=== ahb_arbiter ===
### src/rtl/ahb_arbiter.sv
// AHB arbiter for one bus-matrix layer: dummy master 0 plus real masters 1-3.
// The grant is registered. Fixed priority is 1 > 2 > 3. Fixed-length bursts,
// locked sequences and SPLIT masking are honoured. With no requester the
// arbiter parks on DEFAULT_MASTER, or on the dummy master when that is masked.
module ahb_arbiter #(
    parameter int DEFAULT_MASTER = 1
) (
    input  logic       HCLK,
    input  logic       HRESETn,
    input  logic [3:0] HBUSREQ,
    input  logic [3:0] HLOCK,
    input  logic [1:0] HTRANS,
    input  logic [2:0] HBURST,
    input  logic       HREADY,
    input  logic [1:0] HRESP,
    input  logic [3:0] HSPLIT,
    output logic [3:0] HGRANT,
    output logic [1:0] HMASTER,
    output logic       HMASTLOCK
);

    localparam logic [1:0] TR_NONSEQ = 2'b10;
    localparam logic [1:0] TR_SEQ    = 2'b11;
    localparam logic [1:0] RSP_OKAY  = 2'b00;
    localparam logic [1:0] RSP_SPLIT = 2'b11;

    localparam logic [1:0] DEF_IDX   = 2'(DEFAULT_MASTER);
    localparam logic [3:0] DEF_GRANT = 4'b0001 << DEFAULT_MASTER;

    logic [3:0] hgrant_reg, hgrant_next;
    logic [1:0] hmaster_reg, hmaster_next;
    logic       hmastlock_reg, hmastlock_next;
    logic [3:0] beat_cnt_reg, beat_cnt_next;
    logic [3:0] split_mask_reg, split_mask_next;
    logic       lock_split_reg, lock_split_next;
    logic [1:0] lock_split_idx_reg, lock_split_idx_next;

    logic [3:0] split_mask_calc;
    logic [3:0] eff_req;
    logic [3:0] sel_grant;
    logic [1:0] grant_idx;
    logic       split_set;
    logic       fixed_burst;
    logic       arb_permit;
    logic       state_ok;
    logic       unused_bits;

    // Bit 0 of the request and split-resume buses belongs to the dummy master
    // and carries no information.
    assign unused_bits = ^{HBUSREQ[0], HSPLIT[0]};

    // First cycle of a two-cycle SPLIT response.
    assign split_set = (HRESP == RSP_SPLIT) && !HREADY;

    // Index of the master currently holding the grant (grant is one-hot).
    assign grant_idx = {hgrant_reg[3] | hgrant_reg[2], hgrant_reg[3] | hgrant_reg[1]};

    // Per-master split mask update and masked request vector.
    genvar gi;
    generate
        for (gi = 0; gi < 4; gi++) begin : g_master
            if (gi == 0) begin : g_dummy
                assign split_mask_calc[gi] = 1'b0;
                assign eff_req[gi]         = 1'b0;
            end else begin : g_real
                // A resume pulse on the same edge as a new split wins.
                assign split_mask_calc[gi] = (split_mask_reg[gi] |
                                              (split_set && (hmaster_reg == 2'(gi))))
                                             & ~HSPLIT[gi];
                assign eff_req[gi]         = HBUSREQ[gi] & ~split_mask_reg[gi];
            end
        end
    endgenerate

    // Fixed-length bursts (WRAP4..INCR16) have a nonzero HBURST[2:1].
    assign fixed_burst = |HBURST[2:1];

    // Arbitration is allowed between bursts, never on the NONSEQ that opens a
    // fixed burst, and on the last beat so the new grant overlaps it.
    assign arb_permit = HREADY &&
                        (((beat_cnt_reg == 4'd0) && !((HTRANS == TR_NONSEQ) && fixed_burst)) ||
                         ((beat_cnt_reg == 4'd1) && (HTRANS == TR_SEQ)));

    // Any non-one-hot grant or impossible mask/flag combination is illegal.
    assign state_ok = (hgrant_reg != 4'd0) &&
                      ((hgrant_reg & (hgrant_reg - 4'd1)) == 4'd0) &&
                      !split_mask_reg[0] &&
                      !(lock_split_reg && (lock_split_idx_reg == 2'd0));

    // Next-grant priority selection.
    always_comb begin
        sel_grant = 4'b0001;
        if (lock_split_reg) begin
            // Parked on the dummy master; a locked master whose split resumes
            // while still holding HLOCK gets the bus straight back.
            if (HSPLIT[lock_split_idx_reg] && HLOCK[lock_split_idx_reg])
                sel_grant = 4'b0001 << lock_split_idx_reg;
        end else if (HLOCK[grant_idx] && !split_mask_reg[grant_idx]) begin
            sel_grant = hgrant_reg;
        end else if (eff_req[1]) begin
            sel_grant = 4'b0010;
        end else if (eff_req[2]) begin
            sel_grant = 4'b0100;
        end else if (eff_req[3]) begin
            sel_grant = 4'b1000;
        end else if (!split_mask_reg[DEF_IDX]) begin
            sel_grant = DEF_GRANT;
        end
    end

    // Next-state for grant, ownership, beat counter, mask and locked-split flag.
    always_comb begin
        hgrant_next         = hgrant_reg;
        hmaster_next        = hmaster_reg;
        hmastlock_next      = hmastlock_reg;
        beat_cnt_next       = beat_cnt_reg;
        split_mask_next     = split_mask_calc;
        lock_split_next     = lock_split_reg;
        lock_split_idx_next = lock_split_idx_reg;

        if (arb_permit)
            hgrant_next = sel_grant;

        if (HREADY) begin
            // Address-phase handover to whoever held the grant this cycle.
            hmaster_next   = grant_idx;
            hmastlock_next = HLOCK[grant_idx];
        end

        // Any non-OKAY response ends the burst; a split owner is masked, so
        // holding the count would only keep the grant on a masked master.
        if (HRESP != RSP_OKAY) begin
            beat_cnt_next = 4'd0;
        end else if (HREADY) begin
            if (HTRANS == TR_NONSEQ) begin
                case (HBURST)
                    3'b010, 3'b011: beat_cnt_next = 4'd3;
                    3'b100, 3'b101: beat_cnt_next = 4'd7;
                    3'b110, 3'b111: beat_cnt_next = 4'd15;
                    default:        beat_cnt_next = 4'd0;
                endcase
            end else if ((HTRANS == TR_SEQ) && (beat_cnt_reg != 4'd0)) begin
                beat_cnt_next = beat_cnt_reg - 4'd1;
            end
        end

        if (split_set && hmastlock_reg) begin
            lock_split_next     = 1'b1;
            lock_split_idx_next = hmaster_reg;
        end
        if (!split_mask_calc[lock_split_idx_next])
            lock_split_next = 1'b0;

        if (!state_ok) begin
            hgrant_next         = DEF_GRANT;
            hmaster_next        = DEF_IDX;
            hmastlock_next      = 1'b0;
            beat_cnt_next       = 4'd0;
            split_mask_next     = 4'd0;
            lock_split_next     = 1'b0;
            lock_split_idx_next = 2'd0;
        end
    end

    // State registers with asynchronous reset to the default-master park.
    always_ff @(posedge HCLK or negedge HRESETn) begin
        if (!HRESETn) begin
            hgrant_reg         <= DEF_GRANT;
            hmaster_reg        <= DEF_IDX;
            hmastlock_reg      <= 1'b0;
            beat_cnt_reg       <= 4'd0;
            split_mask_reg     <= 4'd0;
            lock_split_reg     <= 1'b0;
            lock_split_idx_reg <= 2'd0;
        end else begin
            hgrant_reg         <= hgrant_next;
            hmaster_reg        <= hmaster_next;
            hmastlock_reg      <= hmastlock_next;
            beat_cnt_reg       <= beat_cnt_next;
            split_mask_reg     <= split_mask_next;
            lock_split_reg     <= lock_split_next;
            lock_split_idx_reg <= lock_split_idx_next;
        end
    end

    assign HGRANT    = hgrant_reg;
    assign HMASTER   = hmaster_reg;
    assign HMASTLOCK = hmastlock_reg;

endmodule

### config.mk
export PLATFORM = sky130hd
export DESIGN_NAME = ahb_arbiter
export DESIGN_NICKNAME = d
export VERILOG_FILES = /design/src/rtl/ahb_arbiter.sv
export SDC_FILE = /design/constraint.sdc
export NUM_CORES = 1
export LEC_CHECK = 0
export CAP_MARGIN = 30
export CORE_MARGIN = 3
export CORE_UTILIZATION = 49
export DETAILED_ROUTE_END_ITERATION = 16
export PLACE_DENSITY = 0.79
export SETUP_SLACK_MARGIN = 0.02
export SYNTH_ARGS = -nofsm -noshare
export SYNTH_HDL_FRONTEND = slang
export SYNTH_SLANG_ARGS = --single-unit
### constraint.sdc
create_clock -name HCLK -period 2.1 [get_ports HCLK]
set_input_delay 0.525 -clock HCLK [delete_from_list [all_inputs] [get_ports HCLK]]
set_output_delay 0.525 -clock HCLK [all_outputs]
set_load 0.05 [all_outputs]
Fig. 1: ahb_arbiter, M2 wires
Bar = 20 um.
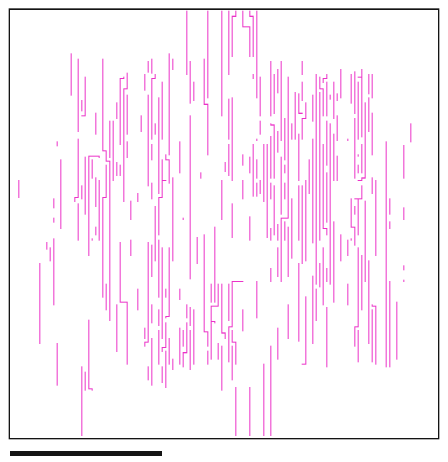
wire length on this layer = 1430 um
main direction = vertical
Post-Route WL: 3054 um
via count: 1182
met2 Use GR: 0.3306

Fig. 2: ahb_arbiter, cell placement
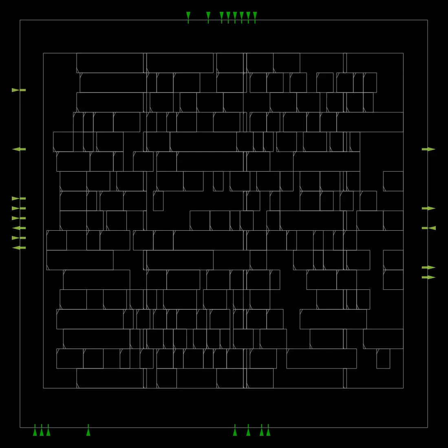
core area: 2297 um2
Site Rows: 17
utilization after layout: 0.6901
num tapcells: 28

Fig. 3: ahb_arbiter, metal layers overlaid
Only two layers are drawn.
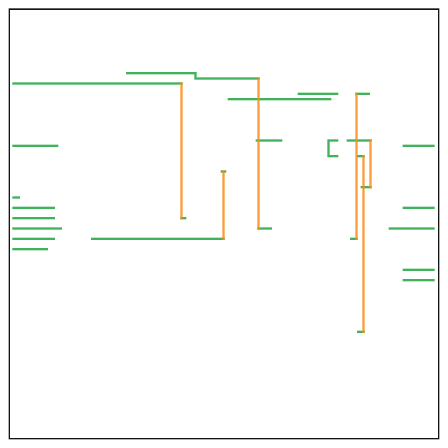
metal 4 -> orange  # wire length 94.5 um
metal 3 -> green  # wire length 147 um
WL per Instance: 14.83 um
total global-route track usage: 0.2088

==> GITHUB_STEP_SUMMARY <==
## Implementation flow summary

| Metric | Value |
|---|---|
| Placed cells | `roughly 200` |
| RSZ-0062 raised after global routing | `no` |
| Family with the most delay on the worst path | `simple AND/OR/NAND/NOR gates` |
| Clock share of power | `0.119` |
| Reg-to-Reg Start | `HGRANT[1]` |
| Part of the power in registers | `0.351` |
| Cells in synth_stat.txt | `141` |
| Post-Syn Instances | `141` |
| TNS Setup | `0 ps` |
| Synth top cell by count | `nor2_1` |
| Power Total | `1.437 mW` |
| WHS | `550.3 ps` |
| CP Buf/Inv Count | `0` |
| Top cells by area | `dfrtp_1 30%, nor2_1 7.0%, nand2b_1 4.6%, a21oi_1 4.4%, dfstp_2 4.2%` |
| Internal power | `787.5 uW` |
| Comb/total area | `0.4633` |
| Post-DP HPWL | `~2500 um` |
| Layout area overhead | `28.11%` |
| Ys Warns | `0` |
| Grt total ovfl | `0` |
| Post-layout minimum cycle time | `1795 ps` |
| Status | `completed` |
| DR DRC count | `0` |
| Synthesis area per yosys | `1237 um2` |
| Die height | `56.26 um` |
| Inserted Diodes | `0` |
| Leading cell kind | `logic gates` |
| Sw frac | `0.4520` |
| Slew headroom | `0.6610` |
| PwrDens | `906.4 nW/um2` |
-- how the worst min path moves through the flow --
stage | slack (ps) | cells after the start | to | from
after floorplan | 230 | 0 | HGRANT[0] | HRESETn
after global placement | 540 | 2 | beat_cnt_reg[1] | beat_cnt_reg[1]
after detailed placement | 540 | 2 | beat_cnt_reg[1] | beat_cnt_reg[1]
after CTS | 550 | 2 | beat_cnt_reg[3] | HRESETn
after global routing | 540 | 2 | beat_cnt_reg[2] | HRESETn
final | 550 | 2 | beat_cnt_reg[3] | HRESETn

=== axi_stom_resp_mux_s3_flat ===
`config.mk`:
```
export PLATFORM = sky130hd
export DESIGN_NAME = axi_stom_resp_mux_s3_flat
export DESIGN_NICKNAME = d
export VERILOG_FILES = /design/src/rtl/axi_stom_resp_mux_s3_if.sv /design/src/rtl/axi_stom_resp_mux_s3.sv /design/src/flat_wrapper.sv
export SDC_FILE = /design/constraint.sdc
export NUM_CORES = 1
export LEC_CHECK = 0
export CAP_MARGIN = 5
export CORE_ASPECT_RATIO = 0.75
export CORE_MARGIN = 2
export CORE_UTILIZATION = 41
export DETAILED_ROUTE_END_ITERATION = 12
export PLACE_DENSITY = 0.92
export SETUP_SLACK_MARGIN = 0.3
export SLEW_MARGIN = 20
export SYNTH_ARGS = -nofsm -noshare
export SYNTH_HDL_FRONTEND = slang
export SYNTH_SLANG_ARGS = --single-unit
```
`constraint.sdc`:
```
create_clock -name ACLK -period 3.9 [get_ports ACLK]
set_input_delay 0.39 -clock ACLK [delete_from_list [all_inputs] [get_ports ACLK]]
set_output_delay 0.39 -clock ACLK [all_outputs]
set_load 0.01 [all_outputs]
```
`src/rtl/axi_stom_resp_mux_s3_if.sv`:
```
// Slave-side R/B bundles, arbiter select/grant and master-side R/B for one master port.
// The master modport is the environment side; the slave modport is the mux itself.
interface axi_stom_resp_mux_s3_if #(
  parameter int NUM    = 3,
  parameter int W_MID  = 4,
  parameter int W_ID   = 4,
  parameter int W_DATA = 32
);
  localparam int W_SID = W_MID + W_ID;

  logic [(NUM+1)*W_SID-1:0]  S_RID;
  logic [(NUM+1)*W_DATA-1:0] S_RDATA;
  logic [(NUM+1)*2-1:0]      S_RRESP;
  logic [NUM:0]              S_RLAST;
  logic [NUM:0]              S_RVALID;
  logic [NUM:0]              S_RREADY;
  logic [(NUM+1)*W_SID-1:0]  S_BID;
  logic [(NUM+1)*2-1:0]      S_BRESP;
  logic [NUM:0]              S_BVALID;
  logic [NUM:0]              S_BREADY;
  logic [NUM:0]              RSELECT;
  logic [NUM:0]              BSELECT;
  logic [NUM:0]              RGRANT;
  logic [NUM:0]              BGRANT;
  logic [W_ID-1:0]           M_RID;
  logic [W_DATA-1:0]         M_RDATA;
  logic [1:0]                M_RRESP;
  logic                      M_RLAST;
  logic                      M_RVALID;
  logic                      M_RREADY;
  logic [W_ID-1:0]           M_BID;
  logic [1:0]                M_BRESP;
  logic                      M_BVALID;
  logic                      M_BREADY;

  modport master (
    output S_RID, S_RDATA, S_RRESP, S_RLAST, S_RVALID, S_BID, S_BRESP, S_BVALID,
    output RGRANT, BGRANT, M_RREADY, M_BREADY,
    input  S_RREADY, S_BREADY, RSELECT, BSELECT,
    input  M_RID, M_RDATA, M_RRESP, M_RLAST, M_RVALID, M_BID, M_BRESP, M_BVALID
  );

  modport slave (
    input  S_RID, S_RDATA, S_RRESP, S_RLAST, S_RVALID, S_BID, S_BRESP, S_BVALID,
    input  RGRANT, BGRANT, M_RREADY, M_BREADY,
    output S_RREADY, S_BREADY, RSELECT, BSELECT,
    output M_RID, M_RDATA, M_RRESP, M_RLAST, M_RVALID, M_BID, M_BRESP, M_BVALID
  );
endinterface

```
`src/rtl/axi_stom_resp_mux_s3.sv`:
```
// Per-master response mux: ID-prefix select, grant-driven R/B muxing into 2-entry skid buffers.
// 1 cycle slave handshake to M_*VALID; input ready depends only on buffer state, never on M_*READY.
module axi_stom_resp_mux_s3_skid #(
  parameter int W = 8
) (
  input  logic         clk,
  input  logic         rst,
  input  logic         push,
  input  logic [W-1:0] in_dat,
  output logic         in_rdy,
  output logic         out_vld,
  input  logic         out_rdy,
  output logic [W-1:0] out_dat
);
  typedef enum logic [1:0] {EMPTY = 2'd0, ONE = 2'd1, FULL = 2'd2} state_t;

  state_t       state_q, state_d;
  logic [W-1:0] main_q, main_d;
  logic [W-1:0] skid_q, skid_d;
  logic         pop;

  assign pop     = out_vld & out_rdy;
  assign in_rdy  = (state_q != FULL);
  assign out_vld = (state_q != EMPTY);
  assign out_dat = main_q;

  always_ff @(posedge clk or posedge rst) begin
    if (rst) begin
      state_q <= EMPTY;
      main_q  <= '0;
      skid_q  <= '0;
    end else begin
      state_q <= state_d;
      main_q  <= main_d;
      skid_q  <= skid_d;
    end
  end

  always_comb begin
    state_d = state_q;
    main_d  = main_q;
    skid_d  = skid_q;
    case (state_q)
      EMPTY: begin
        if (push) begin
          main_d  = in_dat;
          state_d = ONE;
        end
      end
      ONE: begin
        if (push && pop) begin
          main_d = in_dat;
        end else if (push) begin
          skid_d  = in_dat;
          state_d = FULL;
        end else if (pop) begin
          state_d = EMPTY;
        end
      end
      FULL: begin
        // Ready is low here, so only a pop can move the buffer.
        if (pop) begin
          main_d  = skid_q;
          state_d = ONE;
        end
      end
      default: state_d = EMPTY;
    endcase
  end
endmodule

module axi_stom_resp_mux_s3 #(
  parameter int          NUM    = 3,
  parameter int          W_MID  = 4,
  parameter int unsigned MID    = 0,
  parameter int          W_ID   = 4,
  parameter int          W_DATA = 32
) (
  input logic                   ACLK,
  input logic                   ARESET,
  axi_stom_resp_mux_s3_if.slave bus
);
  localparam int               W_SID   = W_MID + W_ID;
  localparam logic [W_MID-1:0] MID_PFX = MID[W_MID-1:0];

  typedef struct packed {
    logic [W_ID-1:0]   id;
    logic [W_DATA-1:0] data;
    logic [1:0]        resp;
    logic              last;
  } r_beat_t;

  typedef struct packed {
    logic [W_ID-1:0] id;
    logic [1:0]      resp;
  } b_beat_t;

  logic [NUM:0] r_sel, b_sel;
  r_beat_t      r_in, r_out;
  b_beat_t      b_in, b_out;
  logic         r_in_rdy, b_in_rdy;
  logic         r_push, b_push;

  always_comb begin
    r_sel = '0;
    b_sel = '0;
    for (int i = 0; i <= NUM; i++) begin
      r_sel[i] = (bus.S_RID[i*W_SID+W_ID +: W_MID] == MID_PFX);
      b_sel[i] = (bus.S_BID[i*W_SID+W_ID +: W_MID] == MID_PFX);
    end
  end

  assign bus.RSELECT = r_sel;
  assign bus.BSELECT = b_sel;

  // Scanning downward lets the lowest granted index win on a non-onehot grant.
  always_comb begin
    r_in = '0;
    b_in = '0;
    for (int i = NUM; i >= 0; i--) begin
      if (bus.RGRANT[i]) begin
        r_in.id   = bus.S_RID[i*W_SID +: W_ID];
        r_in.data = bus.S_RDATA[i*W_DATA +: W_DATA];
        r_in.resp = bus.S_RRESP[i*2 +: 2];
        r_in.last = bus.S_RLAST[i];
      end
      if (bus.BGRANT[i]) begin
        b_in.id   = bus.S_BID[i*W_SID +: W_ID];
        b_in.resp = bus.S_BRESP[i*2 +: 2];
      end
    end
  end

  assign bus.S_RREADY = bus.RGRANT & {(NUM+1){r_in_rdy}};
  assign bus.S_BREADY = bus.BGRANT & {(NUM+1){b_in_rdy}};
  assign r_push       = |(bus.RGRANT & bus.S_RVALID & bus.S_RREADY);
  assign b_push       = |(bus.BGRANT & bus.S_BVALID & bus.S_BREADY);

  axi_stom_resp_mux_s3_skid #(.W($bits(r_beat_t))) u_r_skid (
    .clk     (ACLK),
    .rst     (ARESET),
    .push    (r_push),
    .in_dat  (r_in),
    .in_rdy  (r_in_rdy),
    .out_vld (bus.M_RVALID),
    .out_rdy (bus.M_RREADY),
    .out_dat (r_out)
  );

  axi_stom_resp_mux_s3_skid #(.W($bits(b_beat_t))) u_b_skid (
    .clk     (ACLK),
    .rst     (ARESET),
    .push    (b_push),
    .in_dat  (b_in),
    .in_rdy  (b_in_rdy),
    .out_vld (bus.M_BVALID),
    .out_rdy (bus.M_BREADY),
    .out_dat (b_out)
  );

  assign bus.M_RID   = r_out.id;
  assign bus.M_RDATA = r_out.data;
  assign bus.M_RRESP = r_out.resp;
  assign bus.M_RLAST = r_out.last;
  assign bus.M_BID   = b_out.id;
  assign bus.M_BRESP = b_out.resp;
endmodule

```
`src/flat_wrapper.sv`:
```
// flat-port wrapper written by rule: the top's interface ports become plain ports
module axi_stom_resp_mux_s3_flat 
#(
  parameter int          NUM    = 3,
  parameter int          W_MID  = 4,
  parameter int unsigned MID    = 0,
  parameter int          W_ID   = 4,
  parameter int          W_DATA = 32
)
  (ACLK, ARESET, bus_S_RID, bus_S_RDATA, bus_S_RRESP, bus_S_RLAST, bus_S_RVALID, bus_S_BID, bus_S_BRESP, bus_S_BVALID, bus_RGRANT, bus_BGRANT, bus_M_RREADY, bus_M_BREADY, bus_S_RREADY, bus_S_BREADY, bus_RSELECT, bus_BSELECT, bus_M_RID, bus_M_RDATA, bus_M_RRESP, bus_M_RLAST, bus_M_RVALID, bus_M_BID, bus_M_BRESP, bus_M_BVALID);
  axi_stom_resp_mux_s3_if #(.NUM(NUM), .W_MID(W_MID), .W_ID(W_ID), .W_DATA(W_DATA)) bus_i ();
  input logic ACLK;
  input logic ARESET;
  input wire logic [$bits(bus_i.S_RID)-1:0] bus_S_RID;
  input wire logic [$bits(bus_i.S_RDATA)-1:0] bus_S_RDATA;
  input wire logic [$bits(bus_i.S_RRESP)-1:0] bus_S_RRESP;
  input wire logic [$bits(bus_i.S_RLAST)-1:0] bus_S_RLAST;
  input wire logic [$bits(bus_i.S_RVALID)-1:0] bus_S_RVALID;
  input wire logic [$bits(bus_i.S_BID)-1:0] bus_S_BID;
  input wire logic [$bits(bus_i.S_BRESP)-1:0] bus_S_BRESP;
  input wire logic [$bits(bus_i.S_BVALID)-1:0] bus_S_BVALID;
  input wire logic [$bits(bus_i.RGRANT)-1:0] bus_RGRANT;
  input wire logic [$bits(bus_i.BGRANT)-1:0] bus_BGRANT;
  input wire logic [$bits(bus_i.M_RREADY)-1:0] bus_M_RREADY;
  input wire logic [$bits(bus_i.M_BREADY)-1:0] bus_M_BREADY;
  output wire logic [$bits(bus_i.S_RREADY)-1:0] bus_S_RREADY;
  output wire logic [$bits(bus_i.S_BREADY)-1:0] bus_S_BREADY;
  output wire logic [$bits(bus_i.RSELECT)-1:0] bus_RSELECT;
  output wire logic [$bits(bus_i.BSELECT)-1:0] bus_BSELECT;
  output wire logic [$bits(bus_i.M_RID)-1:0] bus_M_RID;
  output wire logic [$bits(bus_i.M_RDATA)-1:0] bus_M_RDATA;
  output wire logic [$bits(bus_i.M_RRESP)-1:0] bus_M_RRESP;
  output wire logic [$bits(bus_i.M_RLAST)-1:0] bus_M_RLAST;
  output wire logic [$bits(bus_i.M_RVALID)-1:0] bus_M_RVALID;
  output wire logic [$bits(bus_i.M_BID)-1:0] bus_M_BID;
  output wire logic [$bits(bus_i.M_BRESP)-1:0] bus_M_BRESP;
  output wire logic [$bits(bus_i.M_BVALID)-1:0] bus_M_BVALID;
  assign bus_i.S_RID = bus_S_RID;
  assign bus_i.S_RDATA = bus_S_RDATA;
  assign bus_i.S_RRESP = bus_S_RRESP;
  assign bus_i.S_RLAST = bus_S_RLAST;
  assign bus_i.S_RVALID = bus_S_RVALID;
  assign bus_i.S_BID = bus_S_BID;
  assign bus_i.S_BRESP = bus_S_BRESP;
  assign bus_i.S_BVALID = bus_S_BVALID;
  assign bus_i.RGRANT = bus_RGRANT;
  assign bus_i.BGRANT = bus_BGRANT;
  assign bus_i.M_RREADY = bus_M_RREADY;
  assign bus_i.M_BREADY = bus_M_BREADY;
  assign bus_S_RREADY = bus_i.S_RREADY;
  assign bus_S_BREADY = bus_i.S_BREADY;
  assign bus_RSELECT = bus_i.RSELECT;
  assign bus_BSELECT = bus_i.BSELECT;
  assign bus_M_RID = bus_i.M_RID;
  assign bus_M_RDATA = bus_i.M_RDATA;
  assign bus_M_RRESP = bus_i.M_RRESP;
  assign bus_M_RLAST = bus_i.M_RLAST;
  assign bus_M_RVALID = bus_i.M_RVALID;
  assign bus_M_BID = bus_i.M_BID;
  assign bus_M_BRESP = bus_i.M_BRESP;
  assign bus_M_BVALID = bus_i.M_BVALID;
  axi_stom_resp_mux_s3 #(.NUM(NUM), .W_MID(W_MID), .MID(MID), .W_ID(W_ID), .W_DATA(W_DATA)) u_core (.ACLK(ACLK), .ARESET(ARESET), .bus(bus_i));
endmodule
```
Fig. 4: axi_stom_resp_mux_s3_flat, sequential cells coloured by netlist name
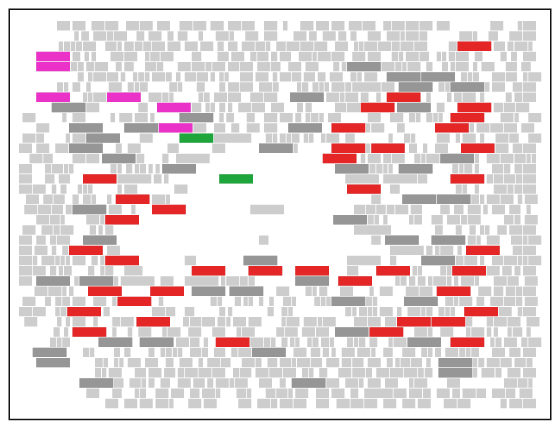
u_core.u_r_skid.out_dat -> red  # sequential cells 39
u_core.u_b_skid.state_q -> green  # sequential cells 2
u_core.u_b_skid.skid_q -> magenta  # sequential cells 6, where north-west
not coloured = 47
utilization after layout: 0.6420
P_seq: 1.76 mW
Seq. cell area: 2352 um2
fraction of area in registers: 0.2543

Fig. 5: axi_stom_resp_mux_s3_flat, M2 wires
Bar = 50 um.
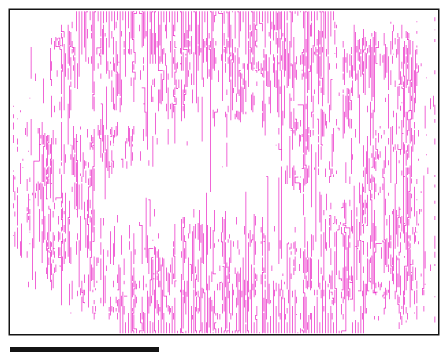
main direction = vertical
nets with wire on the layer = 1022
share of all routed wire = 47%
Post-Route WL: 19300 um
via count: 6289
met2 Use GR: 0.4024

==> GITHUB_STEP_SUMMARY <==
## Implementation flow summary

| Metric | Value |
|---|---|
| CP Max Fanout | `51` |
| Number of hold-repair buffers added at the cts stage | `0` |
| P_clk | `between 800 and 900 uW` |
| Post-layout minimum cycle time | `about 2600 ps` |
| Vias/cell | `5.236` |
| Sink Count | `94` |
| WHS | `518.0 ps` |
| Fmax | `a little under 400 MHz` |
| Non-clock buffer count | `304` |
| Pre-CTS setup slack | `~1300 ps` |
| Status | `completed` |
| Layout non-clock buf frac | `0.3244` |
| Worst path cell trace | `buf_2 -> buf_4 -> and2_1 -> clkdlybuf4s50_1` |
| Metal1 wirelength | `8534 um` |
| DR iter-0 viols | `306` |
| I/O Buffers | `between 200 and 300` |
| R2R setup slack | `around 1800 ps` |
| Syn Area/Cell | `8.047 um2` |
| Type of element capturing the critical path | `output port` |
-- cells in the mapped netlist (all sizes together) --
cell     count  area, um2
a21oi      136      680.7
dfrtp       94       2352
inv         93      349.1
nand2       91      341.6
nor2        48      180.2
mux2i       47      470.5
nand3b      46      345.3
a221oi      45      394.1
o22ai       45      281.5
clkbuf      40      151.4
buf         27      157.7
and2         8      50.05
nor4         8      50.05
nor2b        3      18.77
a2111oi      2      55.05
a22o         2      17.52
a22oi        2      42.54
nand2b       2      12.51
o32ai        2      17.52
or2          2      12.51
a211oi       1      7.510
a31o         1      8.760
nor3         1      5.000
o211a        1      10.01
o21bai       1      7.510

=== render_setup ===
$ cat src/rtl/render_setup.sv
// Per-frame table walk turning piece position/rotation into render_shape start point and step values.
// Build macro RENDER_SETUP_HIDE_EN adds per-piece visibility (piece_vis in, wr_vis out).
module render_setup #(
  parameter int PIECES         = 7,
  parameter int ANGLE_BITS     = 4,
  parameter int INT_BITS       = 10,
  parameter int FLOAT_BITS     = 20,
  parameter int FLOAT_DCM_BITS = 8,
  localparam int IDX_W         = (PIECES > 1) ? $clog2(PIECES) : 1
) (
  input  logic                         clk,
  input  logic                         rst,
  input  logic                         start,
  output logic                         busy,
  output logic                         done,
  output logic [IDX_W-1:0]             rd_idx,
  input  logic [INT_BITS-1:0]          piece_px,
  input  logic [INT_BITS-1:0]          piece_py,
  input  logic [ANGLE_BITS-1:0]        piece_rot,
`ifdef RENDER_SETUP_HIDE_EN
  input  logic                         piece_vis,
  output logic                         wr_vis,
`endif
  output logic                         wr_en,
  output logic [IDX_W-1:0]             wr_idx,
  output logic signed [FLOAT_BITS-1:0] ix,
  output logic signed [FLOAT_BITS-1:0] iy,
  output logic signed [FLOAT_BITS-1:0] sin,
  output logic signed [FLOAT_BITS-1:0] cos
);

  // Angle index is rescaled onto a 64-step circle, so ANGLE_BITS may range from 2 to 6.
  localparam int SH = 6 - ANGLE_BITS;

  typedef enum logic [3:0] {
    ST_IDLE, ST_READ, ST_LUT, ST_MUL0, ST_MUL1, ST_MUL2, ST_MUL3, ST_WRITE, ST_DONE
  } state_t;

  state_t                       state_q, state_d;
  logic [IDX_W-1:0]             rd_idx_q, rd_idx_d;
  logic [IDX_W-1:0]             wr_idx_q, wr_idx_d;
  logic [INT_BITS-1:0]          px_q, px_d, py_q, py_d;
  logic signed [FLOAT_BITS-1:0] sin_l_q, sin_l_d, cos_l_q, cos_l_d;
  logic signed [FLOAT_BITS-1:0] acc_x_q, acc_x_d, acc_y_q, acc_y_d;
  logic signed [FLOAT_BITS-1:0] ix_q, ix_d, iy_q, iy_d, sin_q, sin_d, cos_q, cos_d;
`ifdef RENDER_SETUP_HIDE_EN
  logic                         wr_vis_q, wr_vis_d;
`endif

  logic [5:0]                   lut_k;
  logic [4:0]                   lut_f;
  logic [16:0]                  lut_s_f, lut_s_c;
  logic signed [FLOAT_BITS-1:0] lut_sin, lut_cos;

  logic [INT_BITS-1:0]          mul_a;
  logic signed [FLOAT_BITS-1:0] mul_a_s, mul_b, mul_term;

  // First quadrant of sine in Q16 at 5.625 degree steps.
  function automatic logic [16:0] qsin16(input logic [4:0] k);
    logic [16:0] v;
    case (k)
      5'd0:    v = 17'd0;
      5'd1:    v = 17'd6424;
      5'd2:    v = 17'd12785;
      5'd3:    v = 17'd19024;
      5'd4:    v = 17'd25079;
      5'd5:    v = 17'd30894;
      5'd6:    v = 17'd36410;
      5'd7:    v = 17'd41576;
      5'd8:    v = 17'd46341;
      5'd9:    v = 17'd50660;
      5'd10:   v = 17'd54491;
      5'd11:   v = 17'd57798;
      5'd12:   v = 17'd60547;
      5'd13:   v = 17'd62714;
      5'd14:   v = 17'd64277;
      5'd15:   v = 17'd65220;
      default: v = 17'd65536;
    endcase
    return v;
  endfunction

  function automatic logic signed [FLOAT_BITS-1:0] to_fixed(input logic [16:0] q, input logic neg);
    logic [17:0]                  r;
    logic signed [FLOAT_BITS-1:0] m;
    r = ({1'b0, q} + (18'd1 << (15 - FLOAT_DCM_BITS))) >> (16 - FLOAT_DCM_BITS);
    m = FLOAT_BITS'(r);
    return neg ? -m : m;
  endfunction

  always_comb begin
    lut_k   = 6'(piece_rot) << SH;
    lut_f   = {1'b0, lut_k[3:0]};
    lut_s_f = qsin16(lut_f);
    lut_s_c = qsin16(5'd16 - lut_f);
    case (lut_k[5:4])
      2'd0: begin
        lut_sin = to_fixed(lut_s_f, 1'b0);
        lut_cos = to_fixed(lut_s_c, 1'b0);
      end
      2'd1: begin
        lut_sin = to_fixed(lut_s_c, 1'b0);
        lut_cos = to_fixed(lut_s_f, 1'b1);
      end
      2'd2: begin
        lut_sin = to_fixed(lut_s_f, 1'b1);
        lut_cos = to_fixed(lut_s_c, 1'b1);
      end
      default: begin
        lut_sin = to_fixed(lut_s_c, 1'b1);
        lut_cos = to_fixed(lut_s_f, 1'b0);
      end
    endcase
  end

  // Only the low FLOAT_BITS of the full product survive the wrap, so only those are formed.
  assign mul_a_s  = FLOAT_BITS'({1'b0, mul_a});
  assign mul_term = mul_a_s * mul_b;

  always_comb begin
    state_d  = state_q;
    rd_idx_d = rd_idx_q;
    wr_idx_d = wr_idx_q;
    px_d     = px_q;
    py_d     = py_q;
    sin_l_d  = sin_l_q;
    cos_l_d  = cos_l_q;
    acc_x_d  = acc_x_q;
    acc_y_d  = acc_y_q;
    ix_d     = ix_q;
    iy_d     = iy_q;
    sin_d    = sin_q;
    cos_d    = cos_q;
`ifdef RENDER_SETUP_HIDE_EN
    wr_vis_d = wr_vis_q;
`endif
    mul_a    = px_q;
    mul_b    = cos_l_q;
    case (state_q)
      ST_IDLE: begin
        if (start) begin
          rd_idx_d = '0;
          state_d  = ST_READ;
        end
      end
      ST_READ: state_d = ST_LUT;
      ST_LUT: begin
        px_d    = piece_px;
        py_d    = piece_py;
        sin_l_d = lut_sin;
        cos_l_d = lut_cos;
        state_d = ST_MUL0;
`ifdef RENDER_SETUP_HIDE_EN
        if (!piece_vis) begin
          ix_d     = '0;
          iy_d     = '0;
          sin_d    = '0;
          cos_d    = '0;
          wr_vis_d = 1'b0;
          wr_idx_d = rd_idx_q;
          state_d  = ST_WRITE;
        end
`endif
      end
      ST_MUL0: begin
        mul_a   = px_q;
        mul_b   = cos_l_q;
        acc_x_d = -mul_term;
        state_d = ST_MUL1;
      end
      ST_MUL1: begin
        mul_a   = py_q;
        mul_b   = sin_l_q;
        acc_x_d = acc_x_q + mul_term;
        state_d = ST_MUL2;
      end
      ST_MUL2: begin
        mul_a   = px_q;
        mul_b   = sin_l_q;
        acc_y_d = -mul_term;
        state_d = ST_MUL3;
      end
      ST_MUL3: begin
        mul_a    = py_q;
        mul_b    = cos_l_q;
        ix_d     = acc_x_q;
        iy_d     = acc_y_q - mul_term;
        sin_d    = sin_l_q;
        cos_d    = cos_l_q;
        wr_idx_d = rd_idx_q;
`ifdef RENDER_SETUP_HIDE_EN
        wr_vis_d = 1'b1;
`endif
        state_d  = ST_WRITE;
      end
      ST_WRITE: begin
        if (rd_idx_q == IDX_W'(PIECES - 1)) begin
          state_d = ST_DONE;
        end else begin
          rd_idx_d = rd_idx_q + 1'b1;
          state_d  = ST_READ;
        end
      end
      ST_DONE: state_d = ST_IDLE;
      default: state_d = ST_IDLE;
    endcase
  end

  always_ff @(posedge clk) begin
    if (rst) begin
      state_q  <= ST_IDLE;
      rd_idx_q <= '0;
      wr_idx_q <= '0;
      px_q     <= '0;
      py_q     <= '0;
      sin_l_q  <= '0;
      cos_l_q  <= '0;
      acc_x_q  <= '0;
      acc_y_q  <= '0;
      ix_q     <= '0;
      iy_q     <= '0;
      sin_q    <= '0;
      cos_q    <= '0;
    end else begin
      state_q  <= state_d;
      rd_idx_q <= rd_idx_d;
      wr_idx_q <= wr_idx_d;
      px_q     <= px_d;
      py_q     <= py_d;
      sin_l_q  <= sin_l_d;
      cos_l_q  <= cos_l_d;
      acc_x_q  <= acc_x_d;
      acc_y_q  <= acc_y_d;
      ix_q     <= ix_d;
      iy_q     <= iy_d;
      sin_q    <= sin_d;
      cos_q    <= cos_d;
    end
  end

`ifdef RENDER_SETUP_HIDE_EN
  always_ff @(posedge clk) begin
    if (rst) wr_vis_q <= 1'b0;
    else     wr_vis_q <= wr_vis_d;
  end
  assign wr_vis = wr_vis_q;
`endif

  assign busy   = (state_q != ST_IDLE) && (state_q != ST_DONE);
  assign done   = (state_q == ST_DONE);
  assign wr_en  = (state_q == ST_WRITE);
  assign rd_idx = rd_idx_q;
  assign wr_idx = wr_idx_q;
  assign ix     = ix_q;
  assign iy     = iy_q;
  assign sin    = sin_q;
  assign cos    = cos_q;

endmodule

$ cat config.mk
export PLATFORM = sky130hd
export DESIGN_NAME = render_setup
export DESIGN_NICKNAME = d
export VERILOG_FILES = /design/src/rtl/render_setup.sv
export SDC_FILE = /design/constraint.sdc
export NUM_CORES = 1
export LEC_CHECK = 0
export ABC_AREA = 1
export ABC_CLOCK_PERIOD_IN_PS = 10850
export CAP_MARGIN = 20
export CORE_MARGIN = 3
export CORE_UTILIZATION = 33
export CTS_CLUSTER_DIAMETER = 30
export CTS_CLUSTER_SIZE = 24
export DETAILED_ROUTE_END_ITERATION = 8
export GPL_TIMING_DRIVEN = 0
export SKIP_CTS_REPAIR_TIMING = 1
export SYNTH_ARGS = -nofsm -noshare
export SYNTH_HDL_FRONTEND = slang
export SYNTH_SLANG_ARGS = --single-unit
$ cat constraint.sdc
create_clock -name clk -period 10.85 [get_ports clk]
set_input_delay 1.085 -clock clk [delete_from_list [all_inputs] [get_ports clk]]
set_output_delay 1.085 -clock clk [all_outputs]
set_load 0.03 [all_outputs]
==> GITHUB_STEP_SUMMARY <==
## Implementation flow summary

| Metric | Value |
|---|---|
| Status | `completed` |
| Simple Share, Synth | `0.2394` |
| Max Cap Viol | `0` |
| Worst Setup EP | `iy[16]` |
| Cell mode on critical path | `inv_1` |
| I/O Buffers | `roughly 110` |
| Syn Area/Cell | `7.145 um2` |
| FF-to-FF path depth | `33` |
| CP Data Arrival Time | `between 9000 and 10000 ps` |
| Maximum vdd drop | `0.1235 mV` |
| Clk latency of the worst-skew pair | `450 ps` |
| Seq. cell area | `3483 um2` |
| Final Cycle Share | `0.8242` |
| Fraction of area in registers | `0.2072` |
| Hold WC Path Type | `reg -> reg` |
| Max-slew violations | `0` |
## metal layers
metal	GRT usage	vias up	wire (um)
met5	0	-	0
met4	0.06188	0	1076
met3	0.02253	61	2463
met2	0.3333	417	21580
met1	0.2868	6554	21980
li1	-	6623	-
## where the power goes
| group | switching, mW | total, mW | leakage, nW | internal (mW) |
|---|---|---|---|---|
| sequential | 0.0263 | 0.698 | 1.41 | 0.672 |
| combinational | 0.618 | 0.910 | 6.23 | 0.292 |
| clock | 0.283 | 0.649 | 0.289 | 0.366 |
| total | 0.928 | 2.26 | 7.93 | 1.33 |
Fig. 6: render_setup, M2 wires
Bar = 50 um.
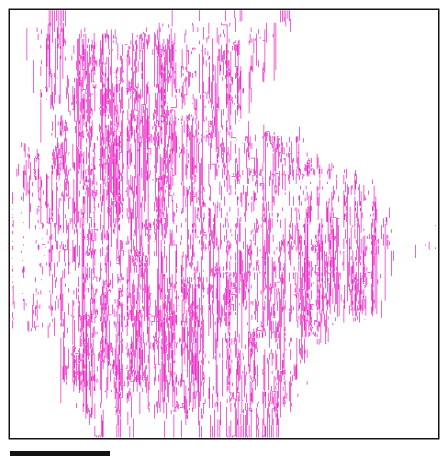
main direction = vertical
wire length on this layer = 21.6 mm
Post-Route WL: 47090 um
via count: 13655
met2 Use GR: 0.3333

Fig. 7: render_setup, metal layers overlaid
Only two layers are drawn.
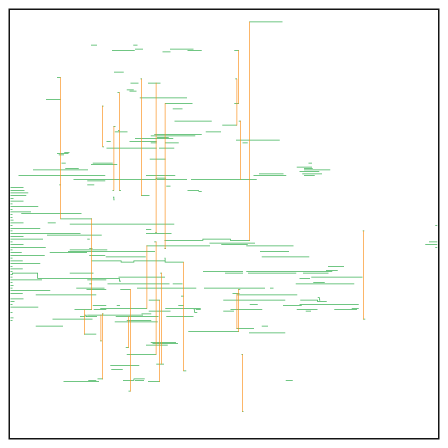
metal 3 -> green  # wire length 2460 um
metal 4 -> orange  # wire length 1080 um
total global-route track usage: 0.2048
WL per Instance: 17.25 um


=== vga_scanout_flat ===
Fig. 8: vga_scanout_flat, M2 wires
Bar = 50 um.
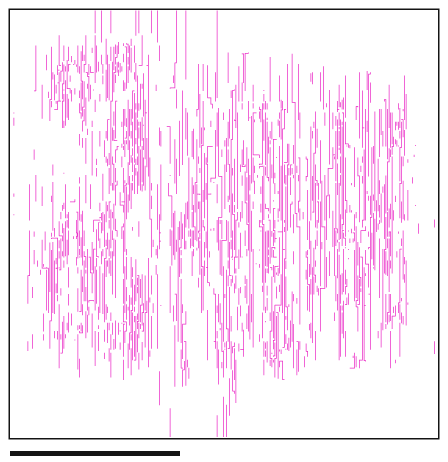
Fig. 9: vga_scanout_flat, sequential cells coloured by netlist name
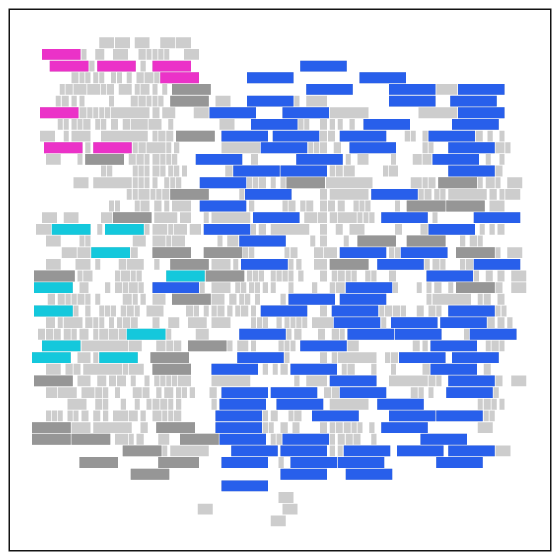
### src/rtl/vga_scanout_if.sv
// Pixel-stream and display bundle between a PPU producer and vga_scanout.
// Combinational wiring only; it adds no latency.
// The producer holds stb_i with data_i until it sees ack_o.
interface vga_scanout_if #(
  parameter int FIFO_AW = 4
);
  logic [7:0]       data_i;
  logic             stb_i;
  logic             ack_o;
  logic [5:0]       rgb_o;
  logic             hsync_o;
  logic             vsync_o;
  logic             de_o;
  logic             sync_o;
  logic             underrun_clr;
  logic [7:0]       underrun_cnt;
  logic [FIFO_AW:0] fifo_level;

  // Producer / test side.
  modport master (
    output data_i, stb_i, underrun_clr,
    input  ack_o, rgb_o, hsync_o, vsync_o, de_o, sync_o, underrun_cnt, fifo_level
  );

  // Scanout side.
  modport slave (
    input  data_i, stb_i, underrun_clr,
    output ack_o, rgb_o, hsync_o, vsync_o, de_o, sync_o, underrun_cnt, fifo_level
  );
endinterface

### src/rtl/vga_scanout.sv
// RGB222 pixel FIFO plus VGA timing generator; one byte is popped per active pixel.
// Push to ack / level: 1 clk. Counters to rgb/hsync/vsync/de/sync: 1 clk, all aligned.
// Full FIFO withholds ack so stb_i stays pending; empty FIFO in active video outputs black and counts an underrun.
module vga_scanout #(
  parameter int H_ACTIVE = 640,
  parameter int H_FP     = 16,
  parameter int H_SYNC   = 96,
  parameter int H_BP     = 48,
  parameter int V_ACTIVE = 480,
  parameter int V_FP     = 10,
  parameter int V_SYNC   = 2,
  parameter int V_BP     = 33,
  parameter int FIFO_AW  = 4
) (
  input  logic          clk,
  input  logic          rst,
  vga_scanout_if.slave  io_vga
);

  localparam int H_TOTAL = H_ACTIVE + H_FP + H_SYNC + H_BP;
  localparam int V_TOTAL = V_ACTIVE + V_FP + V_SYNC + V_BP;
  localparam int HW      = $clog2(H_TOTAL);
  localparam int VW      = $clog2(V_TOTAL);
  localparam int DEPTH   = 1 << FIFO_AW;

  // Raster position.
  logic [HW-1:0] r_h;
  logic [VW-1:0] r_v;
  logic [31:0]   w_h32;
  logic [31:0]   w_v32;

  // FIFO state.
  logic [7:0]         r_mem [DEPTH];
  logic [FIFO_AW-1:0] r_wp;
  logic [FIFO_AW-1:0] r_rp;
  logic [FIFO_AW:0]   r_level;

  // Registered outputs.
  logic       r_ack;
  logic [5:0] r_rgb;
  logic       r_hsync;
  logic       r_vsync;
  logic       r_de;
  logic       r_sync;
  logic [7:0] r_und;

  logic w_de;
  logic w_hs_n;
  logic w_vs_n;
  logic w_frame;
  logic w_full;
  logic w_empty;
  logic w_push;
  logic w_pop;
  logic w_underrun;

  // Compare the counters at 32 bits so porch sums that reach the total cannot overflow.
  assign w_h32 = 32'(r_h);
  assign w_v32 = 32'(r_v);

  assign w_de    = (w_h32 < H_ACTIVE) && (w_v32 < V_ACTIVE);
  assign w_hs_n  = !((w_h32 >= H_ACTIVE + H_FP) && (w_h32 < H_ACTIVE + H_FP + H_SYNC));
  assign w_vs_n  = !((w_v32 >= V_ACTIVE + V_FP) && (w_v32 < V_ACTIVE + V_FP + V_SYNC));
  assign w_frame = (w_h32 == 32'd0) && (w_v32 == V_ACTIVE);

  // Full test uses the level before the edge, so push and pop never collide on a full FIFO.
  // The ack term stops a second capture while the producer is still releasing stb_i.
  assign w_full     = (r_level == (FIFO_AW + 1)'(DEPTH));
  assign w_empty    = (r_level == '0);
  assign w_push     = io_vga.stb_i && !r_ack && !w_full;
  assign w_pop      = w_de && !w_empty;
  assign w_underrun = w_de && w_empty;

  // Horizontal and vertical raster counters.
  always_ff @(posedge clk or posedge rst) begin
    if (rst) begin
      r_h <= '0;
      r_v <= '0;
    end else if (w_h32 == H_TOTAL - 1) begin
      r_h <= '0;
      if (w_v32 == V_TOTAL - 1) r_v <= '0;
      else                      r_v <= r_v + VW'(1);
    end else begin
      r_h <= r_h + HW'(1);
    end
  end

  // FIFO storage; contents need no reset because the pointers gate every read.
  always_ff @(posedge clk) begin
    if (w_push) r_mem[r_wp] <= io_vga.data_i;
  end

  // FIFO pointers and occupancy.
  always_ff @(posedge clk or posedge rst) begin
    if (rst) begin
      r_wp    <= '0;
      r_rp    <= '0;
      r_level <= '0;
    end else begin
      if (w_push) r_wp <= r_wp + FIFO_AW'(1);
      if (w_pop)  r_rp <= r_rp + FIFO_AW'(1);
      case ({w_push, w_pop})
        2'b10:   r_level <= r_level + (FIFO_AW + 1)'(1);
        2'b01:   r_level <= r_level - (FIFO_AW + 1)'(1);
        default: r_level <= r_level;
      endcase
    end
  end

  // One-cycle acknowledge following each capture.
  always_ff @(posedge clk or posedge rst) begin
    if (rst) r_ack <= 1'b0;
    else     r_ack <= w_push;
  end

  // Display outputs, all registered off the same counter state to stay aligned.
  always_ff @(posedge clk or posedge rst) begin
    if (rst) begin
      r_rgb   <= '0;
      r_hsync <= 1'b1;
      r_vsync <= 1'b1;
      r_de    <= 1'b0;
      r_sync  <= 1'b0;
    end else begin
      r_rgb   <= w_pop ? r_mem[r_rp][7:2] : 6'd0;
      r_hsync <= w_hs_n;
      r_vsync <= w_vs_n;
      r_de    <= w_de;
      r_sync  <= w_frame;
    end
  end

  // Saturating starvation counter; clear wins over a coincident increment.
  always_ff @(posedge clk or posedge rst) begin
    if (rst)                                 r_und <= '0;
    else if (io_vga.underrun_clr)            r_und <= '0;
    else if (w_underrun && r_und != 8'hFF)   r_und <= r_und + 8'd1;
  end

  assign io_vga.ack_o        = r_ack;
  assign io_vga.rgb_o        = r_rgb;
  assign io_vga.hsync_o      = r_hsync;
  assign io_vga.vsync_o      = r_vsync;
  assign io_vga.de_o         = r_de;
  assign io_vga.sync_o       = r_sync;
  assign io_vga.underrun_cnt = r_und;
  assign io_vga.fifo_level   = r_level;

endmodule
### src/flat_wrapper.sv
// flat-port wrapper written by rule: the top's interface ports become plain ports
module vga_scanout_flat 
#(
  parameter int H_ACTIVE = 640,
  parameter int H_FP     = 16,
  parameter int H_SYNC   = 96,
  parameter int H_BP     = 48,
  parameter int V_ACTIVE = 480,
  parameter int V_FP     = 10,
  parameter int V_SYNC   = 2,
  parameter int V_BP     = 33,
  parameter int FIFO_AW  = 4
)
  (clk, rst, io_vga_data_i, io_vga_stb_i, io_vga_underrun_clr, io_vga_ack_o, io_vga_rgb_o, io_vga_hsync_o, io_vga_vsync_o, io_vga_de_o, io_vga_sync_o, io_vga_underrun_cnt, io_vga_fifo_level);
  vga_scanout_if #(.FIFO_AW(FIFO_AW)) io_vga_i ();
  input  logic clk;
  input  logic rst;
  input wire logic [$bits(io_vga_i.data_i)-1:0] io_vga_data_i;
  input wire logic [$bits(io_vga_i.stb_i)-1:0] io_vga_stb_i;
  input wire logic [$bits(io_vga_i.underrun_clr)-1:0] io_vga_underrun_clr;
  output wire logic [$bits(io_vga_i.ack_o)-1:0] io_vga_ack_o;
  output wire logic [$bits(io_vga_i.rgb_o)-1:0] io_vga_rgb_o;
  output wire logic [$bits(io_vga_i.hsync_o)-1:0] io_vga_hsync_o;
  output wire logic [$bits(io_vga_i.vsync_o)-1:0] io_vga_vsync_o;
  output wire logic [$bits(io_vga_i.de_o)-1:0] io_vga_de_o;
  output wire logic [$bits(io_vga_i.sync_o)-1:0] io_vga_sync_o;
  output wire logic [$bits(io_vga_i.underrun_cnt)-1:0] io_vga_underrun_cnt;
  output wire logic [$bits(io_vga_i.fifo_level)-1:0] io_vga_fifo_level;
  assign io_vga_i.data_i = io_vga_data_i;
  assign io_vga_i.stb_i = io_vga_stb_i;
  assign io_vga_i.underrun_clr = io_vga_underrun_clr;
  assign io_vga_ack_o = io_vga_i.ack_o;
  assign io_vga_rgb_o = io_vga_i.rgb_o;
  assign io_vga_hsync_o = io_vga_i.hsync_o;
  assign io_vga_vsync_o = io_vga_i.vsync_o;
  assign io_vga_de_o = io_vga_i.de_o;
  assign io_vga_sync_o = io_vga_i.sync_o;
  assign io_vga_underrun_cnt = io_vga_i.underrun_cnt;
  assign io_vga_fifo_level = io_vga_i.fifo_level;
  vga_scanout #(.H_ACTIVE(H_ACTIVE), .H_FP(H_FP), .H_SYNC(H_SYNC), .H_BP(H_BP), .V_ACTIVE(V_ACTIVE), .V_FP(V_FP), .V_SYNC(V_SYNC), .V_BP(V_BP), .FIFO_AW(FIFO_AW)) u_core (.clk(clk), .rst(rst), .io_vga(io_vga_i));
endmodule
### config.mk
export PLATFORM = sky130hd
export DESIGN_NAME = vga_scanout_flat
export DESIGN_NICKNAME = d
export VERILOG_FILES = /design/src/rtl/vga_scanout_if.sv /design/src/rtl/vga_scanout.sv /design/src/flat_wrapper.sv
export SDC_FILE = /design/constraint.sdc
export NUM_CORES = 1
export LEC_CHECK = 0
export ABC_AREA = 1
export CAP_MARGIN = 20
export CORE_MARGIN = 5
export CORE_UTILIZATION = 50
export DETAILED_ROUTE_END_ITERATION = 8
export PLACE_DENSITY = 0.78
export SETUP_SLACK_MARGIN = 0.15
export SYNTH_ARGS = -nofsm -noshare
export SYNTH_HDL_FRONTEND = slang
export SYNTH_SLANG_ARGS = --single-unit
### constraint.sdc
create_clock -name clk -period 2.8 [get_ports clk]
set_clock_uncertainty 0.1 [all_clocks]
set_input_delay 0.42 -clock clk [delete_from_list [all_inputs] [get_ports clk]]
set_output_delay 0.42 -clock clk [all_outputs]
set_load 0.005 [all_outputs]
==> GITHUB_STEP_SUMMARY <==
## Implementation flow summary

| Metric | Value |
|---|---|
| Status | `completed` |
| Clk latency of the worst-skew pair | `420 ps` |
| TNS Setup | `0 ps` |
| Synth top cell by count | `nand2_1` |
| Setup ws final | `398.4 ps` |
| Seq. cell area | `4187 um2` |
| Clock share of power | `0.316` |
| Final std cells w/o fill | `904` |
| Worst Max-Slew Pin Slew | `858.5 ps` |
| Fa+ha+maj area frac | `0.02419` |
| Synth area leader | `edfxtp_1` |
| Final Cycle Share | `0.8577` |
| Worst path cell trace | `nor2_1 -> nand3_1 -> o21ai_2 -> clkinv_4 -> ha_2 -> inv_1 -> nand2_1 -> nand2_1 -> ha_1 -> inv_1 -> nand2_1 -> nand3_1 -> nand3b_1 -> nand2_1 -> nand2_1 -> nand2_1` |
| Die X | `roughly 130 um` |
| CTS max path bufs | `2` |
| Placed cells | `871` |
| Setup violations, final | `0` |
| Area post-placement | `7213 um2` |
| OpenROAD warning count | `34` |
| Type of element capturing the critical path | `register` |
| Cell area after synthesis | `roughly 6700 um2` |
| Post-Syn Instances | `about 680` |
| Part of the power in registers | `0.388` |
| Synthesis area per yosys | `approximately 6700 um2` |
| Slowest-stage cell, CP | `dfrtp_1` |
| Total global-route track usage | `0.1893` |
| Top flop regs | `u_core.r_mem: 96 flops, u_core.r_h: 10 flops, u_core.r_v: 10 flops` |
About Fig. 8:
wire length on this layer = 7330 um
nets with wire on the layer = 596
main direction = vertical
share of all routed wire = 51%
longest straight run = 54.1 um
Post-Route WL: 14410 um
met2 Use GR: 0.3214
via count: 4848

About Fig. 9:
u_core.io_vga.underrun_cnt -> magenta  # sequential cells 8, where north-west
u_core.r_v -> cyan  # sequential cells 10, where west
u_core.r_mem -> blue  # sequential cells 96
fraction of area in registers: 0.5342
utilization after layout: 0.5941

[repair_timing]
action                     in CTS  in global routing
setup buffers                   0                  1
setup endpoints to repair       0                  1
hold buffers                    0                  0
gates resized                   0                  2
[placed cells by master (no fill, tap or decap), drive strengths merged, types with 13 or more instances in the layout]
cell | Yosys | final
nand3 | 95 | 95
ha | 13 | 13
a21oi | 17 | 17
clkdlybuf4s50 | 0 | 33
clkbuf | 5 | 21
edfxtp | 96 | 96
nand2 | 202 | 202
dfrtp | 50 | 50
inv | 49 | 48
o21ai | 17 | 17
nor2 | 60 | 60

=== buttons_event_controller ===
Fig. 10: buttons_event_controller, sequential cells coloured by netlist name
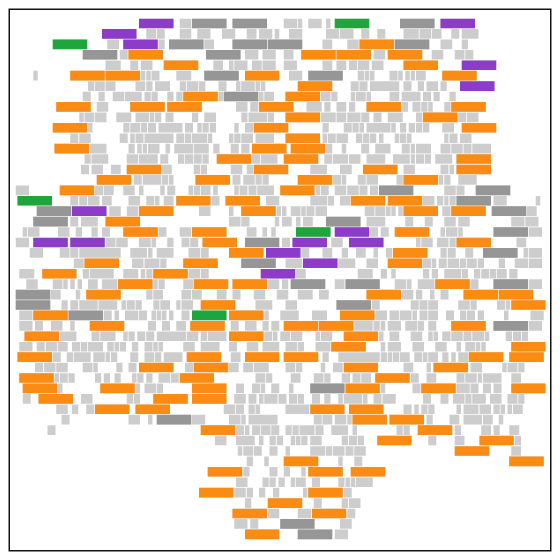
**src/rtl/buttons_pkg.sv**
```systemverilog
// Shared constants, helper functions and hold-tracker state type for the
// button event controller. Optional feature macro: BUTTONS_AUTOREPEAT_EN.
package buttons_pkg;

  // Default tick counts for a 50 MHz board clock.
  localparam int unsigned DEFAULT_DEBOUNCING_TICKS = 4;
  localparam int unsigned DEFAULT_HOLD_TICKS       = 50_000_000;
  localparam int unsigned DEFAULT_REPEAT_TICKS     = 10_000_000;

  typedef enum logic [1:0] {
    HOLD_IDLE,
    HOLD_COUNT,
    HOLD_DONE,
    HOLD_REPEAT
  } hold_state_e;

  // Ceiling log2, never less than 1 so derived counters keep a legal width.
  function automatic int unsigned clog2(input longint unsigned value);
    int unsigned result;
    result = 0;
    for (int unsigned i = 0; i < 64; i++) begin
      if ((64'd1 << i) < value) result = i + 1;
    end
    return (result == 0) ? 1 : result;
  endfunction

  function automatic int unsigned max_u(input int unsigned a, input int unsigned b);
    return (a > b) ? a : b;
  endfunction

endpackage

```
**src/rtl/button_channel.sv**
```systemverilog
// One button channel: two-flop synchroniser, debouncer, press/release pulses
// and hold detection. Optional feature macro: BUTTONS_AUTOREPEAT_EN.
module button_channel
  import buttons_pkg::*;
#(
  parameter int unsigned DEBOUNCING_TICKS = DEFAULT_DEBOUNCING_TICKS,
  parameter int unsigned HOLD_TICKS       = DEFAULT_HOLD_TICKS,
  parameter int unsigned REPEAT_TICKS     = DEFAULT_REPEAT_TICKS
) (
  input  logic clk,
  input  logic rst,
  input  logic raw_i,
  output logic level_o,
  output logic press_o,
  output logic release_o,
  output logic hold_o
);

  localparam int unsigned CW = clog2(longint'(DEBOUNCING_TICKS) + 1);
  localparam int unsigned HW = clog2(longint'(max_u(HOLD_TICKS, REPEAT_TICKS)) + 1);

  localparam logic [CW-1:0] DB_LAST   = CW'(DEBOUNCING_TICKS - 1);
  localparam logic [HW-1:0] HOLD_LAST = HW'(HOLD_TICKS - 1);
`ifdef BUTTONS_AUTOREPEAT_EN
  localparam logic [HW-1:0] REP_LAST  = HW'(REPEAT_TICKS - 1);
`else
  localparam logic [HW-1:0] HOLD_SAT  = HW'(HOLD_TICKS);
`endif

  logic          s1_q, s2_q;
  logic [CW-1:0] cnt_q, cnt_d;
  logic          level_q, level_d;
  logic          press_q, press_d;
  logic          release_q, release_d;

  logic [HW-1:0] hcnt_q;
  logic          hold_q;
  hold_state_e   hstate_q;

  // Any sample matching the current level restarts the debounce count.
  always_comb begin
    cnt_d     = cnt_q;
    level_d   = level_q;
    press_d   = 1'b0;
    release_d = 1'b0;
    if (s2_q != level_q) begin
      if (cnt_q == DB_LAST) begin
        level_d   = s2_q;
        cnt_d     = '0;
        press_d   = s2_q;
        release_d = ~s2_q;
      end else begin
        cnt_d = cnt_q + 1'b1;
      end
    end else begin
      cnt_d = '0;
    end
  end

  always_ff @(posedge clk or posedge rst) begin
    if (rst) begin
      s1_q      <= 1'b0;
      s2_q      <= 1'b0;
      cnt_q     <= '0;
      level_q   <= 1'b0;
      press_q   <= 1'b0;
      release_q <= 1'b0;
    end else begin
      s1_q      <= raw_i;
      s2_q      <= s1_q;
      cnt_q     <= cnt_d;
      level_q   <= level_d;
      press_q   <= press_d;
      release_q <= release_d;
    end
  end

  // Hold tracker: counts edges while the debounced level is high; the first
  // counted edge after a press sees hcnt_q == 0.
  always_ff @(posedge clk or posedge rst) begin
    if (rst) begin
      hstate_q <= HOLD_IDLE;
      hcnt_q   <= '0;
      hold_q   <= 1'b0;
    end else begin
      hold_q <= 1'b0;
      if (!level_q) begin
        hstate_q <= HOLD_IDLE;
        hcnt_q   <= '0;
      end else begin
        case (hstate_q)
          HOLD_IDLE, HOLD_COUNT: begin
            if (hcnt_q == HOLD_LAST) begin
              hold_q <= 1'b1;
`ifdef BUTTONS_AUTOREPEAT_EN
              hstate_q <= HOLD_REPEAT;
              hcnt_q   <= '0;
`else
              hstate_q <= HOLD_DONE;
              hcnt_q   <= HOLD_SAT;
`endif
            end else begin
              hstate_q <= HOLD_COUNT;
              hcnt_q   <= hcnt_q + 1'b1;
            end
          end
`ifdef BUTTONS_AUTOREPEAT_EN
          HOLD_REPEAT: begin
            if (hcnt_q == REP_LAST) begin
              hold_q <= 1'b1;
              hcnt_q <= '0;
            end else begin
              hcnt_q <= hcnt_q + 1'b1;
            end
          end
`endif
          default: begin
            hstate_q <= hstate_q;
            hcnt_q   <= hcnt_q;
          end
        endcase
      end
    end
  end

  assign level_o   = level_q;
  assign press_o   = press_q;
  assign release_o = release_q;
  assign hold_o    = hold_q;

endmodule

```
**src/rtl/buttons_event_controller.sv**
```systemverilog
// N-channel button front end with sticky pending-press register and per-bit
// acknowledge. Optional feature macro: BUTTONS_AUTOREPEAT_EN.
module buttons_event_controller
  import buttons_pkg::*;
#(
  parameter int unsigned CHANNELS         = 5,
  parameter int unsigned DEBOUNCING_TICKS = DEFAULT_DEBOUNCING_TICKS,
  parameter int unsigned HOLD_TICKS       = DEFAULT_HOLD_TICKS,
  parameter int unsigned REPEAT_TICKS     = DEFAULT_REPEAT_TICKS,
  parameter bit          ACTIVE_LOW       = 1'b1
) (
  input  logic                clk,
  input  logic                rst,
  input  logic [CHANNELS-1:0] button_pins_i,
  output logic [CHANNELS-1:0] level_o,
  output logic [CHANNELS-1:0] press_o,
  output logic [CHANNELS-1:0] release_o,
  output logic [CHANNELS-1:0] hold_o,
  output logic [CHANNELS-1:0] pending_o,
  input  logic [CHANNELS-1:0] ack_i
);

  logic [CHANNELS-1:0] raw;
  logic [CHANNELS-1:0] pending_q, pending_d;

  assign raw = ACTIVE_LOW ? ~button_pins_i : button_pins_i;

  for (genvar i = 0; i < CHANNELS; i++) begin : g_ch
    button_channel #(
      .DEBOUNCING_TICKS(DEBOUNCING_TICKS),
      .HOLD_TICKS      (HOLD_TICKS),
      .REPEAT_TICKS    (REPEAT_TICKS)
    ) u_channel (
      .clk      (clk),
      .rst      (rst),
      .raw_i    (raw[i]),
      .level_o  (level_o[i]),
      .press_o  (press_o[i]),
      .release_o(release_o[i]),
      .hold_o   (hold_o[i])
    );
  end

  // A new event on the same bit as an ack wins, so no press is ever lost.
  always_comb begin
    pending_d = (pending_q & ~ack_i) | press_o;
`ifdef BUTTONS_AUTOREPEAT_EN
    pending_d = pending_d | hold_o;
`endif
  end

  always_ff @(posedge clk or posedge rst) begin
    if (rst) pending_q <= '0;
    else     pending_q <= pending_d;
  end

  assign pending_o = pending_q;

endmodule

```
**config.mk**
```make
export PLATFORM = sky130hd
export DESIGN_NAME = buttons_event_controller
export DESIGN_NICKNAME = d
export VERILOG_FILES = /design/src/rtl/buttons_pkg.sv /design/src/rtl/button_channel.sv /design/src/rtl/buttons_event_controller.sv
export SDC_FILE = /design/constraint.sdc
export NUM_CORES = 1
export LEC_CHECK = 0
export CAP_MARGIN = 30
export CORE_UTILIZATION = 50
export CTS_BUF_LIST = sky130_fd_sc_hd__clkbuf_4 sky130_fd_sc_hd__clkbuf_8
export CTS_CLUSTER_SIZE = 12
export DETAILED_ROUTE_END_ITERATION = 10
export PLACE_DENSITY = 0.78
export SYNTH_ARGS = -nofsm -noshare
export SYNTH_HDL_FRONTEND = slang
export SYNTH_HIERARCHICAL = 1
export SYNTH_SLANG_ARGS = --single-unit
```
**constraint.sdc**
```tcl
create_clock -name clk -period 5.35 [get_ports clk]
set_clock_uncertainty 0.05 [all_clocks]
set_input_delay 1.3375 -clock clk [delete_from_list [all_inputs] [get_ports clk]]
set_output_delay 1.3375 -clock clk [all_outputs]
set_load 0.03 [all_outputs]
```
==> GITHUB_STEP_SUMMARY <==
## Implementation flow summary

| Metric | Value |
|---|---|
| Status | `completed` |
| Placed cells | `1225` |
| Top Layout Cells | `185 x dfrtp_1, 102 x nand3_1, 83 x nand2_1, 43 x and2_1, 39 x xnor2_1` |
| Maximum vdd drop | `0.4414 mV` |
| Num tapcells | `260` |
| Layout non-clock buf frac | `0.04030` |
| R2R Path End | `g_ch[4].u_channel/hcnt_q[22]` |
| Post-Route WL | `19990 um` |
| Seq share, synth | `0.4800` |
| IO Pins | `37` |
| WHS | `between 300 and 400 ps` |
| Pre-CTS setup slack | `2410 ps` |
| Type of element capturing the critical path | `output port` |
| Slew headroom | `0.5302` |
| Synth top cell by count | `dfrtp_1` |
| Gpl congestion | `0.8837` |
| Top cell excl fill/tap | `dfrtp_1` |
| Distinct cells, synth | `about 56` |
Notes on Fig. 10 above:
g_ch.u_channel/s1_q -> green  # sequential cells 5
g_ch.u_channel/hcnt_q -> orange  # sequential cells 130, where spread over the die
g_ch.u_channel/cnt_q -> purple  # sequential cells 15
not coloured = 35
fraction of area in registers: 0.4360
utilization after layout: 0.5639
P_seq: 1.60 mW
Seq. cell area: 4629 um2

-- report_power, final --
group          total [mW]  internal [mW]  switching (mW)  leakage [nW]
Sequential           1.60           1.50          0.0971          2.53
Clock               0.950          0.426           0.524         0.201
Combinational       0.703          0.258           0.445          1.67
-- flip-flops by register name (all words and copies together), names as in the netlist --
register,cells
g_ch.u_channel/cnt_q,15
g_ch.u_channel/hcnt_q,130
g_ch.u_channel/hold_o,5
g_ch.u_channel/hstate_q,5
g_ch.u_channel/level_o,5
g_ch.u_channel/press_o,5
g_ch.u_channel/release_o,5
g_ch.u_channel/s1_q,5
g_ch.u_channel/s2_q,5
pending_o,5

=== comp_flags_pipe_flat ===
Fig. 11: comp_flags_pipe_flat, metal layers overlaid
Only two layers are drawn.
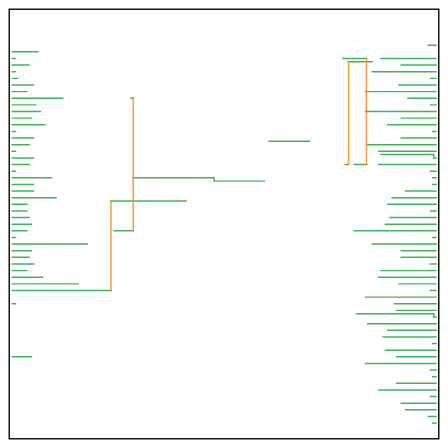
## src/rtl/comp_flags_pipe_if.sv

```systemverilog
// Beat interface for comp_flags_pipe: input beat, registered result flags,
// and the sticky-negative sideband (clr / sticky_ltz).
// The DUT connects through the slave modport and the producer/consumer through master.
interface comp_flags_pipe_if #(
    parameter int WIDTH    = 32,
    parameter int CHANNELS = 4
);
    logic                      in_valid;
    logic                      in_ready;
    logic [CHANNELS*WIDTH-1:0] in_data;
    logic                      out_valid;
    logic                      out_ready;
    logic [CHANNELS-1:0]       eqz;
    logic [CHANNELS-1:0]       ltz;
    logic [CHANNELS-1:0]       gtz;
    logic [CHANNELS-1:0]       zhold;
    logic                      any_eqz;
    logic                      all_eqz;
    logic                      clr;
    logic [CHANNELS-1:0]       sticky_ltz;

    modport slave (
        input  in_valid, in_data, out_ready, clr,
        output in_ready, out_valid, eqz, ltz, gtz, zhold, any_eqz, all_eqz, sticky_ltz
    );

    modport master (
        output in_valid, in_data, out_ready, clr,
        input  in_ready, out_valid, eqz, ltz, gtz, zhold, any_eqz, all_eqz, sticky_ltz
    );
endinterface

```

## src/rtl/comp_flags_pipe.sv

```systemverilog
// Registered multi-channel sign/zero flag unit with a one-deep valid/ready
// output stage and per-channel saturating zero-streak counters.
// Optional feature macro: COMP_STICKY_EN (sticky per-channel negative flag,
// cleared by clr; without it sticky_ltz is tied low and clr is ignored).
module comp_flags_pipe #(
    parameter int WIDTH    = 32,
    parameter int CHANNELS = 4,
    parameter int STREAK_W = 4,
    parameter int THRESH   = 3
) (
    input logic               clk,
    input logic               rst_n,
    comp_flags_pipe_if.slave  bus
);
    localparam logic [STREAK_W-1:0] STREAK_MAX = '1;
    localparam logic [STREAK_W-1:0] THRESH_CNT = STREAK_W'(THRESH);

    logic                out_valid_q;
    logic                in_ready_w;
    logic                accept;
    logic [CHANNELS-1:0] eqz_q, ltz_q, gtz_q, zhold_q;
    logic [CHANNELS-1:0] eqz_d, ltz_d, gtz_d, zhold_d;
    logic                any_q, all_q;
    logic [STREAK_W-1:0] streak_q [CHANNELS];
    logic [STREAK_W-1:0] streak_d [CHANNELS];
    logic [WIDTH-1:0]    word;

    assign in_ready_w = !out_valid_q || bus.out_ready;
    assign accept     = bus.in_valid && in_ready_w;

    // Per-channel flags and next streak count for the beat on the input
    always_comb begin
        eqz_d   = '0;
        ltz_d   = '0;
        gtz_d   = '0;
        zhold_d = '0;
        word    = '0;
        for (int unsigned c = 0; c < CHANNELS; c++) begin
            streak_d[c] = '0;
            word        = bus.in_data[c*WIDTH +: WIDTH];
            eqz_d[c]    = (word == '0);
            ltz_d[c]    = word[WIDTH-1];
            gtz_d[c]    = !eqz_d[c] && !ltz_d[c];
            if (eqz_d[c]) begin
                streak_d[c] = (streak_q[c] == STREAK_MAX) ? STREAK_MAX
                                                          : streak_q[c] + STREAK_W'(1);
            end
            zhold_d[c] = (streak_d[c] >= THRESH_CNT);
        end
    end

    // Output stage: load on accept, drop valid on transfer out, hold on stall
    always_ff @(posedge clk or negedge rst_n) begin
        if (!rst_n) begin
            out_valid_q <= 1'b0;
            eqz_q       <= '0;
            ltz_q       <= '0;
            gtz_q       <= '0;
            zhold_q     <= '0;
            any_q       <= 1'b0;
            all_q       <= 1'b0;
            for (int unsigned c = 0; c < CHANNELS; c++) begin
                streak_q[c] <= '0;
            end
        end else if (accept) begin
            out_valid_q <= 1'b1;
            eqz_q       <= eqz_d;
            ltz_q       <= ltz_d;
            gtz_q       <= gtz_d;
            zhold_q     <= zhold_d;
            any_q       <= |eqz_d;
            all_q       <= &eqz_d;
            for (int unsigned c = 0; c < CHANNELS; c++) begin
                streak_q[c] <= streak_d[c];
            end
        end else if (out_valid_q && bus.out_ready) begin
            out_valid_q <= 1'b0;
        end
    end

    assign bus.in_ready  = in_ready_w;
    assign bus.out_valid = out_valid_q;
    assign bus.eqz       = eqz_q;
    assign bus.ltz       = ltz_q;
    assign bus.gtz       = gtz_q;
    assign bus.zhold     = zhold_q;
    assign bus.any_eqz   = any_q;
    assign bus.all_eqz   = all_q;

`ifdef COMP_STICKY_EN
    logic [CHANNELS-1:0] sticky_q;

    // Sticky negative flags; a setting beat coinciding with clr leaves the bit set
    always_ff @(posedge clk or negedge rst_n) begin
        if (!rst_n) begin
            sticky_q <= '0;
        end else begin
            sticky_q <= (bus.clr ? '0 : sticky_q) | (accept ? ltz_d : '0);
        end
    end

    assign bus.sticky_ltz = sticky_q;
`else
    assign bus.sticky_ltz = '0;
`endif

endmodule

```

## src/flat_wrapper.sv

```systemverilog
// flat-port wrapper written by rule: the top's interface ports become plain ports
module comp_flags_pipe_flat 
#(
    parameter int WIDTH    = 32,
    parameter int CHANNELS = 4,
    parameter int STREAK_W = 4,
    parameter int THRESH   = 3
)
  (clk, rst_n, bus_in_valid, bus_in_data, bus_out_ready, bus_clr, bus_in_ready, bus_out_valid, bus_eqz, bus_ltz, bus_gtz, bus_zhold, bus_any_eqz, bus_all_eqz, bus_sticky_ltz);
  comp_flags_pipe_if #(.WIDTH(WIDTH), .CHANNELS(CHANNELS)) bus_i ();
  input logic clk;
  input logic rst_n;
  input wire logic [$bits(bus_i.in_valid)-1:0] bus_in_valid;
  input wire logic [$bits(bus_i.in_data)-1:0] bus_in_data;
  input wire logic [$bits(bus_i.out_ready)-1:0] bus_out_ready;
  input wire logic [$bits(bus_i.clr)-1:0] bus_clr;
  output wire logic [$bits(bus_i.in_ready)-1:0] bus_in_ready;
  output wire logic [$bits(bus_i.out_valid)-1:0] bus_out_valid;
  output wire logic [$bits(bus_i.eqz)-1:0] bus_eqz;
  output wire logic [$bits(bus_i.ltz)-1:0] bus_ltz;
  output wire logic [$bits(bus_i.gtz)-1:0] bus_gtz;
  output wire logic [$bits(bus_i.zhold)-1:0] bus_zhold;
  output wire logic [$bits(bus_i.any_eqz)-1:0] bus_any_eqz;
  output wire logic [$bits(bus_i.all_eqz)-1:0] bus_all_eqz;
  output wire logic [$bits(bus_i.sticky_ltz)-1:0] bus_sticky_ltz;
  assign bus_i.in_valid = bus_in_valid;
  assign bus_i.in_data = bus_in_data;
  assign bus_i.out_ready = bus_out_ready;
  assign bus_i.clr = bus_clr;
  assign bus_in_ready = bus_i.in_ready;
  assign bus_out_valid = bus_i.out_valid;
  assign bus_eqz = bus_i.eqz;
  assign bus_ltz = bus_i.ltz;
  assign bus_gtz = bus_i.gtz;
  assign bus_zhold = bus_i.zhold;
  assign bus_any_eqz = bus_i.any_eqz;
  assign bus_all_eqz = bus_i.all_eqz;
  assign bus_sticky_ltz = bus_i.sticky_ltz;
  comp_flags_pipe #(.WIDTH(WIDTH), .CHANNELS(CHANNELS), .STREAK_W(STREAK_W), .THRESH(THRESH)) u_core (.clk(clk), .rst_n(rst_n), .bus(bus_i));
endmodule
```

## config.mk

```make
export PLATFORM = sky130hd
export DESIGN_NAME = comp_flags_pipe_flat
export DESIGN_NICKNAME = d
export VERILOG_FILES = /design/src/rtl/comp_flags_pipe_if.sv /design/src/rtl/comp_flags_pipe.sv /design/src/flat_wrapper.sv
export SDC_FILE = /design/constraint.sdc
export NUM_CORES = 1
export LEC_CHECK = 0
export CAP_MARGIN = 20
export CORE_MARGIN = 3
export CORE_UTILIZATION = 31
export DETAILED_ROUTE_END_ITERATION = 16
export PLACE_DENSITY = 0.76
export SLEW_MARGIN = 5
export SYNTH_ARGS = -nofsm -noshare
export SYNTH_HDL_FRONTEND = slang
export SYNTH_SLANG_ARGS = --single-unit
```

## constraint.sdc

```tcl
create_clock -name clk -period 1.35 [get_ports clk]
set_input_delay 0.135 -clock clk [delete_from_list [all_inputs] [get_ports clk]]
set_output_delay 0.135 -clock clk [all_outputs]
set_load 0.005 [all_outputs]
```

==> GITHUB_STEP_SUMMARY <==
## Implementation flow summary

| Metric | Value |
|---|---|
| Failing checks | `negative setup slack` |
| Sink Count | `35` |
| Status | `complete, but fails checks` |
| Clock buffers | `6` |
| Post-CTS Setup Bufs | `3` |
| H-tree depth | `2` |
| Fmax | `722.0 MHz` |
| CP Class | `in -> reg` |
| Setup ws final | `-35.08 ps` |
| Worst Hold Path Cells | `3` |
| Simple Share, Synth | `0.3522` |
| Worst path depth | `6` |
| Multi-In Gates | `roughly 170` |
| Seq share, synth | `0.4222` |
| Slowest-stage cell, CP | `clkdlybuf4s50_1` |
| Top cells by area | `dfrtp_1 42%, nor4_2 6.6%, nand2_1 6.5%, nor4_1 6.0%, a21oi_1 3.4%` |
| Setup violations, final | `5` |
| Cell area after synthesis | `approximately 2100 um2` |
| Cell mode on critical path | `nand4_1` |
| Final antenna-violating net count | `0` |
| Hold path start | `bus_in_data[95]` |
About Fig. 11:
metal 3 -> green  # wire length 687 um
metal 4 -> orange  # wire length 88.4 um
WL per Instance: 15.32 um
total global-route track usage: 0.1648
Post-Route WL: 7490 um
via count: 2453

## state kept, by name (all words and copies together), names as in the netlist
signal                count
u_core.bus.out_valid      1
u_core.streak_q          16
u_core.bus.all_eqz        1
u_core.bus.ltz            4
u_core.bus.any_eqz        1
u_core.bus.zhold          4
u_core.bus.eqz            4
u_core.bus.gtz            4
## metal layers
metal | up-vias | GRT usage | routed length [um]
met5 | - | 0 | 0
met4 | 0 | 0.04184 | 88
met3 | 9 | 0.04516 | 687
met2 | 106 | 0.3075 | 3936
met1 | 1131 | 0.1836 | 2779
li1 | 1207 | - | -

=== bram_capture_reader ===
### config.mk
export PLATFORM = sky130hd
export DESIGN_NAME = bram_capture_reader
export DESIGN_NICKNAME = d
export VERILOG_FILES = /design/src/rtl/bram_capture_reader_pkg.sv /design/src/rtl/bram_capture_reader_skid_fifo.sv /design/src/rtl/bram_capture_reader.sv
export SDC_FILE = /design/constraint.sdc
export NUM_CORES = 1
export LEC_CHECK = 0
export CORE_MARGIN = 4
export CORE_UTILIZATION = 30
export DETAILED_ROUTE_END_ITERATION = 8
export PLACE_DENSITY = 0.55
export SKIP_LAST_GASP = 1
export SYNTH_ARGS = -nofsm -noshare
export SYNTH_HDL_FRONTEND = slang
export SYNTH_SLANG_ARGS = --single-unit
### constraint.sdc
create_clock -name clk -period 3.49 [get_ports clk]
set_clock_uncertainty 0.15 [all_clocks]
set_input_delay 0.349 -clock clk [delete_from_list [all_inputs] [get_ports clk]]
set_output_delay 0.349 -clock clk [all_outputs]
set_load 0.02 [all_outputs]
### src/rtl/bram_capture_reader_pkg.sv
// Shared types for the BRAM capture/readout front-end.
package bram_capture_reader_pkg;

  typedef enum logic [1:0] {
    ST_IDLE    = 2'd0,
    ST_CAPTURE = 2'd1,
    ST_FULL    = 2'd2,
    ST_READOUT = 2'd3
  } state_t;

endpackage

### src/rtl/bram_capture_reader_skid_fifo.sv
// Small synchronous first-word fall-through FIFO that absorbs RAM read latency.
module sync_skid_fifo #(
  parameter int unsigned DATA_W  = 32,
  parameter int unsigned DEPTH   = 4,
  parameter int unsigned COUNT_W = 3
) (
  input  logic               clk,
  input  logic               i_reset,
  input  logic               i_push,
  input  logic [DATA_W-1:0]  i_data,
  input  logic               i_pop,
  output logic [DATA_W-1:0]  o_data,
  output logic               o_valid,
  output logic [COUNT_W-1:0] o_count
);

  localparam int unsigned PTR_W = (DEPTH > 1) ? $clog2(DEPTH) : 1;
  localparam logic [PTR_W-1:0] LAST_IDX = PTR_W'(DEPTH - 1);

  logic [DATA_W-1:0]  mem [DEPTH];
  logic [PTR_W-1:0]   wr_idx;
  logic [PTR_W-1:0]   rd_idx;
  logic [COUNT_W-1:0] count;
  logic               pop_ok;

  assign pop_ok  = i_pop && (count != '0);
  assign o_valid = (count != '0);
  assign o_data  = (count != '0) ? mem[rd_idx] : '0;
  assign o_count = count;

  always_ff @(posedge clk) begin
    if (i_push) mem[wr_idx] <= i_data;
  end

  always_ff @(posedge clk) begin
    if (i_reset) begin
      wr_idx <= '0;
      rd_idx <= '0;
      count  <= '0;
    end else begin
      if (i_push) wr_idx <= (wr_idx == LAST_IDX) ? '0 : wr_idx + 1'b1;
      if (pop_ok) rd_idx <= (rd_idx == LAST_IDX) ? '0 : rd_idx + 1'b1;
      if (i_push && !pop_ok)      count <= count + 1'b1;
      else if (!i_push && pop_ok) count <= count - 1'b1;
    end
  end

endmodule

### src/rtl/bram_capture_reader.sv
// Captures a sample stream into block RAM, then drains it over a valid/ready stream.
module bram_capture_reader
  import bram_capture_reader_pkg::*;
#(
  parameter int unsigned DATA_W     = 32,
  parameter int unsigned DEPTH      = 32768,
  parameter int unsigned RD_LAT     = 2,
  parameter int unsigned SKID_DEPTH = 4,
  localparam int unsigned ADDR_W    = $clog2(DEPTH)
) (
  input  logic              clk,
  input  logic              i_reset,
  input  logic              i_start,
  input  logic [DATA_W-1:0] i_sample,
  input  logic              i_sample_valid,
  input  logic              i_read_start,
  output logic [ADDR_W-1:0] o_ram_write_addr,
  output logic [DATA_W-1:0] o_ram_data_input,
  output logic              o_ram_write_en,
  output logic [ADDR_W-1:0] o_ram_read_addr,
  output logic              o_ram_read_en,
  input  logic [DATA_W-1:0] i_ram_data_output,
  output logic [DATA_W-1:0] o_data,
  output logic              o_valid,
  input  logic              i_ready,
  output logic              o_busy,
  output logic              o_full
);

  localparam int unsigned CNT_W = $clog2(SKID_DEPTH + RD_LAT + 1) + 1;
  localparam logic [ADDR_W-1:0] LAST_ADDR  = ADDR_W'(DEPTH - 1);
  localparam logic [ADDR_W:0]   DEPTH_CNT  = (ADDR_W + 1)'(DEPTH);
  localparam logic [CNT_W-1:0]  SKID_LIMIT = CNT_W'(SKID_DEPTH);

  state_t             state, next_state;
  logic [ADDR_W-1:0]  wr_ptr;
  logic [ADDR_W-1:0]  rd_ptr;
  logic [ADDR_W:0]    issued;
  logic [RD_LAT-1:0]  vpipe;
  logic [CNT_W-1:0]   fifo_count;
  logic [CNT_W-1:0]   inflight;
  logic               issue;
  logic               push;
  logic               pop;

  assign push = vpipe[RD_LAT-1];
  assign pop  = o_valid && i_ready;

  always_comb begin
    inflight = '0;
    for (int unsigned i = 0; i < RD_LAT; i++) inflight = inflight + CNT_W'(vpipe[i]);
  end

  always_ff @(posedge clk) begin
    if (i_reset) state <= ST_IDLE;
    else         state <= next_state;
  end

  always_comb begin
    next_state = state;
    unique case (state)
      ST_IDLE:    if (i_start) next_state = ST_CAPTURE;
      ST_CAPTURE: if (i_sample_valid && wr_ptr == LAST_ADDR) next_state = ST_FULL;
      ST_FULL:    if (i_read_start) next_state = ST_READOUT;
      ST_READOUT: if (issued == DEPTH_CNT && fifo_count == '0 && inflight == '0)
                    next_state = ST_IDLE;
      default:    next_state = ST_IDLE;
    endcase
  end

  // Credit check counts reads still in the RAM pipe so the FIFO can never overflow.
  always_comb begin
    o_busy = 1'b0;
    o_full = 1'b0;
    issue  = 1'b0;
    unique case (state)
      ST_CAPTURE: o_busy = 1'b1;
      ST_FULL:    o_full = 1'b1;
      ST_READOUT: begin
        o_busy = 1'b1;
        issue  = (issued < DEPTH_CNT) && ((fifo_count + inflight) < SKID_LIMIT);
      end
      default: ;
    endcase
  end

  assign o_ram_read_en   = issue;
  assign o_ram_read_addr = rd_ptr;

  always_ff @(posedge clk) begin
    if (i_reset) begin
      wr_ptr           <= '0;
      rd_ptr           <= '0;
      issued           <= '0;
      vpipe            <= '0;
      o_ram_write_en   <= 1'b0;
      o_ram_write_addr <= '0;
      o_ram_data_input <= '0;
    end else begin
      o_ram_write_en <= 1'b0;
      unique case (state)
        ST_IDLE: if (i_start) wr_ptr <= '0;
        ST_CAPTURE: if (i_sample_valid) begin
          o_ram_write_en   <= 1'b1;
          o_ram_write_addr <= wr_ptr;
          o_ram_data_input <= i_sample;
          wr_ptr           <= (wr_ptr == LAST_ADDR) ? '0 : wr_ptr + 1'b1;
        end
        ST_FULL: if (i_read_start) begin
          rd_ptr <= '0;
          issued <= '0;
        end
        ST_READOUT: if (issue) begin
          rd_ptr <= (rd_ptr == LAST_ADDR) ? '0 : rd_ptr + 1'b1;
          issued <= issued + 1'b1;
        end
        default: ;
      endcase
      vpipe[0] <= issue;
      for (int unsigned i = 1; i < RD_LAT; i++) vpipe[i] <= vpipe[i-1];
    end
  end

  sync_skid_fifo #(
    .DATA_W  (DATA_W),
    .DEPTH   (SKID_DEPTH),
    .COUNT_W (CNT_W)
  ) u_skid (
    .clk     (clk),
    .i_reset (i_reset),
    .i_push  (push),
    .i_data  (i_ram_data_output),
    .i_pop   (pop),
    .o_data  (o_data),
    .o_valid (o_valid),
    .o_count (fifo_count)
  );

endmodule
Fig. 12: bram_capture_reader, M2 wires
Bar = 50 um.
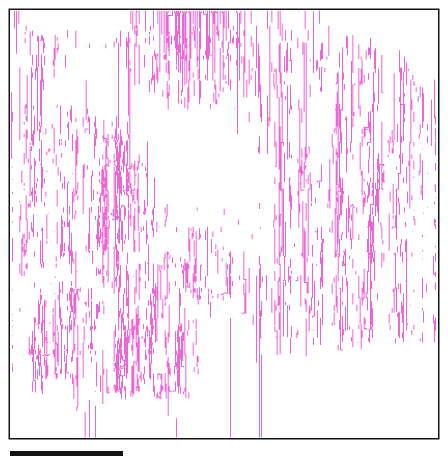
longest straight run = 58.8 um
wire length on this layer = 10400 um
via count: 6736
met2 Use GR: 0.2007

==> GITHUB_STEP_SUMMARY <==
## Implementation flow summary

| Metric | Value |
|---|---|
| Setup ws final | `275.9 ps` |
| Die height | `approximately 190 um` |
| Simple Share, Synth | `0.1560` |
| Pre-CTS setup slack | `roughly 760 ps` |
| CP Class | `reg -> out` |
| Synth async-reset ratio | `0` |
| Initial antenna violation count | `1` |
| Status | `completed` |
| Ys flops | `236` |
| Init Core Util | `0.3049` |
| Seq share, synth | `0.6054` |
| GR peak layer | `met2` |
| Max-slew violations | `0` |
| Comb pwr share | `0.316` |
| FILL cells | `3184` |
Fig. 13: bram_capture_reader, I/O nets highlighted
Bar = 50 um.
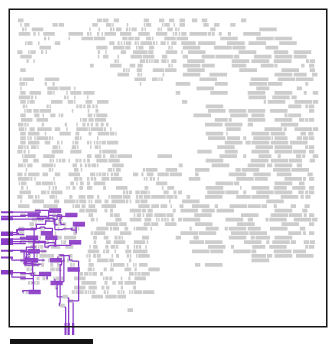
o_ram_read_addr -> purple  # bits 15, direction output, edge 12 west, 3 south, end cells 15, buffers 15, wire 749 um
I/O Buffers: 168
IO Pins: 169

## sequential cells by signal (all words and copies together) (netlist names), 2 cells and up, named ones only
name,count
vpipe,2
u_skid.wr_idx,2
state,2
wr_ptr,15
issued,16
o_ram_read_addr,15
u_skid.mem,128
u_skid.rd_idx,2
u_skid.o_count,4
o_ram_write_addr,15
o_ram_data_input,32
## cell type report
class,count,area [um2],share of cell area
timing repair buffer,181,1787,0.1385
inverter,15,56.30,0.004365
tap,442,553.0,0.04288
sequential,236,6007,0.4657
clock buffer,34,721.9,0.05597
multi-input combinational,509,3646,0.2827
clock inverter,13,127.6,0.009894

=== ysyx_23060184_ifu_ctrl ===
Fig. 14: ysyx_23060184_ifu_ctrl, metal layers overlaid
Only two layers are drawn.
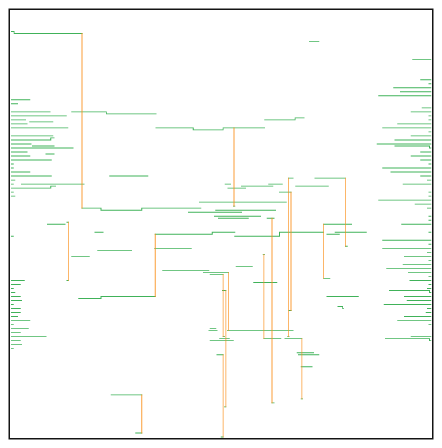
Fig. 15: ysyx_23060184_ifu_ctrl, I/O nets highlighted
Bar = 50 um.
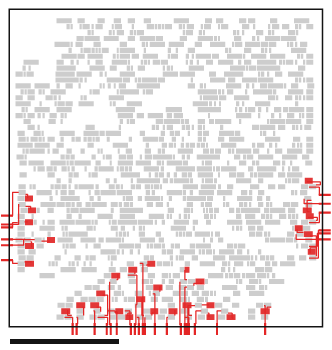
===== src/rtl/ysyx_23060184_ifu_ctrl_pkg.sv =====
// Shared types and encodings for the instruction fetch controller.
// The next-PC select encoding matches the decode stage's pc_src field.
package ysyx_23060184_ifu_ctrl_pkg;

    localparam int PC_SRC_LENGTH = 2;

    localparam logic [PC_SRC_LENGTH-1:0] PC_SRC_PCPlus4 = 2'd0;
    localparam logic [PC_SRC_LENGTH-1:0] PC_SRC_PCTarget = 2'd1;
    localparam logic [PC_SRC_LENGTH-1:0] PC_SRC_ALU = 2'd2;
    localparam logic [PC_SRC_LENGTH-1:0] PC_SRC_CSRREAD = 2'd3;

    typedef enum logic [1:0] {
        IDLE = 2'd0,
        REQ  = 2'd1,
        WAIT = 2'd2,
        HOLD = 2'd3
    } ifu_state_e;

endpackage


===== src/rtl/ysyx_23060184_ifu_nextpc.sv =====
// Redirect target mux: picks the new PC from the execute/CSR operands.
// PCPlus4 is sequential flow, so it does not count as a redirect.
module ysyx_23060184_ifu_nextpc
    import ysyx_23060184_ifu_ctrl_pkg::*;
(
    input  logic [PC_SRC_LENGTH-1:0] pc_src,
    input  logic [31:0]              pc_target,
    input  logic [31:0]              alu_result,
    input  logic [31:0]              csr_rdata,
    output logic                     redirect,
    output logic [31:0]              target
);

    always_comb begin
        redirect = 1'b1;
        target   = pc_target;
        case (pc_src)
            PC_SRC_PCTarget: target = pc_target;
            // JALR clears the low target bit
            PC_SRC_ALU:      target = {alu_result[31:1], 1'b0};
            PC_SRC_CSRREAD:  target = csr_rdata;
            default: begin
                redirect = 1'b0;
                target   = pc_target;
            end
        endcase
    end

endmodule


===== src/rtl/ysyx_23060184_ifu_ctrl.sv =====
// Instruction fetch controller: owns the PC, issues one imem fetch at a time
// and presents the fetched instruction until consumed or redirected.
//
// state | meaning
// IDLE  | one cycle after reset, before the first fetch
// REQ   | imem_req_valid high, waiting for imem_req_ready
// WAIT  | request accepted, waiting for imem_rsp_valid
// HOLD  | inst_valid high, waiting for inst_ready
module ysyx_23060184_ifu_ctrl
    import ysyx_23060184_ifu_ctrl_pkg::*;
#(
    parameter logic [31:0] RESET_PC = 32'h8000_0000
) (
    input  logic                     clk,
    input  logic                     rstn,
    input  logic [PC_SRC_LENGTH-1:0] pc_src,
    input  logic                     redirect_valid,
    input  logic [31:0]              pc_target,
    input  logic [31:0]              alu_result,
    input  logic [31:0]              csr_rdata,
    output logic                     imem_req_valid,
    input  logic                     imem_req_ready,
    output logic [31:0]              imem_req_addr,
    input  logic                     imem_rsp_valid,
    input  logic [31:0]              imem_rsp_data,
    output logic                     inst_valid,
    input  logic                     inst_ready,
    output logic [31:0]              inst,
    output logic [31:0]              inst_pc
);

    ifu_state_e  state;
    logic [31:0] pc;
    logic [31:0] pending_pc;
    logic        kill;
    logic        sel_redirect;
    logic [31:0] sel_target;
    logic        redirect;
    logic        req_fire;

    ysyx_23060184_ifu_nextpc u_nextpc (
        .pc_src     (pc_src),
        .pc_target  (pc_target),
        .alu_result (alu_result),
        .csr_rdata  (csr_rdata),
        .redirect   (sel_redirect),
        .target     (sel_target)
    );

    assign redirect      = redirect_valid & sel_redirect;
    assign req_fire      = imem_req_valid & imem_req_ready;
    assign imem_req_addr = pc;

    always_ff @(posedge clk) begin
        if (!rstn) begin
            state          <= IDLE;
            pc             <= RESET_PC;
            kill           <= 1'b0;
            pending_pc     <= 32'd0;
            imem_req_valid <= 1'b0;
            inst_valid     <= 1'b0;
            inst           <= 32'd0;
            inst_pc        <= 32'd0;
        end else begin
            case (state)
                IDLE: begin
                    state          <= REQ;
                    imem_req_valid <= 1'b1;
                end
                REQ: begin
                    if (req_fire) begin
                        state          <= WAIT;
                        imem_req_valid <= 1'b0;
                        // fetch already in flight: its response must be dropped
                        if (redirect) begin
                            kill       <= 1'b1;
                            pending_pc <= sel_target;
                        end
                    end else if (redirect) begin
                        pc <= sel_target;
                    end
                end
                WAIT: begin
                    if (imem_rsp_valid) begin
                        if (kill || redirect) begin
                            pc             <= redirect ? sel_target : pending_pc;
                            kill           <= 1'b0;
                            state          <= REQ;
                            imem_req_valid <= 1'b1;
                        end else begin
                            inst       <= imem_rsp_data;
                            inst_pc    <= pc;
                            inst_valid <= 1'b1;
                            state      <= HOLD;
                        end
                    end else if (redirect) begin
                        kill       <= 1'b1;
                        pending_pc <= sel_target;
                    end
                end
                HOLD: begin
                    if (redirect) begin
                        inst_valid     <= 1'b0;
                        pc             <= sel_target;
                        state          <= REQ;
                        imem_req_valid <= 1'b1;
                    end else if (inst_ready) begin
                        inst_valid     <= 1'b0;
                        pc             <= pc + 32'd4;
                        state          <= REQ;
                        imem_req_valid <= 1'b1;
                    end
                end
                default: state <= IDLE;
            endcase
        end
    end

endmodule


===== config.mk =====
export PLATFORM = sky130hd
export DESIGN_NAME = ysyx_23060184_ifu_ctrl
export DESIGN_NICKNAME = d
export VERILOG_FILES = /design/src/rtl/ysyx_23060184_ifu_ctrl_pkg.sv /design/src/rtl/ysyx_23060184_ifu_nextpc.sv /design/src/rtl/ysyx_23060184_ifu_ctrl.sv
export SDC_FILE = /design/constraint.sdc
export NUM_CORES = 1
export LEC_CHECK = 0
export CAP_MARGIN = 0
export CORE_AREA = 2 2 141 143
export DETAILED_ROUTE_END_ITERATION = 10
export DIE_AREA = 0 0 143 145
export GPL_ROUTABILITY_DRIVEN = 1
export PLACE_DENSITY_LB_ADDON = 0.12
export SKIP_LAST_GASP = 1
export SLEW_MARGIN = 20
export SYNTH_ARGS = -nofsm -noshare
export SYNTH_HDL_FRONTEND = slang
export SYNTH_SLANG_ARGS = --single-unit
export TNS_END_PERCENT = 20

===== constraint.sdc =====
create_clock -name clk -period 2.7 [get_ports clk]
set_input_delay 0.27 -clock clk [delete_from_list [all_inputs] [get_ports clk]]
set_output_delay 0.27 -clock clk [all_outputs]
set_load 0.01 [all_outputs]

==> GITHUB_STEP_SUMMARY <==
## Implementation flow summary

| Metric | Value |
|---|---|
| Worst Max-Slew Pin Slew | `549.8 ps` |
| Met3 wire length | `1306 um` |
| Routed wl met2 | `10730 um` |
| Gpl congestion | `0.8048` |
| Fin nets | `1185` |
| PwrDens | `~700 nW/um2` |
| Max-slew violations | `0` |
| First-pass GRT wire length | `between 30000 and 40000 um` |
| Synth top cell by count | `nand2_1` |
| Number of failing hold endpoints at the final stage | `0` |
| Status | `completed` |
| Die X | `143 um` |
| Top cell area share | `0.4011` |
| Family with the most delay on the worst path | `AND-OR/OR-AND gates` |
| Slowest-stage cell, CP | `a211o_1` |
| Root Driver | `clkbuf_16` |
| Vias in the first global route | `6423` |
| Setup violations, final | `0` |
| Clock share of power | `0.394` |
| Post-Synth AOI/OAI Area | `0.2346` |
| Num tapcells | `265` |
| RSZ-0062 raised after global routing | `no` |
| P_seq | `2.49 mW` |
About Fig. 14:
metal 3 -> green  # wire length 1310 um
metal 4 -> orange  # wire length 494 um
total global-route track usage: 0.2109
WL per Instance: 16.59 um
via count: 6717
Post-Route WL: 21910 um

About Fig. 15:
csr_rdata -> red  # bits 32, direction input, edge 20 south, 6 east, 6 west, end cells 32, buffers 32, wire 506 um
I/O Buffers: 232
IO Pins: 234

## metrics by stage
step | power, mW | cells | hold WS (ps)
floorplan | 3.339 | 822 | 406.0
finish | 7.007 | 1321 | 392.0
CTS | 7.079 | 1321 | 371.5
detailed placement | 4.285 | 1289 | 445.7
global placement | 4.279 | 1289 | 441.5
global route | 7.332 | 1321 | 393.0
## registers in the layout, summed over array words and instances (netlist names)
| signal | flops |
|---|---|
| imem_req_addr | 32 |
| inst | 32 |
| inst_pc | 32 |
| pending_pc | 32 |
| state | 2 |
| imem_req_valid | 1 |
| inst_valid | 1 |
| kill | 1 |

=== pipeline_hazard_ctrl ===
Fig. 16: pipeline_hazard_ctrl, I/O nets highlighted
Bar = 20 um.
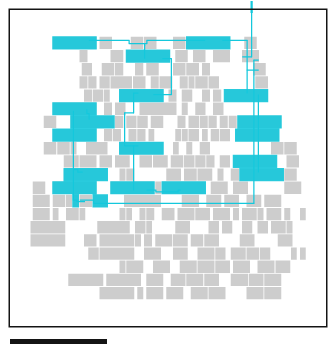
Fig. 17: pipeline_hazard_ctrl, cell placement
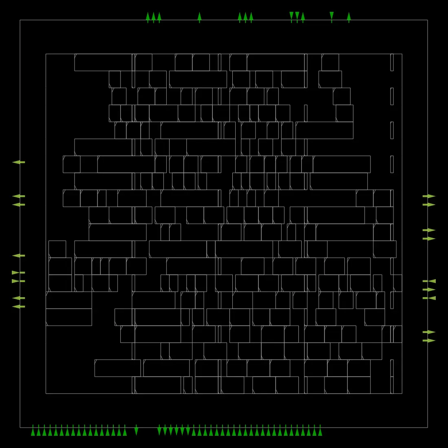
**src/rtl/pipeline_hazard_ctrl.sv**
```systemverilog
// Hazard/stall sequencer for a 5-stage pipeline: stage-register loads, bubbles, forwarding selects.
// Build option: define FWD_EN to build the forwarding unit (only load-use hazards then stall).
module pipeline_hazard_ctrl #(
  parameter int RW          = 5,
  parameter int CNT_W       = 16,
  parameter int FLUSH_DEPTH = 2
) (
  input  logic             clk,
  input  logic             rst_n,
  input  logic [RW-1:0]    id_rs1,
  input  logic [RW-1:0]    id_rs2,
  input  logic             id_use1,
  input  logic             id_use2,
  input  logic [RW-1:0]    ex_rd,
  input  logic             ex_wr,
  input  logic             ex_mem_rd,
  input  logic [RW-1:0]    mem_rd,
  input  logic             mem_wr,
  input  logic [RW-1:0]    wb_rd,
  input  logic             wb_wr,
  input  logic [RW-1:0]    ex_rs1,
  input  logic [RW-1:0]    ex_rs2,
  input  logic             br_taken,
  input  logic             mem_req,
  input  logic             mem_ready,
  input  logic             stall_clr,
  output logic             pc_load,
  output logic             ifid_load,
  output logic             ifid_flush,
  output logic             idex_load,
  output logic             idex_flush,
  output logic             exmem_load,
  output logic             memwb_load,
  output logic [1:0]       fwd_a,
  output logic [1:0]       fwd_b,
  output logic [1:0]       state,
  output logic [CNT_W-1:0] stall_count
);

  typedef enum logic [1:0] {
    RUN      = 2'b00,
    MEM_WAIT = 2'b01
  } state_e;

  state_e           state_q, state_d;
  logic [CNT_W-1:0] stall_count_q, stall_count_d;

  logic [RW-1:0] id_src [2];
  logic [RW-1:0] ex_src [2];
  logic [1:0]    id_use;
  logic [1:0]    src_hit;
  logic [1:0]    fwd_sel [2];
  logic          hz;

  assign id_src[0] = id_rs1;
  assign id_src[1] = id_rs2;
  assign ex_src[0] = ex_rs1;
  assign ex_src[1] = ex_rs2;
  assign id_use    = {id_use2, id_use1};

  genvar gi;
  generate
    for (gi = 0; gi < 2; gi++) begin : g_src
`ifdef FWD_EN
      // With forwarding only a load in EX cannot supply its result in time.
      assign src_hit[gi] = id_use[gi] && (id_src[gi] != '0) &&
                           ex_wr && ex_mem_rd && (id_src[gi] == ex_rd);

      always_comb begin
        fwd_sel[gi] = 2'b00;
        if (ex_src[gi] != '0) begin
          if (mem_wr && (mem_rd == ex_src[gi]))
            fwd_sel[gi] = 2'b10;
          else if (wb_wr && (wb_rd == ex_src[gi]))
            fwd_sel[gi] = 2'b01;
        end
      end
`else
      // Without forwarding ID waits until the producer sits in WB (regfile write-before-read).
      assign src_hit[gi] = id_use[gi] && (id_src[gi] != '0) &&
                           ((ex_wr && (id_src[gi] == ex_rd)) ||
                            (mem_wr && (id_src[gi] == mem_rd)));
      assign fwd_sel[gi] = 2'b00;
`endif
    end
  endgenerate

`ifndef FWD_EN
  logic unused_inputs;
  assign unused_inputs = ^{ex_rs1, ex_rs2, wb_rd, wb_wr, ex_mem_rd, ex_src[0], ex_src[1]};
`endif

  assign hz = |src_hit;

  logic ld_pc, ld_ifid, ld_idex, ld_exmem, ld_memwb;
  logic fl_ifid, fl_idex;

  always_comb begin
    state_d  = state_q;
    ld_pc    = 1'b0;
    ld_ifid  = 1'b0;
    ld_idex  = 1'b0;
    ld_exmem = 1'b0;
    ld_memwb = 1'b0;
    fl_ifid  = 1'b0;
    fl_idex  = 1'b0;
    if (!rst_n) begin
      state_d = RUN;
    end else begin
      case (state_q)
        RUN: begin
          if (mem_req && !mem_ready) begin
            state_d = MEM_WAIT;
          end else if (br_taken) begin
            ld_pc    = 1'b1;
            ld_ifid  = 1'b1;
            ld_idex  = 1'b1;
            ld_exmem = 1'b1;
            ld_memwb = 1'b1;
            fl_ifid  = 1'b1;
            fl_idex  = (FLUSH_DEPTH == 2);
          end else if (hz) begin
            ld_idex  = 1'b1;
            ld_exmem = 1'b1;
            ld_memwb = 1'b1;
            fl_idex  = 1'b1;
          end else begin
            ld_pc    = 1'b1;
            ld_ifid  = 1'b1;
            ld_idex  = 1'b1;
            ld_exmem = 1'b1;
            ld_memwb = 1'b1;
          end
        end
        MEM_WAIT: begin
          if (mem_ready) begin
            ld_pc    = 1'b1;
            ld_ifid  = 1'b1;
            ld_idex  = 1'b1;
            ld_exmem = 1'b1;
            ld_memwb = 1'b1;
            state_d  = RUN;
          end
        end
        default: state_d = RUN;
      endcase
    end
  end

  assign pc_load    = ld_pc;
  assign ifid_load  = ld_ifid;
  assign idex_load  = ld_idex;
  assign exmem_load = ld_exmem;
  assign memwb_load = ld_memwb;
  assign ifid_flush = fl_ifid & ld_ifid;
  assign idex_flush = fl_idex & ld_idex;
  assign fwd_a      = rst_n ? fwd_sel[0] : 2'b00;
  assign fwd_b      = rst_n ? fwd_sel[1] : 2'b00;

  always_comb begin
    stall_count_d = stall_count_q;
    if (stall_clr)
      stall_count_d = '0;
    else if (!ld_pc && (stall_count_q != {CNT_W{1'b1}}))
      stall_count_d = stall_count_q + CNT_W'(1);
  end

  always_ff @(posedge clk or negedge rst_n) begin
    if (!rst_n) begin
      state_q       <= RUN;
      stall_count_q <= '0;
    end else begin
      state_q       <= state_d;
      stall_count_q <= stall_count_d;
    end
  end

  assign state       = state_q;
  assign stall_count = stall_count_q;

endmodule

```
**config.mk**
```make
export PLATFORM = sky130hd
export DESIGN_NAME = pipeline_hazard_ctrl
export DESIGN_NICKNAME = d
export VERILOG_FILES = /design/src/rtl/pipeline_hazard_ctrl.sv
export SDC_FILE = /design/constraint.sdc
export NUM_CORES = 1
export LEC_CHECK = 0
export CAP_MARGIN = 10
export CORE_MARGIN = 4
export CORE_UTILIZATION = 41
export DETAILED_ROUTE_END_ITERATION = 6
export HOLD_SLACK_MARGIN = 0.03
export PLACE_DENSITY = 0.82
export SLEW_MARGIN = 25
export SYNTH_ARGS = -nofsm -noshare
export SYNTH_HDL_FRONTEND = slang
export SYNTH_SLANG_ARGS = --single-unit
```
**constraint.sdc**
```tcl
create_clock -name clk -period 3.35 [get_ports clk]
set_clock_uncertainty 0.15 [all_clocks]
set_input_delay 0.5025 -clock clk [delete_from_list [all_inputs] [get_ports clk]]
set_output_delay 0.5025 -clock clk [all_outputs]
set_load 0.1 [all_outputs]
```
==> GITHUB_STEP_SUMMARY <==
## Implementation flow summary

| Metric | Value |
|---|---|
| Top cell area share | `0.3163` |
| CTS tree | `built` |
| Mux share | `0.007442` |
| Post-DP HPWL | `2752 um` |
| Setup violations, final | `0` |
| Clock share of power | `0.199` |
| PwrDens | `296.7 nW/um2` |
| Crit path DRT | `~2700 ps` |
| Cell area after synthesis | `1345 um2` |
| Vias/cell | `between 5 and 6` |
| Clk latency of the worst-skew pair | `approximately 300 ps` |
| Leak Pwr | `approximately 0.76 nW` |
| Leading cell kind | `logic gates` |
| Fa+ha+maj area frac | `0.009302` |
| Status | `completed` |
| Area post-placement | `between 1500 and 2000 um2` |
| Finished Cell Area | `1931 um2` |
| Clock buffers | `3` |
| Post-Route WL | `3315 um` |
| Psw | `229.9 uW` |
| Non-clock buffer count | `55` |
| Root Driver | `clkbuf_4` |
| Number of failing hold endpoints at the final stage | `0` |
About Fig. 16:
rst_n -> cyan  # bits 1, direction input, edge north, end cells 19, buffers 3, wire 213 um
I/O Buffers: 53
IO Pins: 76

About Fig. 17:
num tapcells: 44
Site Rows: 20
fraction of area in registers: 0.2204

==> cell families (layout without fill, tap and decap cells) <==
family,count (synthesis),count (layout)
compound gates,34,34
flops,17,17
xor+xnor,24,24
simple gates,63,63
other cells,1,5
mux,1,1
buf+inv,15,62
fa+ha+maj,1,1
==> layer usage <==
metal | vias to the layer above | routed length [um] | track usage
met5 | - | 0 | 0
met4 | 0 | 19 | 0.03109
met3 | 3 | 124 | 0.02906
met2 | 26 | 1734 | 0.2958
met1 | 601 | 1437 | 0.2138
li1 | 657 | - | -

=== ne_fp_add_arb ===
Fig. 18: ne_fp_add_arb, cell placement
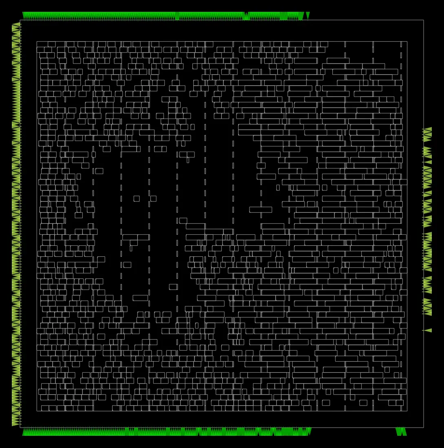
Fig. 19: ne_fp_add_arb, metal layers overlaid
Only two layers are drawn.
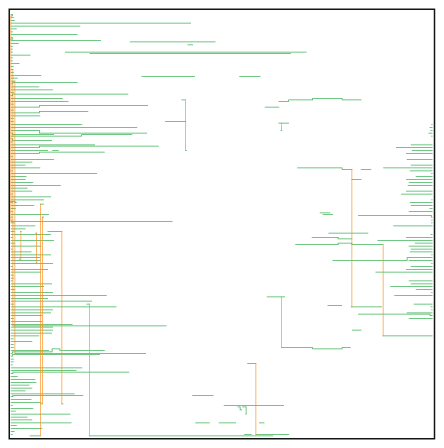
Fig. 20: ne_fp_add_arb, sequential cells coloured by netlist name
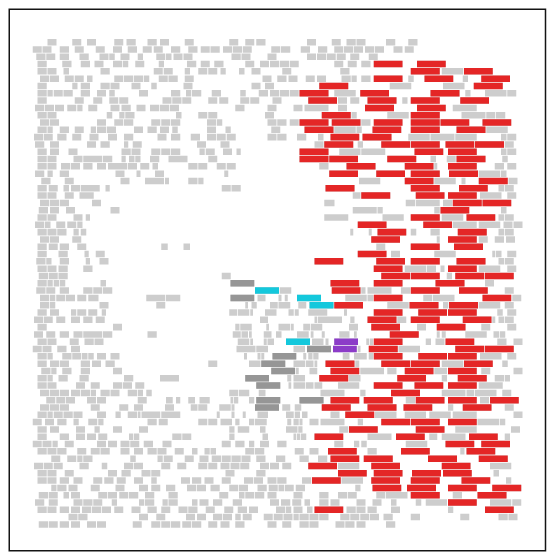
## config.mk

```make
export PLATFORM = sky130hd
export DESIGN_NAME = ne_fp_add_arb
export DESIGN_NICKNAME = d
export VERILOG_FILES = /design/src/rtl/ne_fp_add_arb.sv
export SDC_FILE = /design/constraint.sdc
export NUM_CORES = 1
export LEC_CHECK = 0
export ABC_AREA = 0
export CORE_AREA = 8 8 191 193
export DETAILED_ROUTE_END_ITERATION = 16
export DIE_AREA = 0 0 199 201
export GPL_TIMING_DRIVEN = 0
export PLACE_DENSITY = 0.63
export SLEW_MARGIN = 20
export SYNTH_ARGS = -nofsm -noshare
export SYNTH_HDL_FRONTEND = slang
export SYNTH_SLANG_ARGS = --single-unit
```

## constraint.sdc

```tcl
create_clock -name clk -period 7.6 [get_ports clk]
set_clock_uncertainty 0.2 [all_clocks]
set_input_delay 1.14 -clock clk [delete_from_list [all_inputs] [get_ports clk]]
set_output_delay 1.14 -clock clk [all_outputs]
set_load 0.03 [all_outputs]
```

## src/rtl/ne_fp_add_arb.sv

```systemverilog
// Round-robin arbiter sharing one pipelined FP/INT adder among NREQ requesters, with
// in-order tag tracking and a credit-protected response FIFO. Optional NE_ADD_ARB_STATS_EN adds counters.
module ne_fp_add_arb #(
    parameter int NREQ       = 4,
    parameter int BWA        = 40,
    parameter int BWZ        = 41,
    parameter int LAT        = 1,
    parameter int FIFO_DEPTH = 4
) (
    input  logic                      clk,
    input  logic                      rst_n,
    input  logic [NREQ-1:0]           req_vld,
    output logic [NREQ-1:0]           req_rdy,
    input  logic [NREQ*BWA-1:0]       req_a,
    input  logic [NREQ*BWA-1:0]       req_b,
    input  logic [NREQ*3-1:0]         req_mode,
    output logic [BWA-1:0]            add_a,
    output logic [BWA-1:0]            add_b,
    output logic [2:0]                add_mode,
    input  logic [BWZ-1:0]            add_z,
    output logic                      rsp_vld,
    input  logic                      rsp_rdy,
    output logic [$clog2(NREQ)-1:0]   rsp_id,
    output logic [BWZ-1:0]            rsp_z,
    output logic                      busy
`ifdef NE_ADD_ARB_STATS_EN
    ,
    output logic [15:0]               stat_ops,
    output logic [15:0]               stat_stall
`endif
);

    localparam int IDW = $clog2(NREQ);
    localparam int PW  = (FIFO_DEPTH > 1) ? $clog2(FIFO_DEPTH) : 1;
    localparam int CW  = $clog2(FIFO_DEPTH + 1) + 1;

    logic [BWA-1:0] a_arr    [NREQ];
    logic [BWA-1:0] b_arr    [NREQ];
    logic [2:0]     mode_arr [NREQ];

    logic [IDW-1:0] rr_ptr, win, idx, push_id;
    logic           found, issue_ok, grant, push, pop;
    logic [CW-1:0]  fifo_occ, inflight;
    logic [PW-1:0]  wr_ptr, rd_ptr;
    logic [IDW+BWZ-1:0] mem [FIFO_DEPTH];

    for (genvar g = 0; g < NREQ; g++) begin : g_unpack
        assign a_arr[g]    = req_a[g*BWA +: BWA];
        assign b_arr[g]    = req_b[g*BWA +: BWA];
        assign mode_arr[g] = req_mode[g*3 +: 3];
    end

    // Credit uses registered counts only; a pop in this cycle frees its slot next cycle.
    assign issue_ok = (fifo_occ + inflight) < CW'(FIFO_DEPTH);

    // NOTE: every always_comb output gets a default before any branch so no latch is inferred.
    always_comb begin
        found = 1'b0;
        win   = '0;
        idx   = '0;
        for (int k = 0; k < NREQ; k++) begin
            idx = IDW'((int'(rr_ptr) + k) % NREQ);
            if (!found && req_vld[idx]) begin
                found = 1'b1;
                win   = idx;
            end
        end
    end

    assign grant = found & issue_ok & rst_n;

    // Idle cycles present zero operands so the adder never sees stale data.
    always_comb begin
        req_rdy  = '0;
        add_a    = '0;
        add_b    = '0;
        add_mode = '0;
        if (grant) begin
            req_rdy[win] = 1'b1;
            add_a        = a_arr[win];
            add_b        = b_arr[win];
            add_mode     = mode_arr[win];
        end
    end

    if (LAT == 0) begin : g_direct
        assign push     = grant;
        assign push_id  = win;
        assign inflight = '0;
    end else begin : g_pipe
        logic [LAT-1:0] tag_vld;
        logic [IDW-1:0] tag_id [LAT];
        logic [CW-1:0]  inflight_q;

        always_ff @(posedge clk or negedge rst_n) begin
            if (!rst_n) begin
                tag_vld    <= '0;
                inflight_q <= '0;
                for (int i = 0; i < LAT; i++) tag_id[i] <= '0;
            end else begin
                tag_vld[0] <= grant;
                tag_id[0]  <= win;
                for (int i = 1; i < LAT; i++) begin
                    tag_vld[i] <= tag_vld[i-1];
                    tag_id[i]  <= tag_id[i-1];
                end
                inflight_q <= inflight_q + CW'(grant) - CW'(tag_vld[LAT-1]);
            end
        end

        assign push     = tag_vld[LAT-1];
        assign push_id  = tag_id[LAT-1];
        assign inflight = inflight_q;
    end

    assign rsp_vld = (fifo_occ != '0);
    assign pop     = rsp_vld & rsp_rdy;
    assign busy    = (inflight != '0) | (fifo_occ != '0);

    function automatic logic [PW-1:0] ptr_inc(input logic [PW-1:0] p);
        return (p == PW'(FIFO_DEPTH - 1)) ? '0 : p + PW'(1);
    endfunction

    // NOTE: state registers use non-blocking assignments so every flop samples pre-edge values.
    always_ff @(posedge clk or negedge rst_n) begin
        if (!rst_n) begin
            rr_ptr   <= '0;
            wr_ptr   <= '0;
            rd_ptr   <= '0;
            fifo_occ <= '0;
        end else begin
            if (grant) rr_ptr <= (win == IDW'(NREQ - 1)) ? '0 : win + IDW'(1);
            if (push)  wr_ptr <= ptr_inc(wr_ptr);
            if (pop)   rd_ptr <= ptr_inc(rd_ptr);
            fifo_occ <= fifo_occ + CW'(push) - CW'(pop);
        end
    end

    // NOTE: the storage array is not reset; emptiness is tracked by fifo_occ and outputs are masked.
    always_ff @(posedge clk) begin
        if (push) mem[wr_ptr] <= {push_id, add_z};
    end

    assign {rsp_id, rsp_z} = rsp_vld ? mem[rd_ptr] : '0;

`ifdef NE_ADD_ARB_STATS_EN
    always_ff @(posedge clk or negedge rst_n) begin
        if (!rst_n) begin
            stat_ops   <= '0;
            stat_stall <= '0;
        end else begin
            if (grant && stat_ops != 16'hFFFF) stat_ops <= stat_ops + 16'd1;
            if ((|req_vld) && !issue_ok && stat_stall != 16'hFFFF) stat_stall <= stat_stall + 16'd1;
        end
    end
`endif

    a_no_overflow: assert property (@(posedge clk) disable iff (!rst_n)
        push |-> (fifo_occ < CW'(FIFO_DEPTH)));

endmodule
```

==> GITHUB_STEP_SUMMARY <==
## Implementation flow summary

| Metric | Value |
|---|---|
| Cells in synth_stat.txt | `669` |
| Count of library flops with an enable pin | `172` |
| Status | `completed` |
| Root Driver | `clkbuf_16` |
| Synth area leader | `edfxtp_1` |
| XOR/XNOR Area Share | `0.006032` |
| Post-layout minimum cycle time | `5680 ps` |
| Simple Share, Synth | `0.04013` |
| Site Rows | `67` |
| Gpl congestion | `between 0.9 and 1` |
| Post-Syn Instances | `around 670` |
| Initial antenna violation count | `7` |
| Leak Pwr | `~6 nW` |
| Largest register FFs | `172` |
| TNS Setup | `0 ps` |
| Die X | `199 um` |
| Cell area after synthesis | `10160 um2` |
| CP Data Arrival Time | `4340 ps` |
| TritonCTS Buffers | `17` |
| Crit path DRT | `6260 ps` |
| IO Pins | `approximately 500` |
| Hold WC Path Type | `reg -> reg` |
| Max Cap Viol | `0` |
| Critical path origin | `rst_n` |
| Number of failing hold endpoints at the final stage | `0` |
| Top Layout Cells | `511 x clkdlybuf4s50_1, 172 x edfxtp_1, 166 x mux2i_1, 84 x o22ai_1, 45 x and2_1` |
| Ys flops | `189` |
| Placed cells | `around 1600` |
| Distinct cells, synth | `39` |
| GRT met1 Usage | `0.2334` |
Notes on Fig. 18 above:
final std cells w/o fill: 1665
fraction of area in registers: 0.3400
utilization after layout: 0.4940

Notes on Fig. 19 above:
metal 4 -> orange  # wire length 902 um
metal 3 -> green  # wire length 3780 um
WL per Instance: 26.60 um
total global-route track usage: 0.2151
Post-Route WL: 44290 um
via count: 7964

Notes on Fig. 20 above:
mem -> red  # sequential cells 172
rd_ptr -> purple  # sequential cells 2
fifo_occ -> cyan  # sequential cells 4, where centre
not coloured = 11
Seq. cell area: 5590 um2
P_seq: 1.32 mW

cell type report:
class / count / area, um2
Antenna cell: 5 / 12.51
Buffer: 51 / 441.7
Clock buffer: 22 / 506.7
Clock inverter: 10 / 72.57
Fill cell: 2969 / 16840
Inverter: 22 / 82.58
Multi-Input combinational cell: 407 / 4059
Sequential cell: 189 / 5590
Tap cell: 448 / 560.5
Timing Repair Buffer: 511 / 5115
power by group:
part	leakage [nW]	switching, mW	internal [mW]
sequential	1.76	0.0516	1.27
combinational	3.96	2.11	1.65
clock	0.295	0.375	0.480

=== tm1637_update_sched ===
[config.mk]
export PLATFORM = sky130hd
export DESIGN_NAME = tm1637_update_sched
export DESIGN_NICKNAME = d
export VERILOG_FILES = /design/src/rtl/tm1637_pkg.sv /design/src/rtl/tick_prescaler.sv /design/src/rtl/tm1637_update_sched.sv
export SDC_FILE = /design/constraint.sdc
export NUM_CORES = 1
export LEC_CHECK = 0
export CAP_MARGIN = 20
export CORE_MARGIN = 1
export CORE_UTILIZATION = 60
export DETAILED_ROUTE_END_ITERATION = 12
export PLACE_DENSITY = 0.84
export SLEW_MARGIN = 20
export SYNTH_ARGS = -nofsm -noshare
export SYNTH_HDL_FRONTEND = slang
export SYNTH_SLANG_ARGS = --single-unit
export TNS_END_PERCENT = 20
[constraint.sdc]
create_clock -name clock -period 9.57 [get_ports clock]
set_input_delay 1.914 -clock clock [delete_from_list [all_inputs] [get_ports clock]]
set_output_delay 1.914 -clock clock [all_outputs]
set_load 0.01 [all_outputs]
[src/rtl/tm1637_pkg.sv]
// Shared constants and the FSM state type for the TM1637 refresh scheduler.
// Command bytes follow the TM1637 datasheet: data command, address command, display control.
package tm1637_pkg;

  localparam logic [7:0] CMD_DATA_AUTO = 8'h40;
  localparam logic [7:0] CMD_ADDR0     = 8'hC0;
  localparam logic [7:0] CMD_CTRL_BASE = 8'h80;
  localparam int         CTRL_ON_BIT   = 3;
  localparam int         COLON_BIT     = 7;
  localparam int         COLON_DIGIT   = 1;

  typedef enum logic [2:0] {
    IDLE,
    DCMD,
    ADDR,
    DIG0,
    DIG1,
    DIG2,
    DIG3,
    CTRL
  } sched_state_e;

endpackage

[src/rtl/tick_prescaler.sv]
// Free-running modulo-HALF_PERIOD_CYC counter; tick is high during the last count.
module tick_prescaler #(
  parameter int HALF_PERIOD_CYC = 25000000,
  parameter int CNT_W           = 32
) (
  input  logic clock,
  input  logic reset,
  output logic tick
);

  localparam logic [CNT_W-1:0] LAST_CNT = CNT_W'(HALF_PERIOD_CYC - 1);
  localparam logic [CNT_W-1:0] ONE_CNT  = CNT_W'(1);

  logic [CNT_W-1:0] count_reg;

  assign tick = (count_reg == LAST_CNT);

  always_ff @(posedge clock or posedge reset) begin
    if (reset) begin
      count_reg <= '0;
    end else if (tick) begin
      count_reg <= '0;
    end else begin
      count_reg <= count_reg + ONE_CNT;
    end
  end

endmodule

[src/rtl/tm1637_update_sched.sv]
// Sequences full TM1637 refreshes (data cmd, address, four digits, control) over a
// byte driver, re-running whenever the blink tick fires or the displayed inputs change.
module tm1637_update_sched
  import tm1637_pkg::*;
#(
  parameter int HALF_PERIOD_CYC = 25000000,
  parameter int CNT_W           = 32
) (
  input  logic        clock,
  input  logic        reset,
  input  logic [31:0] digits,
  input  logic [2:0]  brightness,
  input  logic        disp_on,
  input  logic        colon_en,
  output logic [7:0]  tx_byte,
  output logic        tx_last,
  output logic        tx_start,
  input  logic        tx_done,
  output logic        busy,
  output logic        colon_phase
);

  logic         tick;
  logic         colon_phase_reg;
  logic         pending_reg, pending_next;
  logic [31:0]  digits_seen_reg;
  logic [2:0]   bright_seen_reg;
  logic         on_seen_reg;
  logic [31:0]  snap_digits_reg;
  logic [2:0]   snap_bright_reg;
  logic         snap_on_reg;
  logic         snap_colon_reg;
  sched_state_e state_reg, state_next;
  logic         start_reg, start_next;
  logic         take_snap;
  logic         change;
  logic         done_ok;
  logic [7:0]   ctrl_byte;
  logic [7:0]   dig_byte [4];

  tick_prescaler #(
    .HALF_PERIOD_CYC(HALF_PERIOD_CYC),
    .CNT_W          (CNT_W)
  ) u_prescaler (
    .clock(clock),
    .reset(reset),
    .tick (tick)
  );

  assign change = (digits != digits_seen_reg) || (brightness != bright_seen_reg) ||
                  (disp_on != on_seen_reg);
  // The driver may echo a stale done in the cycle we launch a byte; only later ones count.
  assign done_ok = tx_done & ~start_reg;
  assign ctrl_byte = CMD_CTRL_BASE | (8'(snap_on_reg) << CTRL_ON_BIT) | 8'(snap_bright_reg);

  for (genvar gi = 0; gi < 4; gi++) begin : g_dig
    if (gi == COLON_DIGIT) begin : g_colon
      assign dig_byte[gi] = snap_digits_reg[8*gi +: 8] | (8'(snap_colon_reg) << COLON_BIT);
    end else begin : g_plain
      assign dig_byte[gi] = snap_digits_reg[8*gi +: 8];
    end
  end

  // A new request arriving in the same cycle as a sequence launch must survive.
  assign pending_next = tick | change | (pending_reg & ~take_snap);

  always_comb begin
    state_next = state_reg;
    start_next = 1'b0;
    take_snap  = 1'b0;
    tx_byte    = 8'h00;
    tx_last    = 1'b0;
    case (state_reg)
      IDLE: begin
        if (pending_reg) begin
          take_snap  = 1'b1;
          start_next = 1'b1;
          state_next = DCMD;
        end
      end
      DCMD: begin
        tx_byte = CMD_DATA_AUTO;
        tx_last = 1'b1;
        if (done_ok) begin
          state_next = ADDR;
          start_next = 1'b1;
        end
      end
      ADDR: begin
        tx_byte = CMD_ADDR0;
        if (done_ok) begin
          state_next = DIG0;
          start_next = 1'b1;
        end
      end
      DIG0, DIG1, DIG2: begin
        tx_byte = dig_byte[2'(state_reg - DIG0)];
        if (done_ok) begin
          state_next = sched_state_e'(state_reg + 3'd1);
          start_next = 1'b1;
        end
      end
      DIG3: begin
        tx_byte = dig_byte[3];
        tx_last = 1'b1;
        if (done_ok) begin
          state_next = CTRL;
          start_next = 1'b1;
        end
      end
      CTRL: begin
        tx_byte = ctrl_byte;
        tx_last = 1'b1;
        // Chain straight into the next refresh when one is already owed.
        if (done_ok) begin
          if (pending_reg) begin
            take_snap  = 1'b1;
            start_next = 1'b1;
            state_next = DCMD;
          end else begin
            state_next = IDLE;
          end
        end
      end
      default: state_next = IDLE;
    endcase
  end

  always_ff @(posedge clock or posedge reset) begin
    if (reset) begin
      state_reg       <= IDLE;
      start_reg       <= 1'b0;
      pending_reg     <= 1'b1;
      colon_phase_reg <= 1'b1;
      digits_seen_reg <= '0;
      bright_seen_reg <= '0;
      on_seen_reg     <= 1'b0;
      snap_digits_reg <= '0;
      snap_bright_reg <= '0;
      snap_on_reg     <= 1'b0;
      snap_colon_reg  <= 1'b0;
    end else begin
      state_reg       <= state_next;
      start_reg       <= start_next;
      pending_reg     <= pending_next;
      colon_phase_reg <= colon_phase_reg ^ tick;
      digits_seen_reg <= digits;
      bright_seen_reg <= brightness;
      on_seen_reg     <= disp_on;
      if (take_snap) begin
        snap_digits_reg <= digits;
        snap_bright_reg <= brightness;
        snap_on_reg     <= disp_on;
        snap_colon_reg  <= colon_phase_reg & colon_en;
      end
    end
  end

  assign tx_start    = start_reg;
  assign busy        = (state_reg != IDLE);
  assign colon_phase = colon_phase_reg;

endmodule

Fig. 21: tm1637_update_sched, M2 wires
Bar = 20 um.
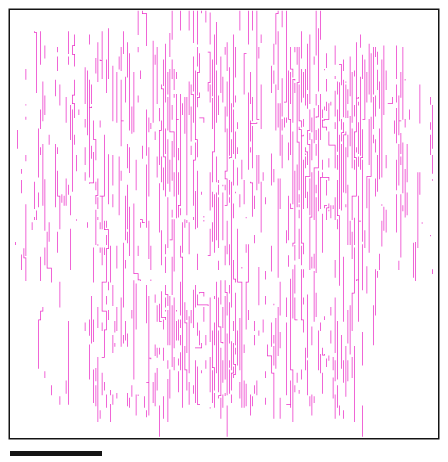
main direction = vertical
longest straight run = 32.6 um
nets with wire on the layer = 432
wire length on this layer = 4590 um
met2 Use GR: 0.3866
via count: 3228
Post-Route WL: 9770 um

==> GITHUB_STEP_SUMMARY <==
## Implementation flow summary

| Metric | Value |
|---|---|
| Fin nets | `between 400 and 500` |
| Synth top cell by count | `dfrtp_1` |
| Core area | `slightly below 8000 um2` |
| Status | `completed` |
| Critical path origin | `state_reg[0]` |
| Cell area after synthesis | `4961 um2` |
| Clk latency of the worst-skew pair | `380 ps` |
| Mux share | `0.1246` |
| Root Driver | `clkbuf_8` |
| WHS | `approximately 470 ps` |
| Clock share of power | `0.205` |
| Post-Syn Nets | `436` |
| Synth async-reset ratio | `1.000` |
| I/O Buffers | `between 50 and 60` |
| Post-DP HPWL | `~6900 um` |
| Maximum vdd drop | `0.1635 mV` |
| Top cell excl fill/tap | `dfrtp_1` |
| Final antenna-violating net count | `0` |
==> final timing paths <==
kind                       cells after the start                       end  slack, ps
setup reg to reg                               7       snap_digits_reg[24]       6870
min in group asynchronous                      2  u_prescaler.count_reg[2]       1870
setup / recovery                               6                tx_byte[0]       4230
max in group asynchronous                      3       digits_seen_reg[25]       6410
hold / removal                                 1  u_prescaler.count_reg[0]        470
hold reg to reg                                1  u_prescaler.count_reg[0]        470
==> routing by layer <==
metal,vias up,global-route usage,share of wire
li1,1482,-,-
met1,1612,0.3622,0.46
met2,113,0.3866,0.47
met3,21,0.06240,0.055
met4,0,0.09103,0.020
met5,-,0,0


==> screenshots <==
Cell placement.
image #1
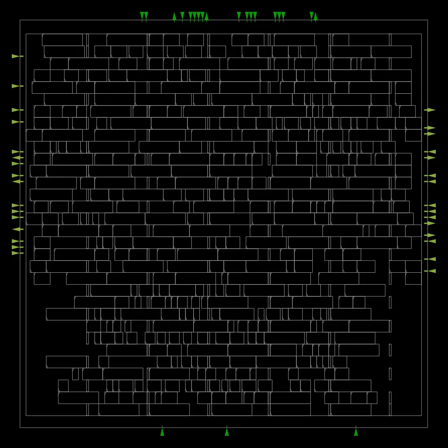
image #2
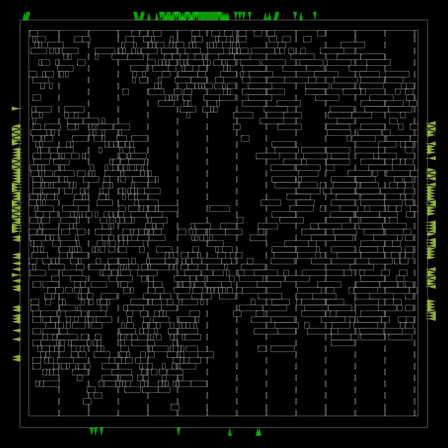
image #3
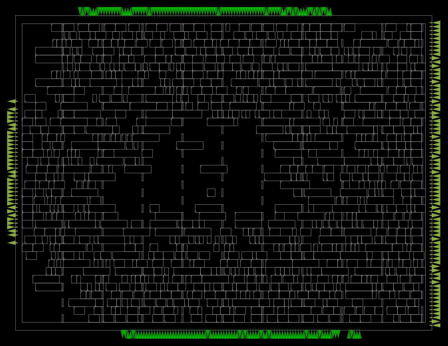
image #4
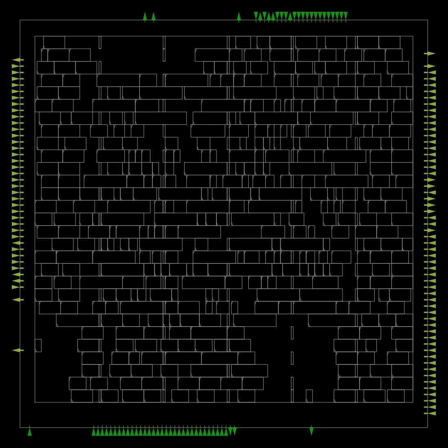
image #5
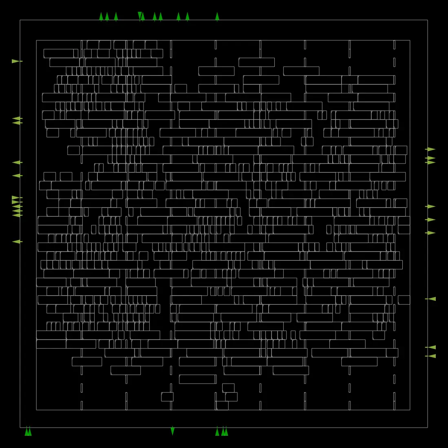
image #6
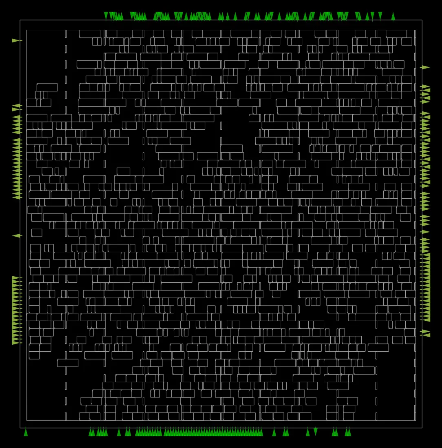
- most sequential cells: image #2
| picture | from |
|---|---|
| image #5 | vga_scanout_flat |
| image #3 | axi_stom_resp_mux_s3_flat |
| image #1 | tm1637_update_sched |
| image #4 | comp_flags_pipe_flat |
| image #2 | bram_capture_reader |
| image #6 | ysyx_23060184_ifu_ctrl |


==> gallery <==
Metal layers overlaid.
Only two layers are drawn.
Plate I
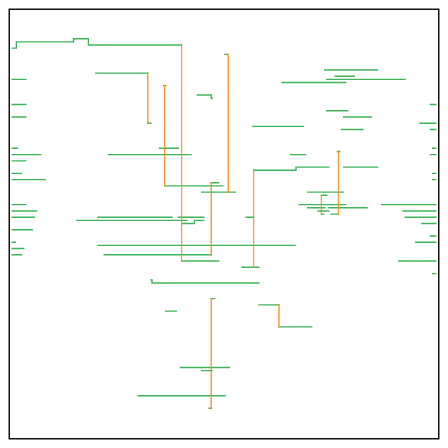
Plate II
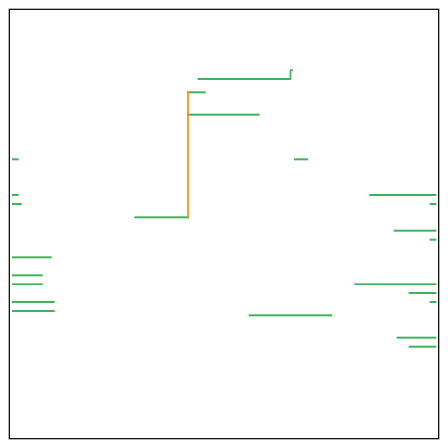
Plate III
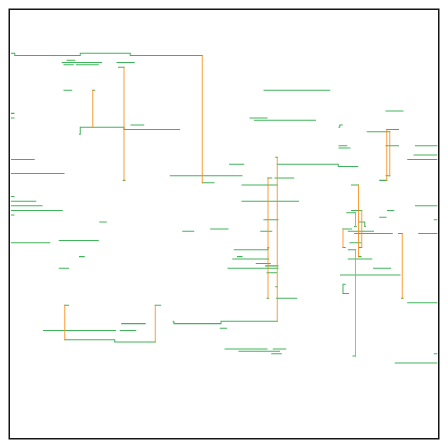
Plate IV
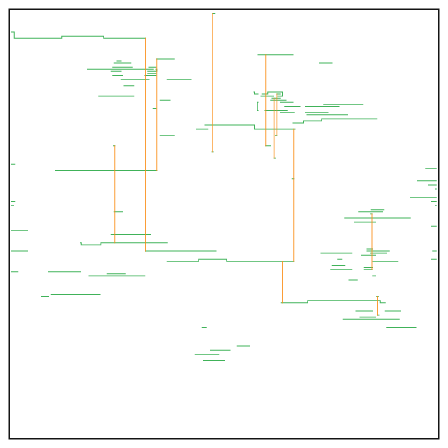
Plate V
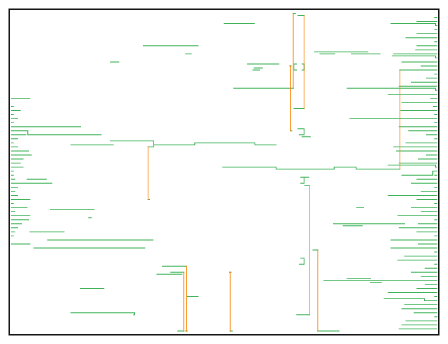
| picture | from |
|---|---|
| Plate III | vga_scanout_flat |
| Plate II | pipeline_hazard_ctrl |
| Plate I | tm1637_update_sched |
| Plate IV | buttons_event_controller |
| Plate V | axi_stom_resp_mux_s3_flat |

Key to Plate II:
metal 3 -> green  # wire length 125 um
metal 4 -> orange  # wire length 19.0 um

Power is estimated from default activity; no workload was simulated.
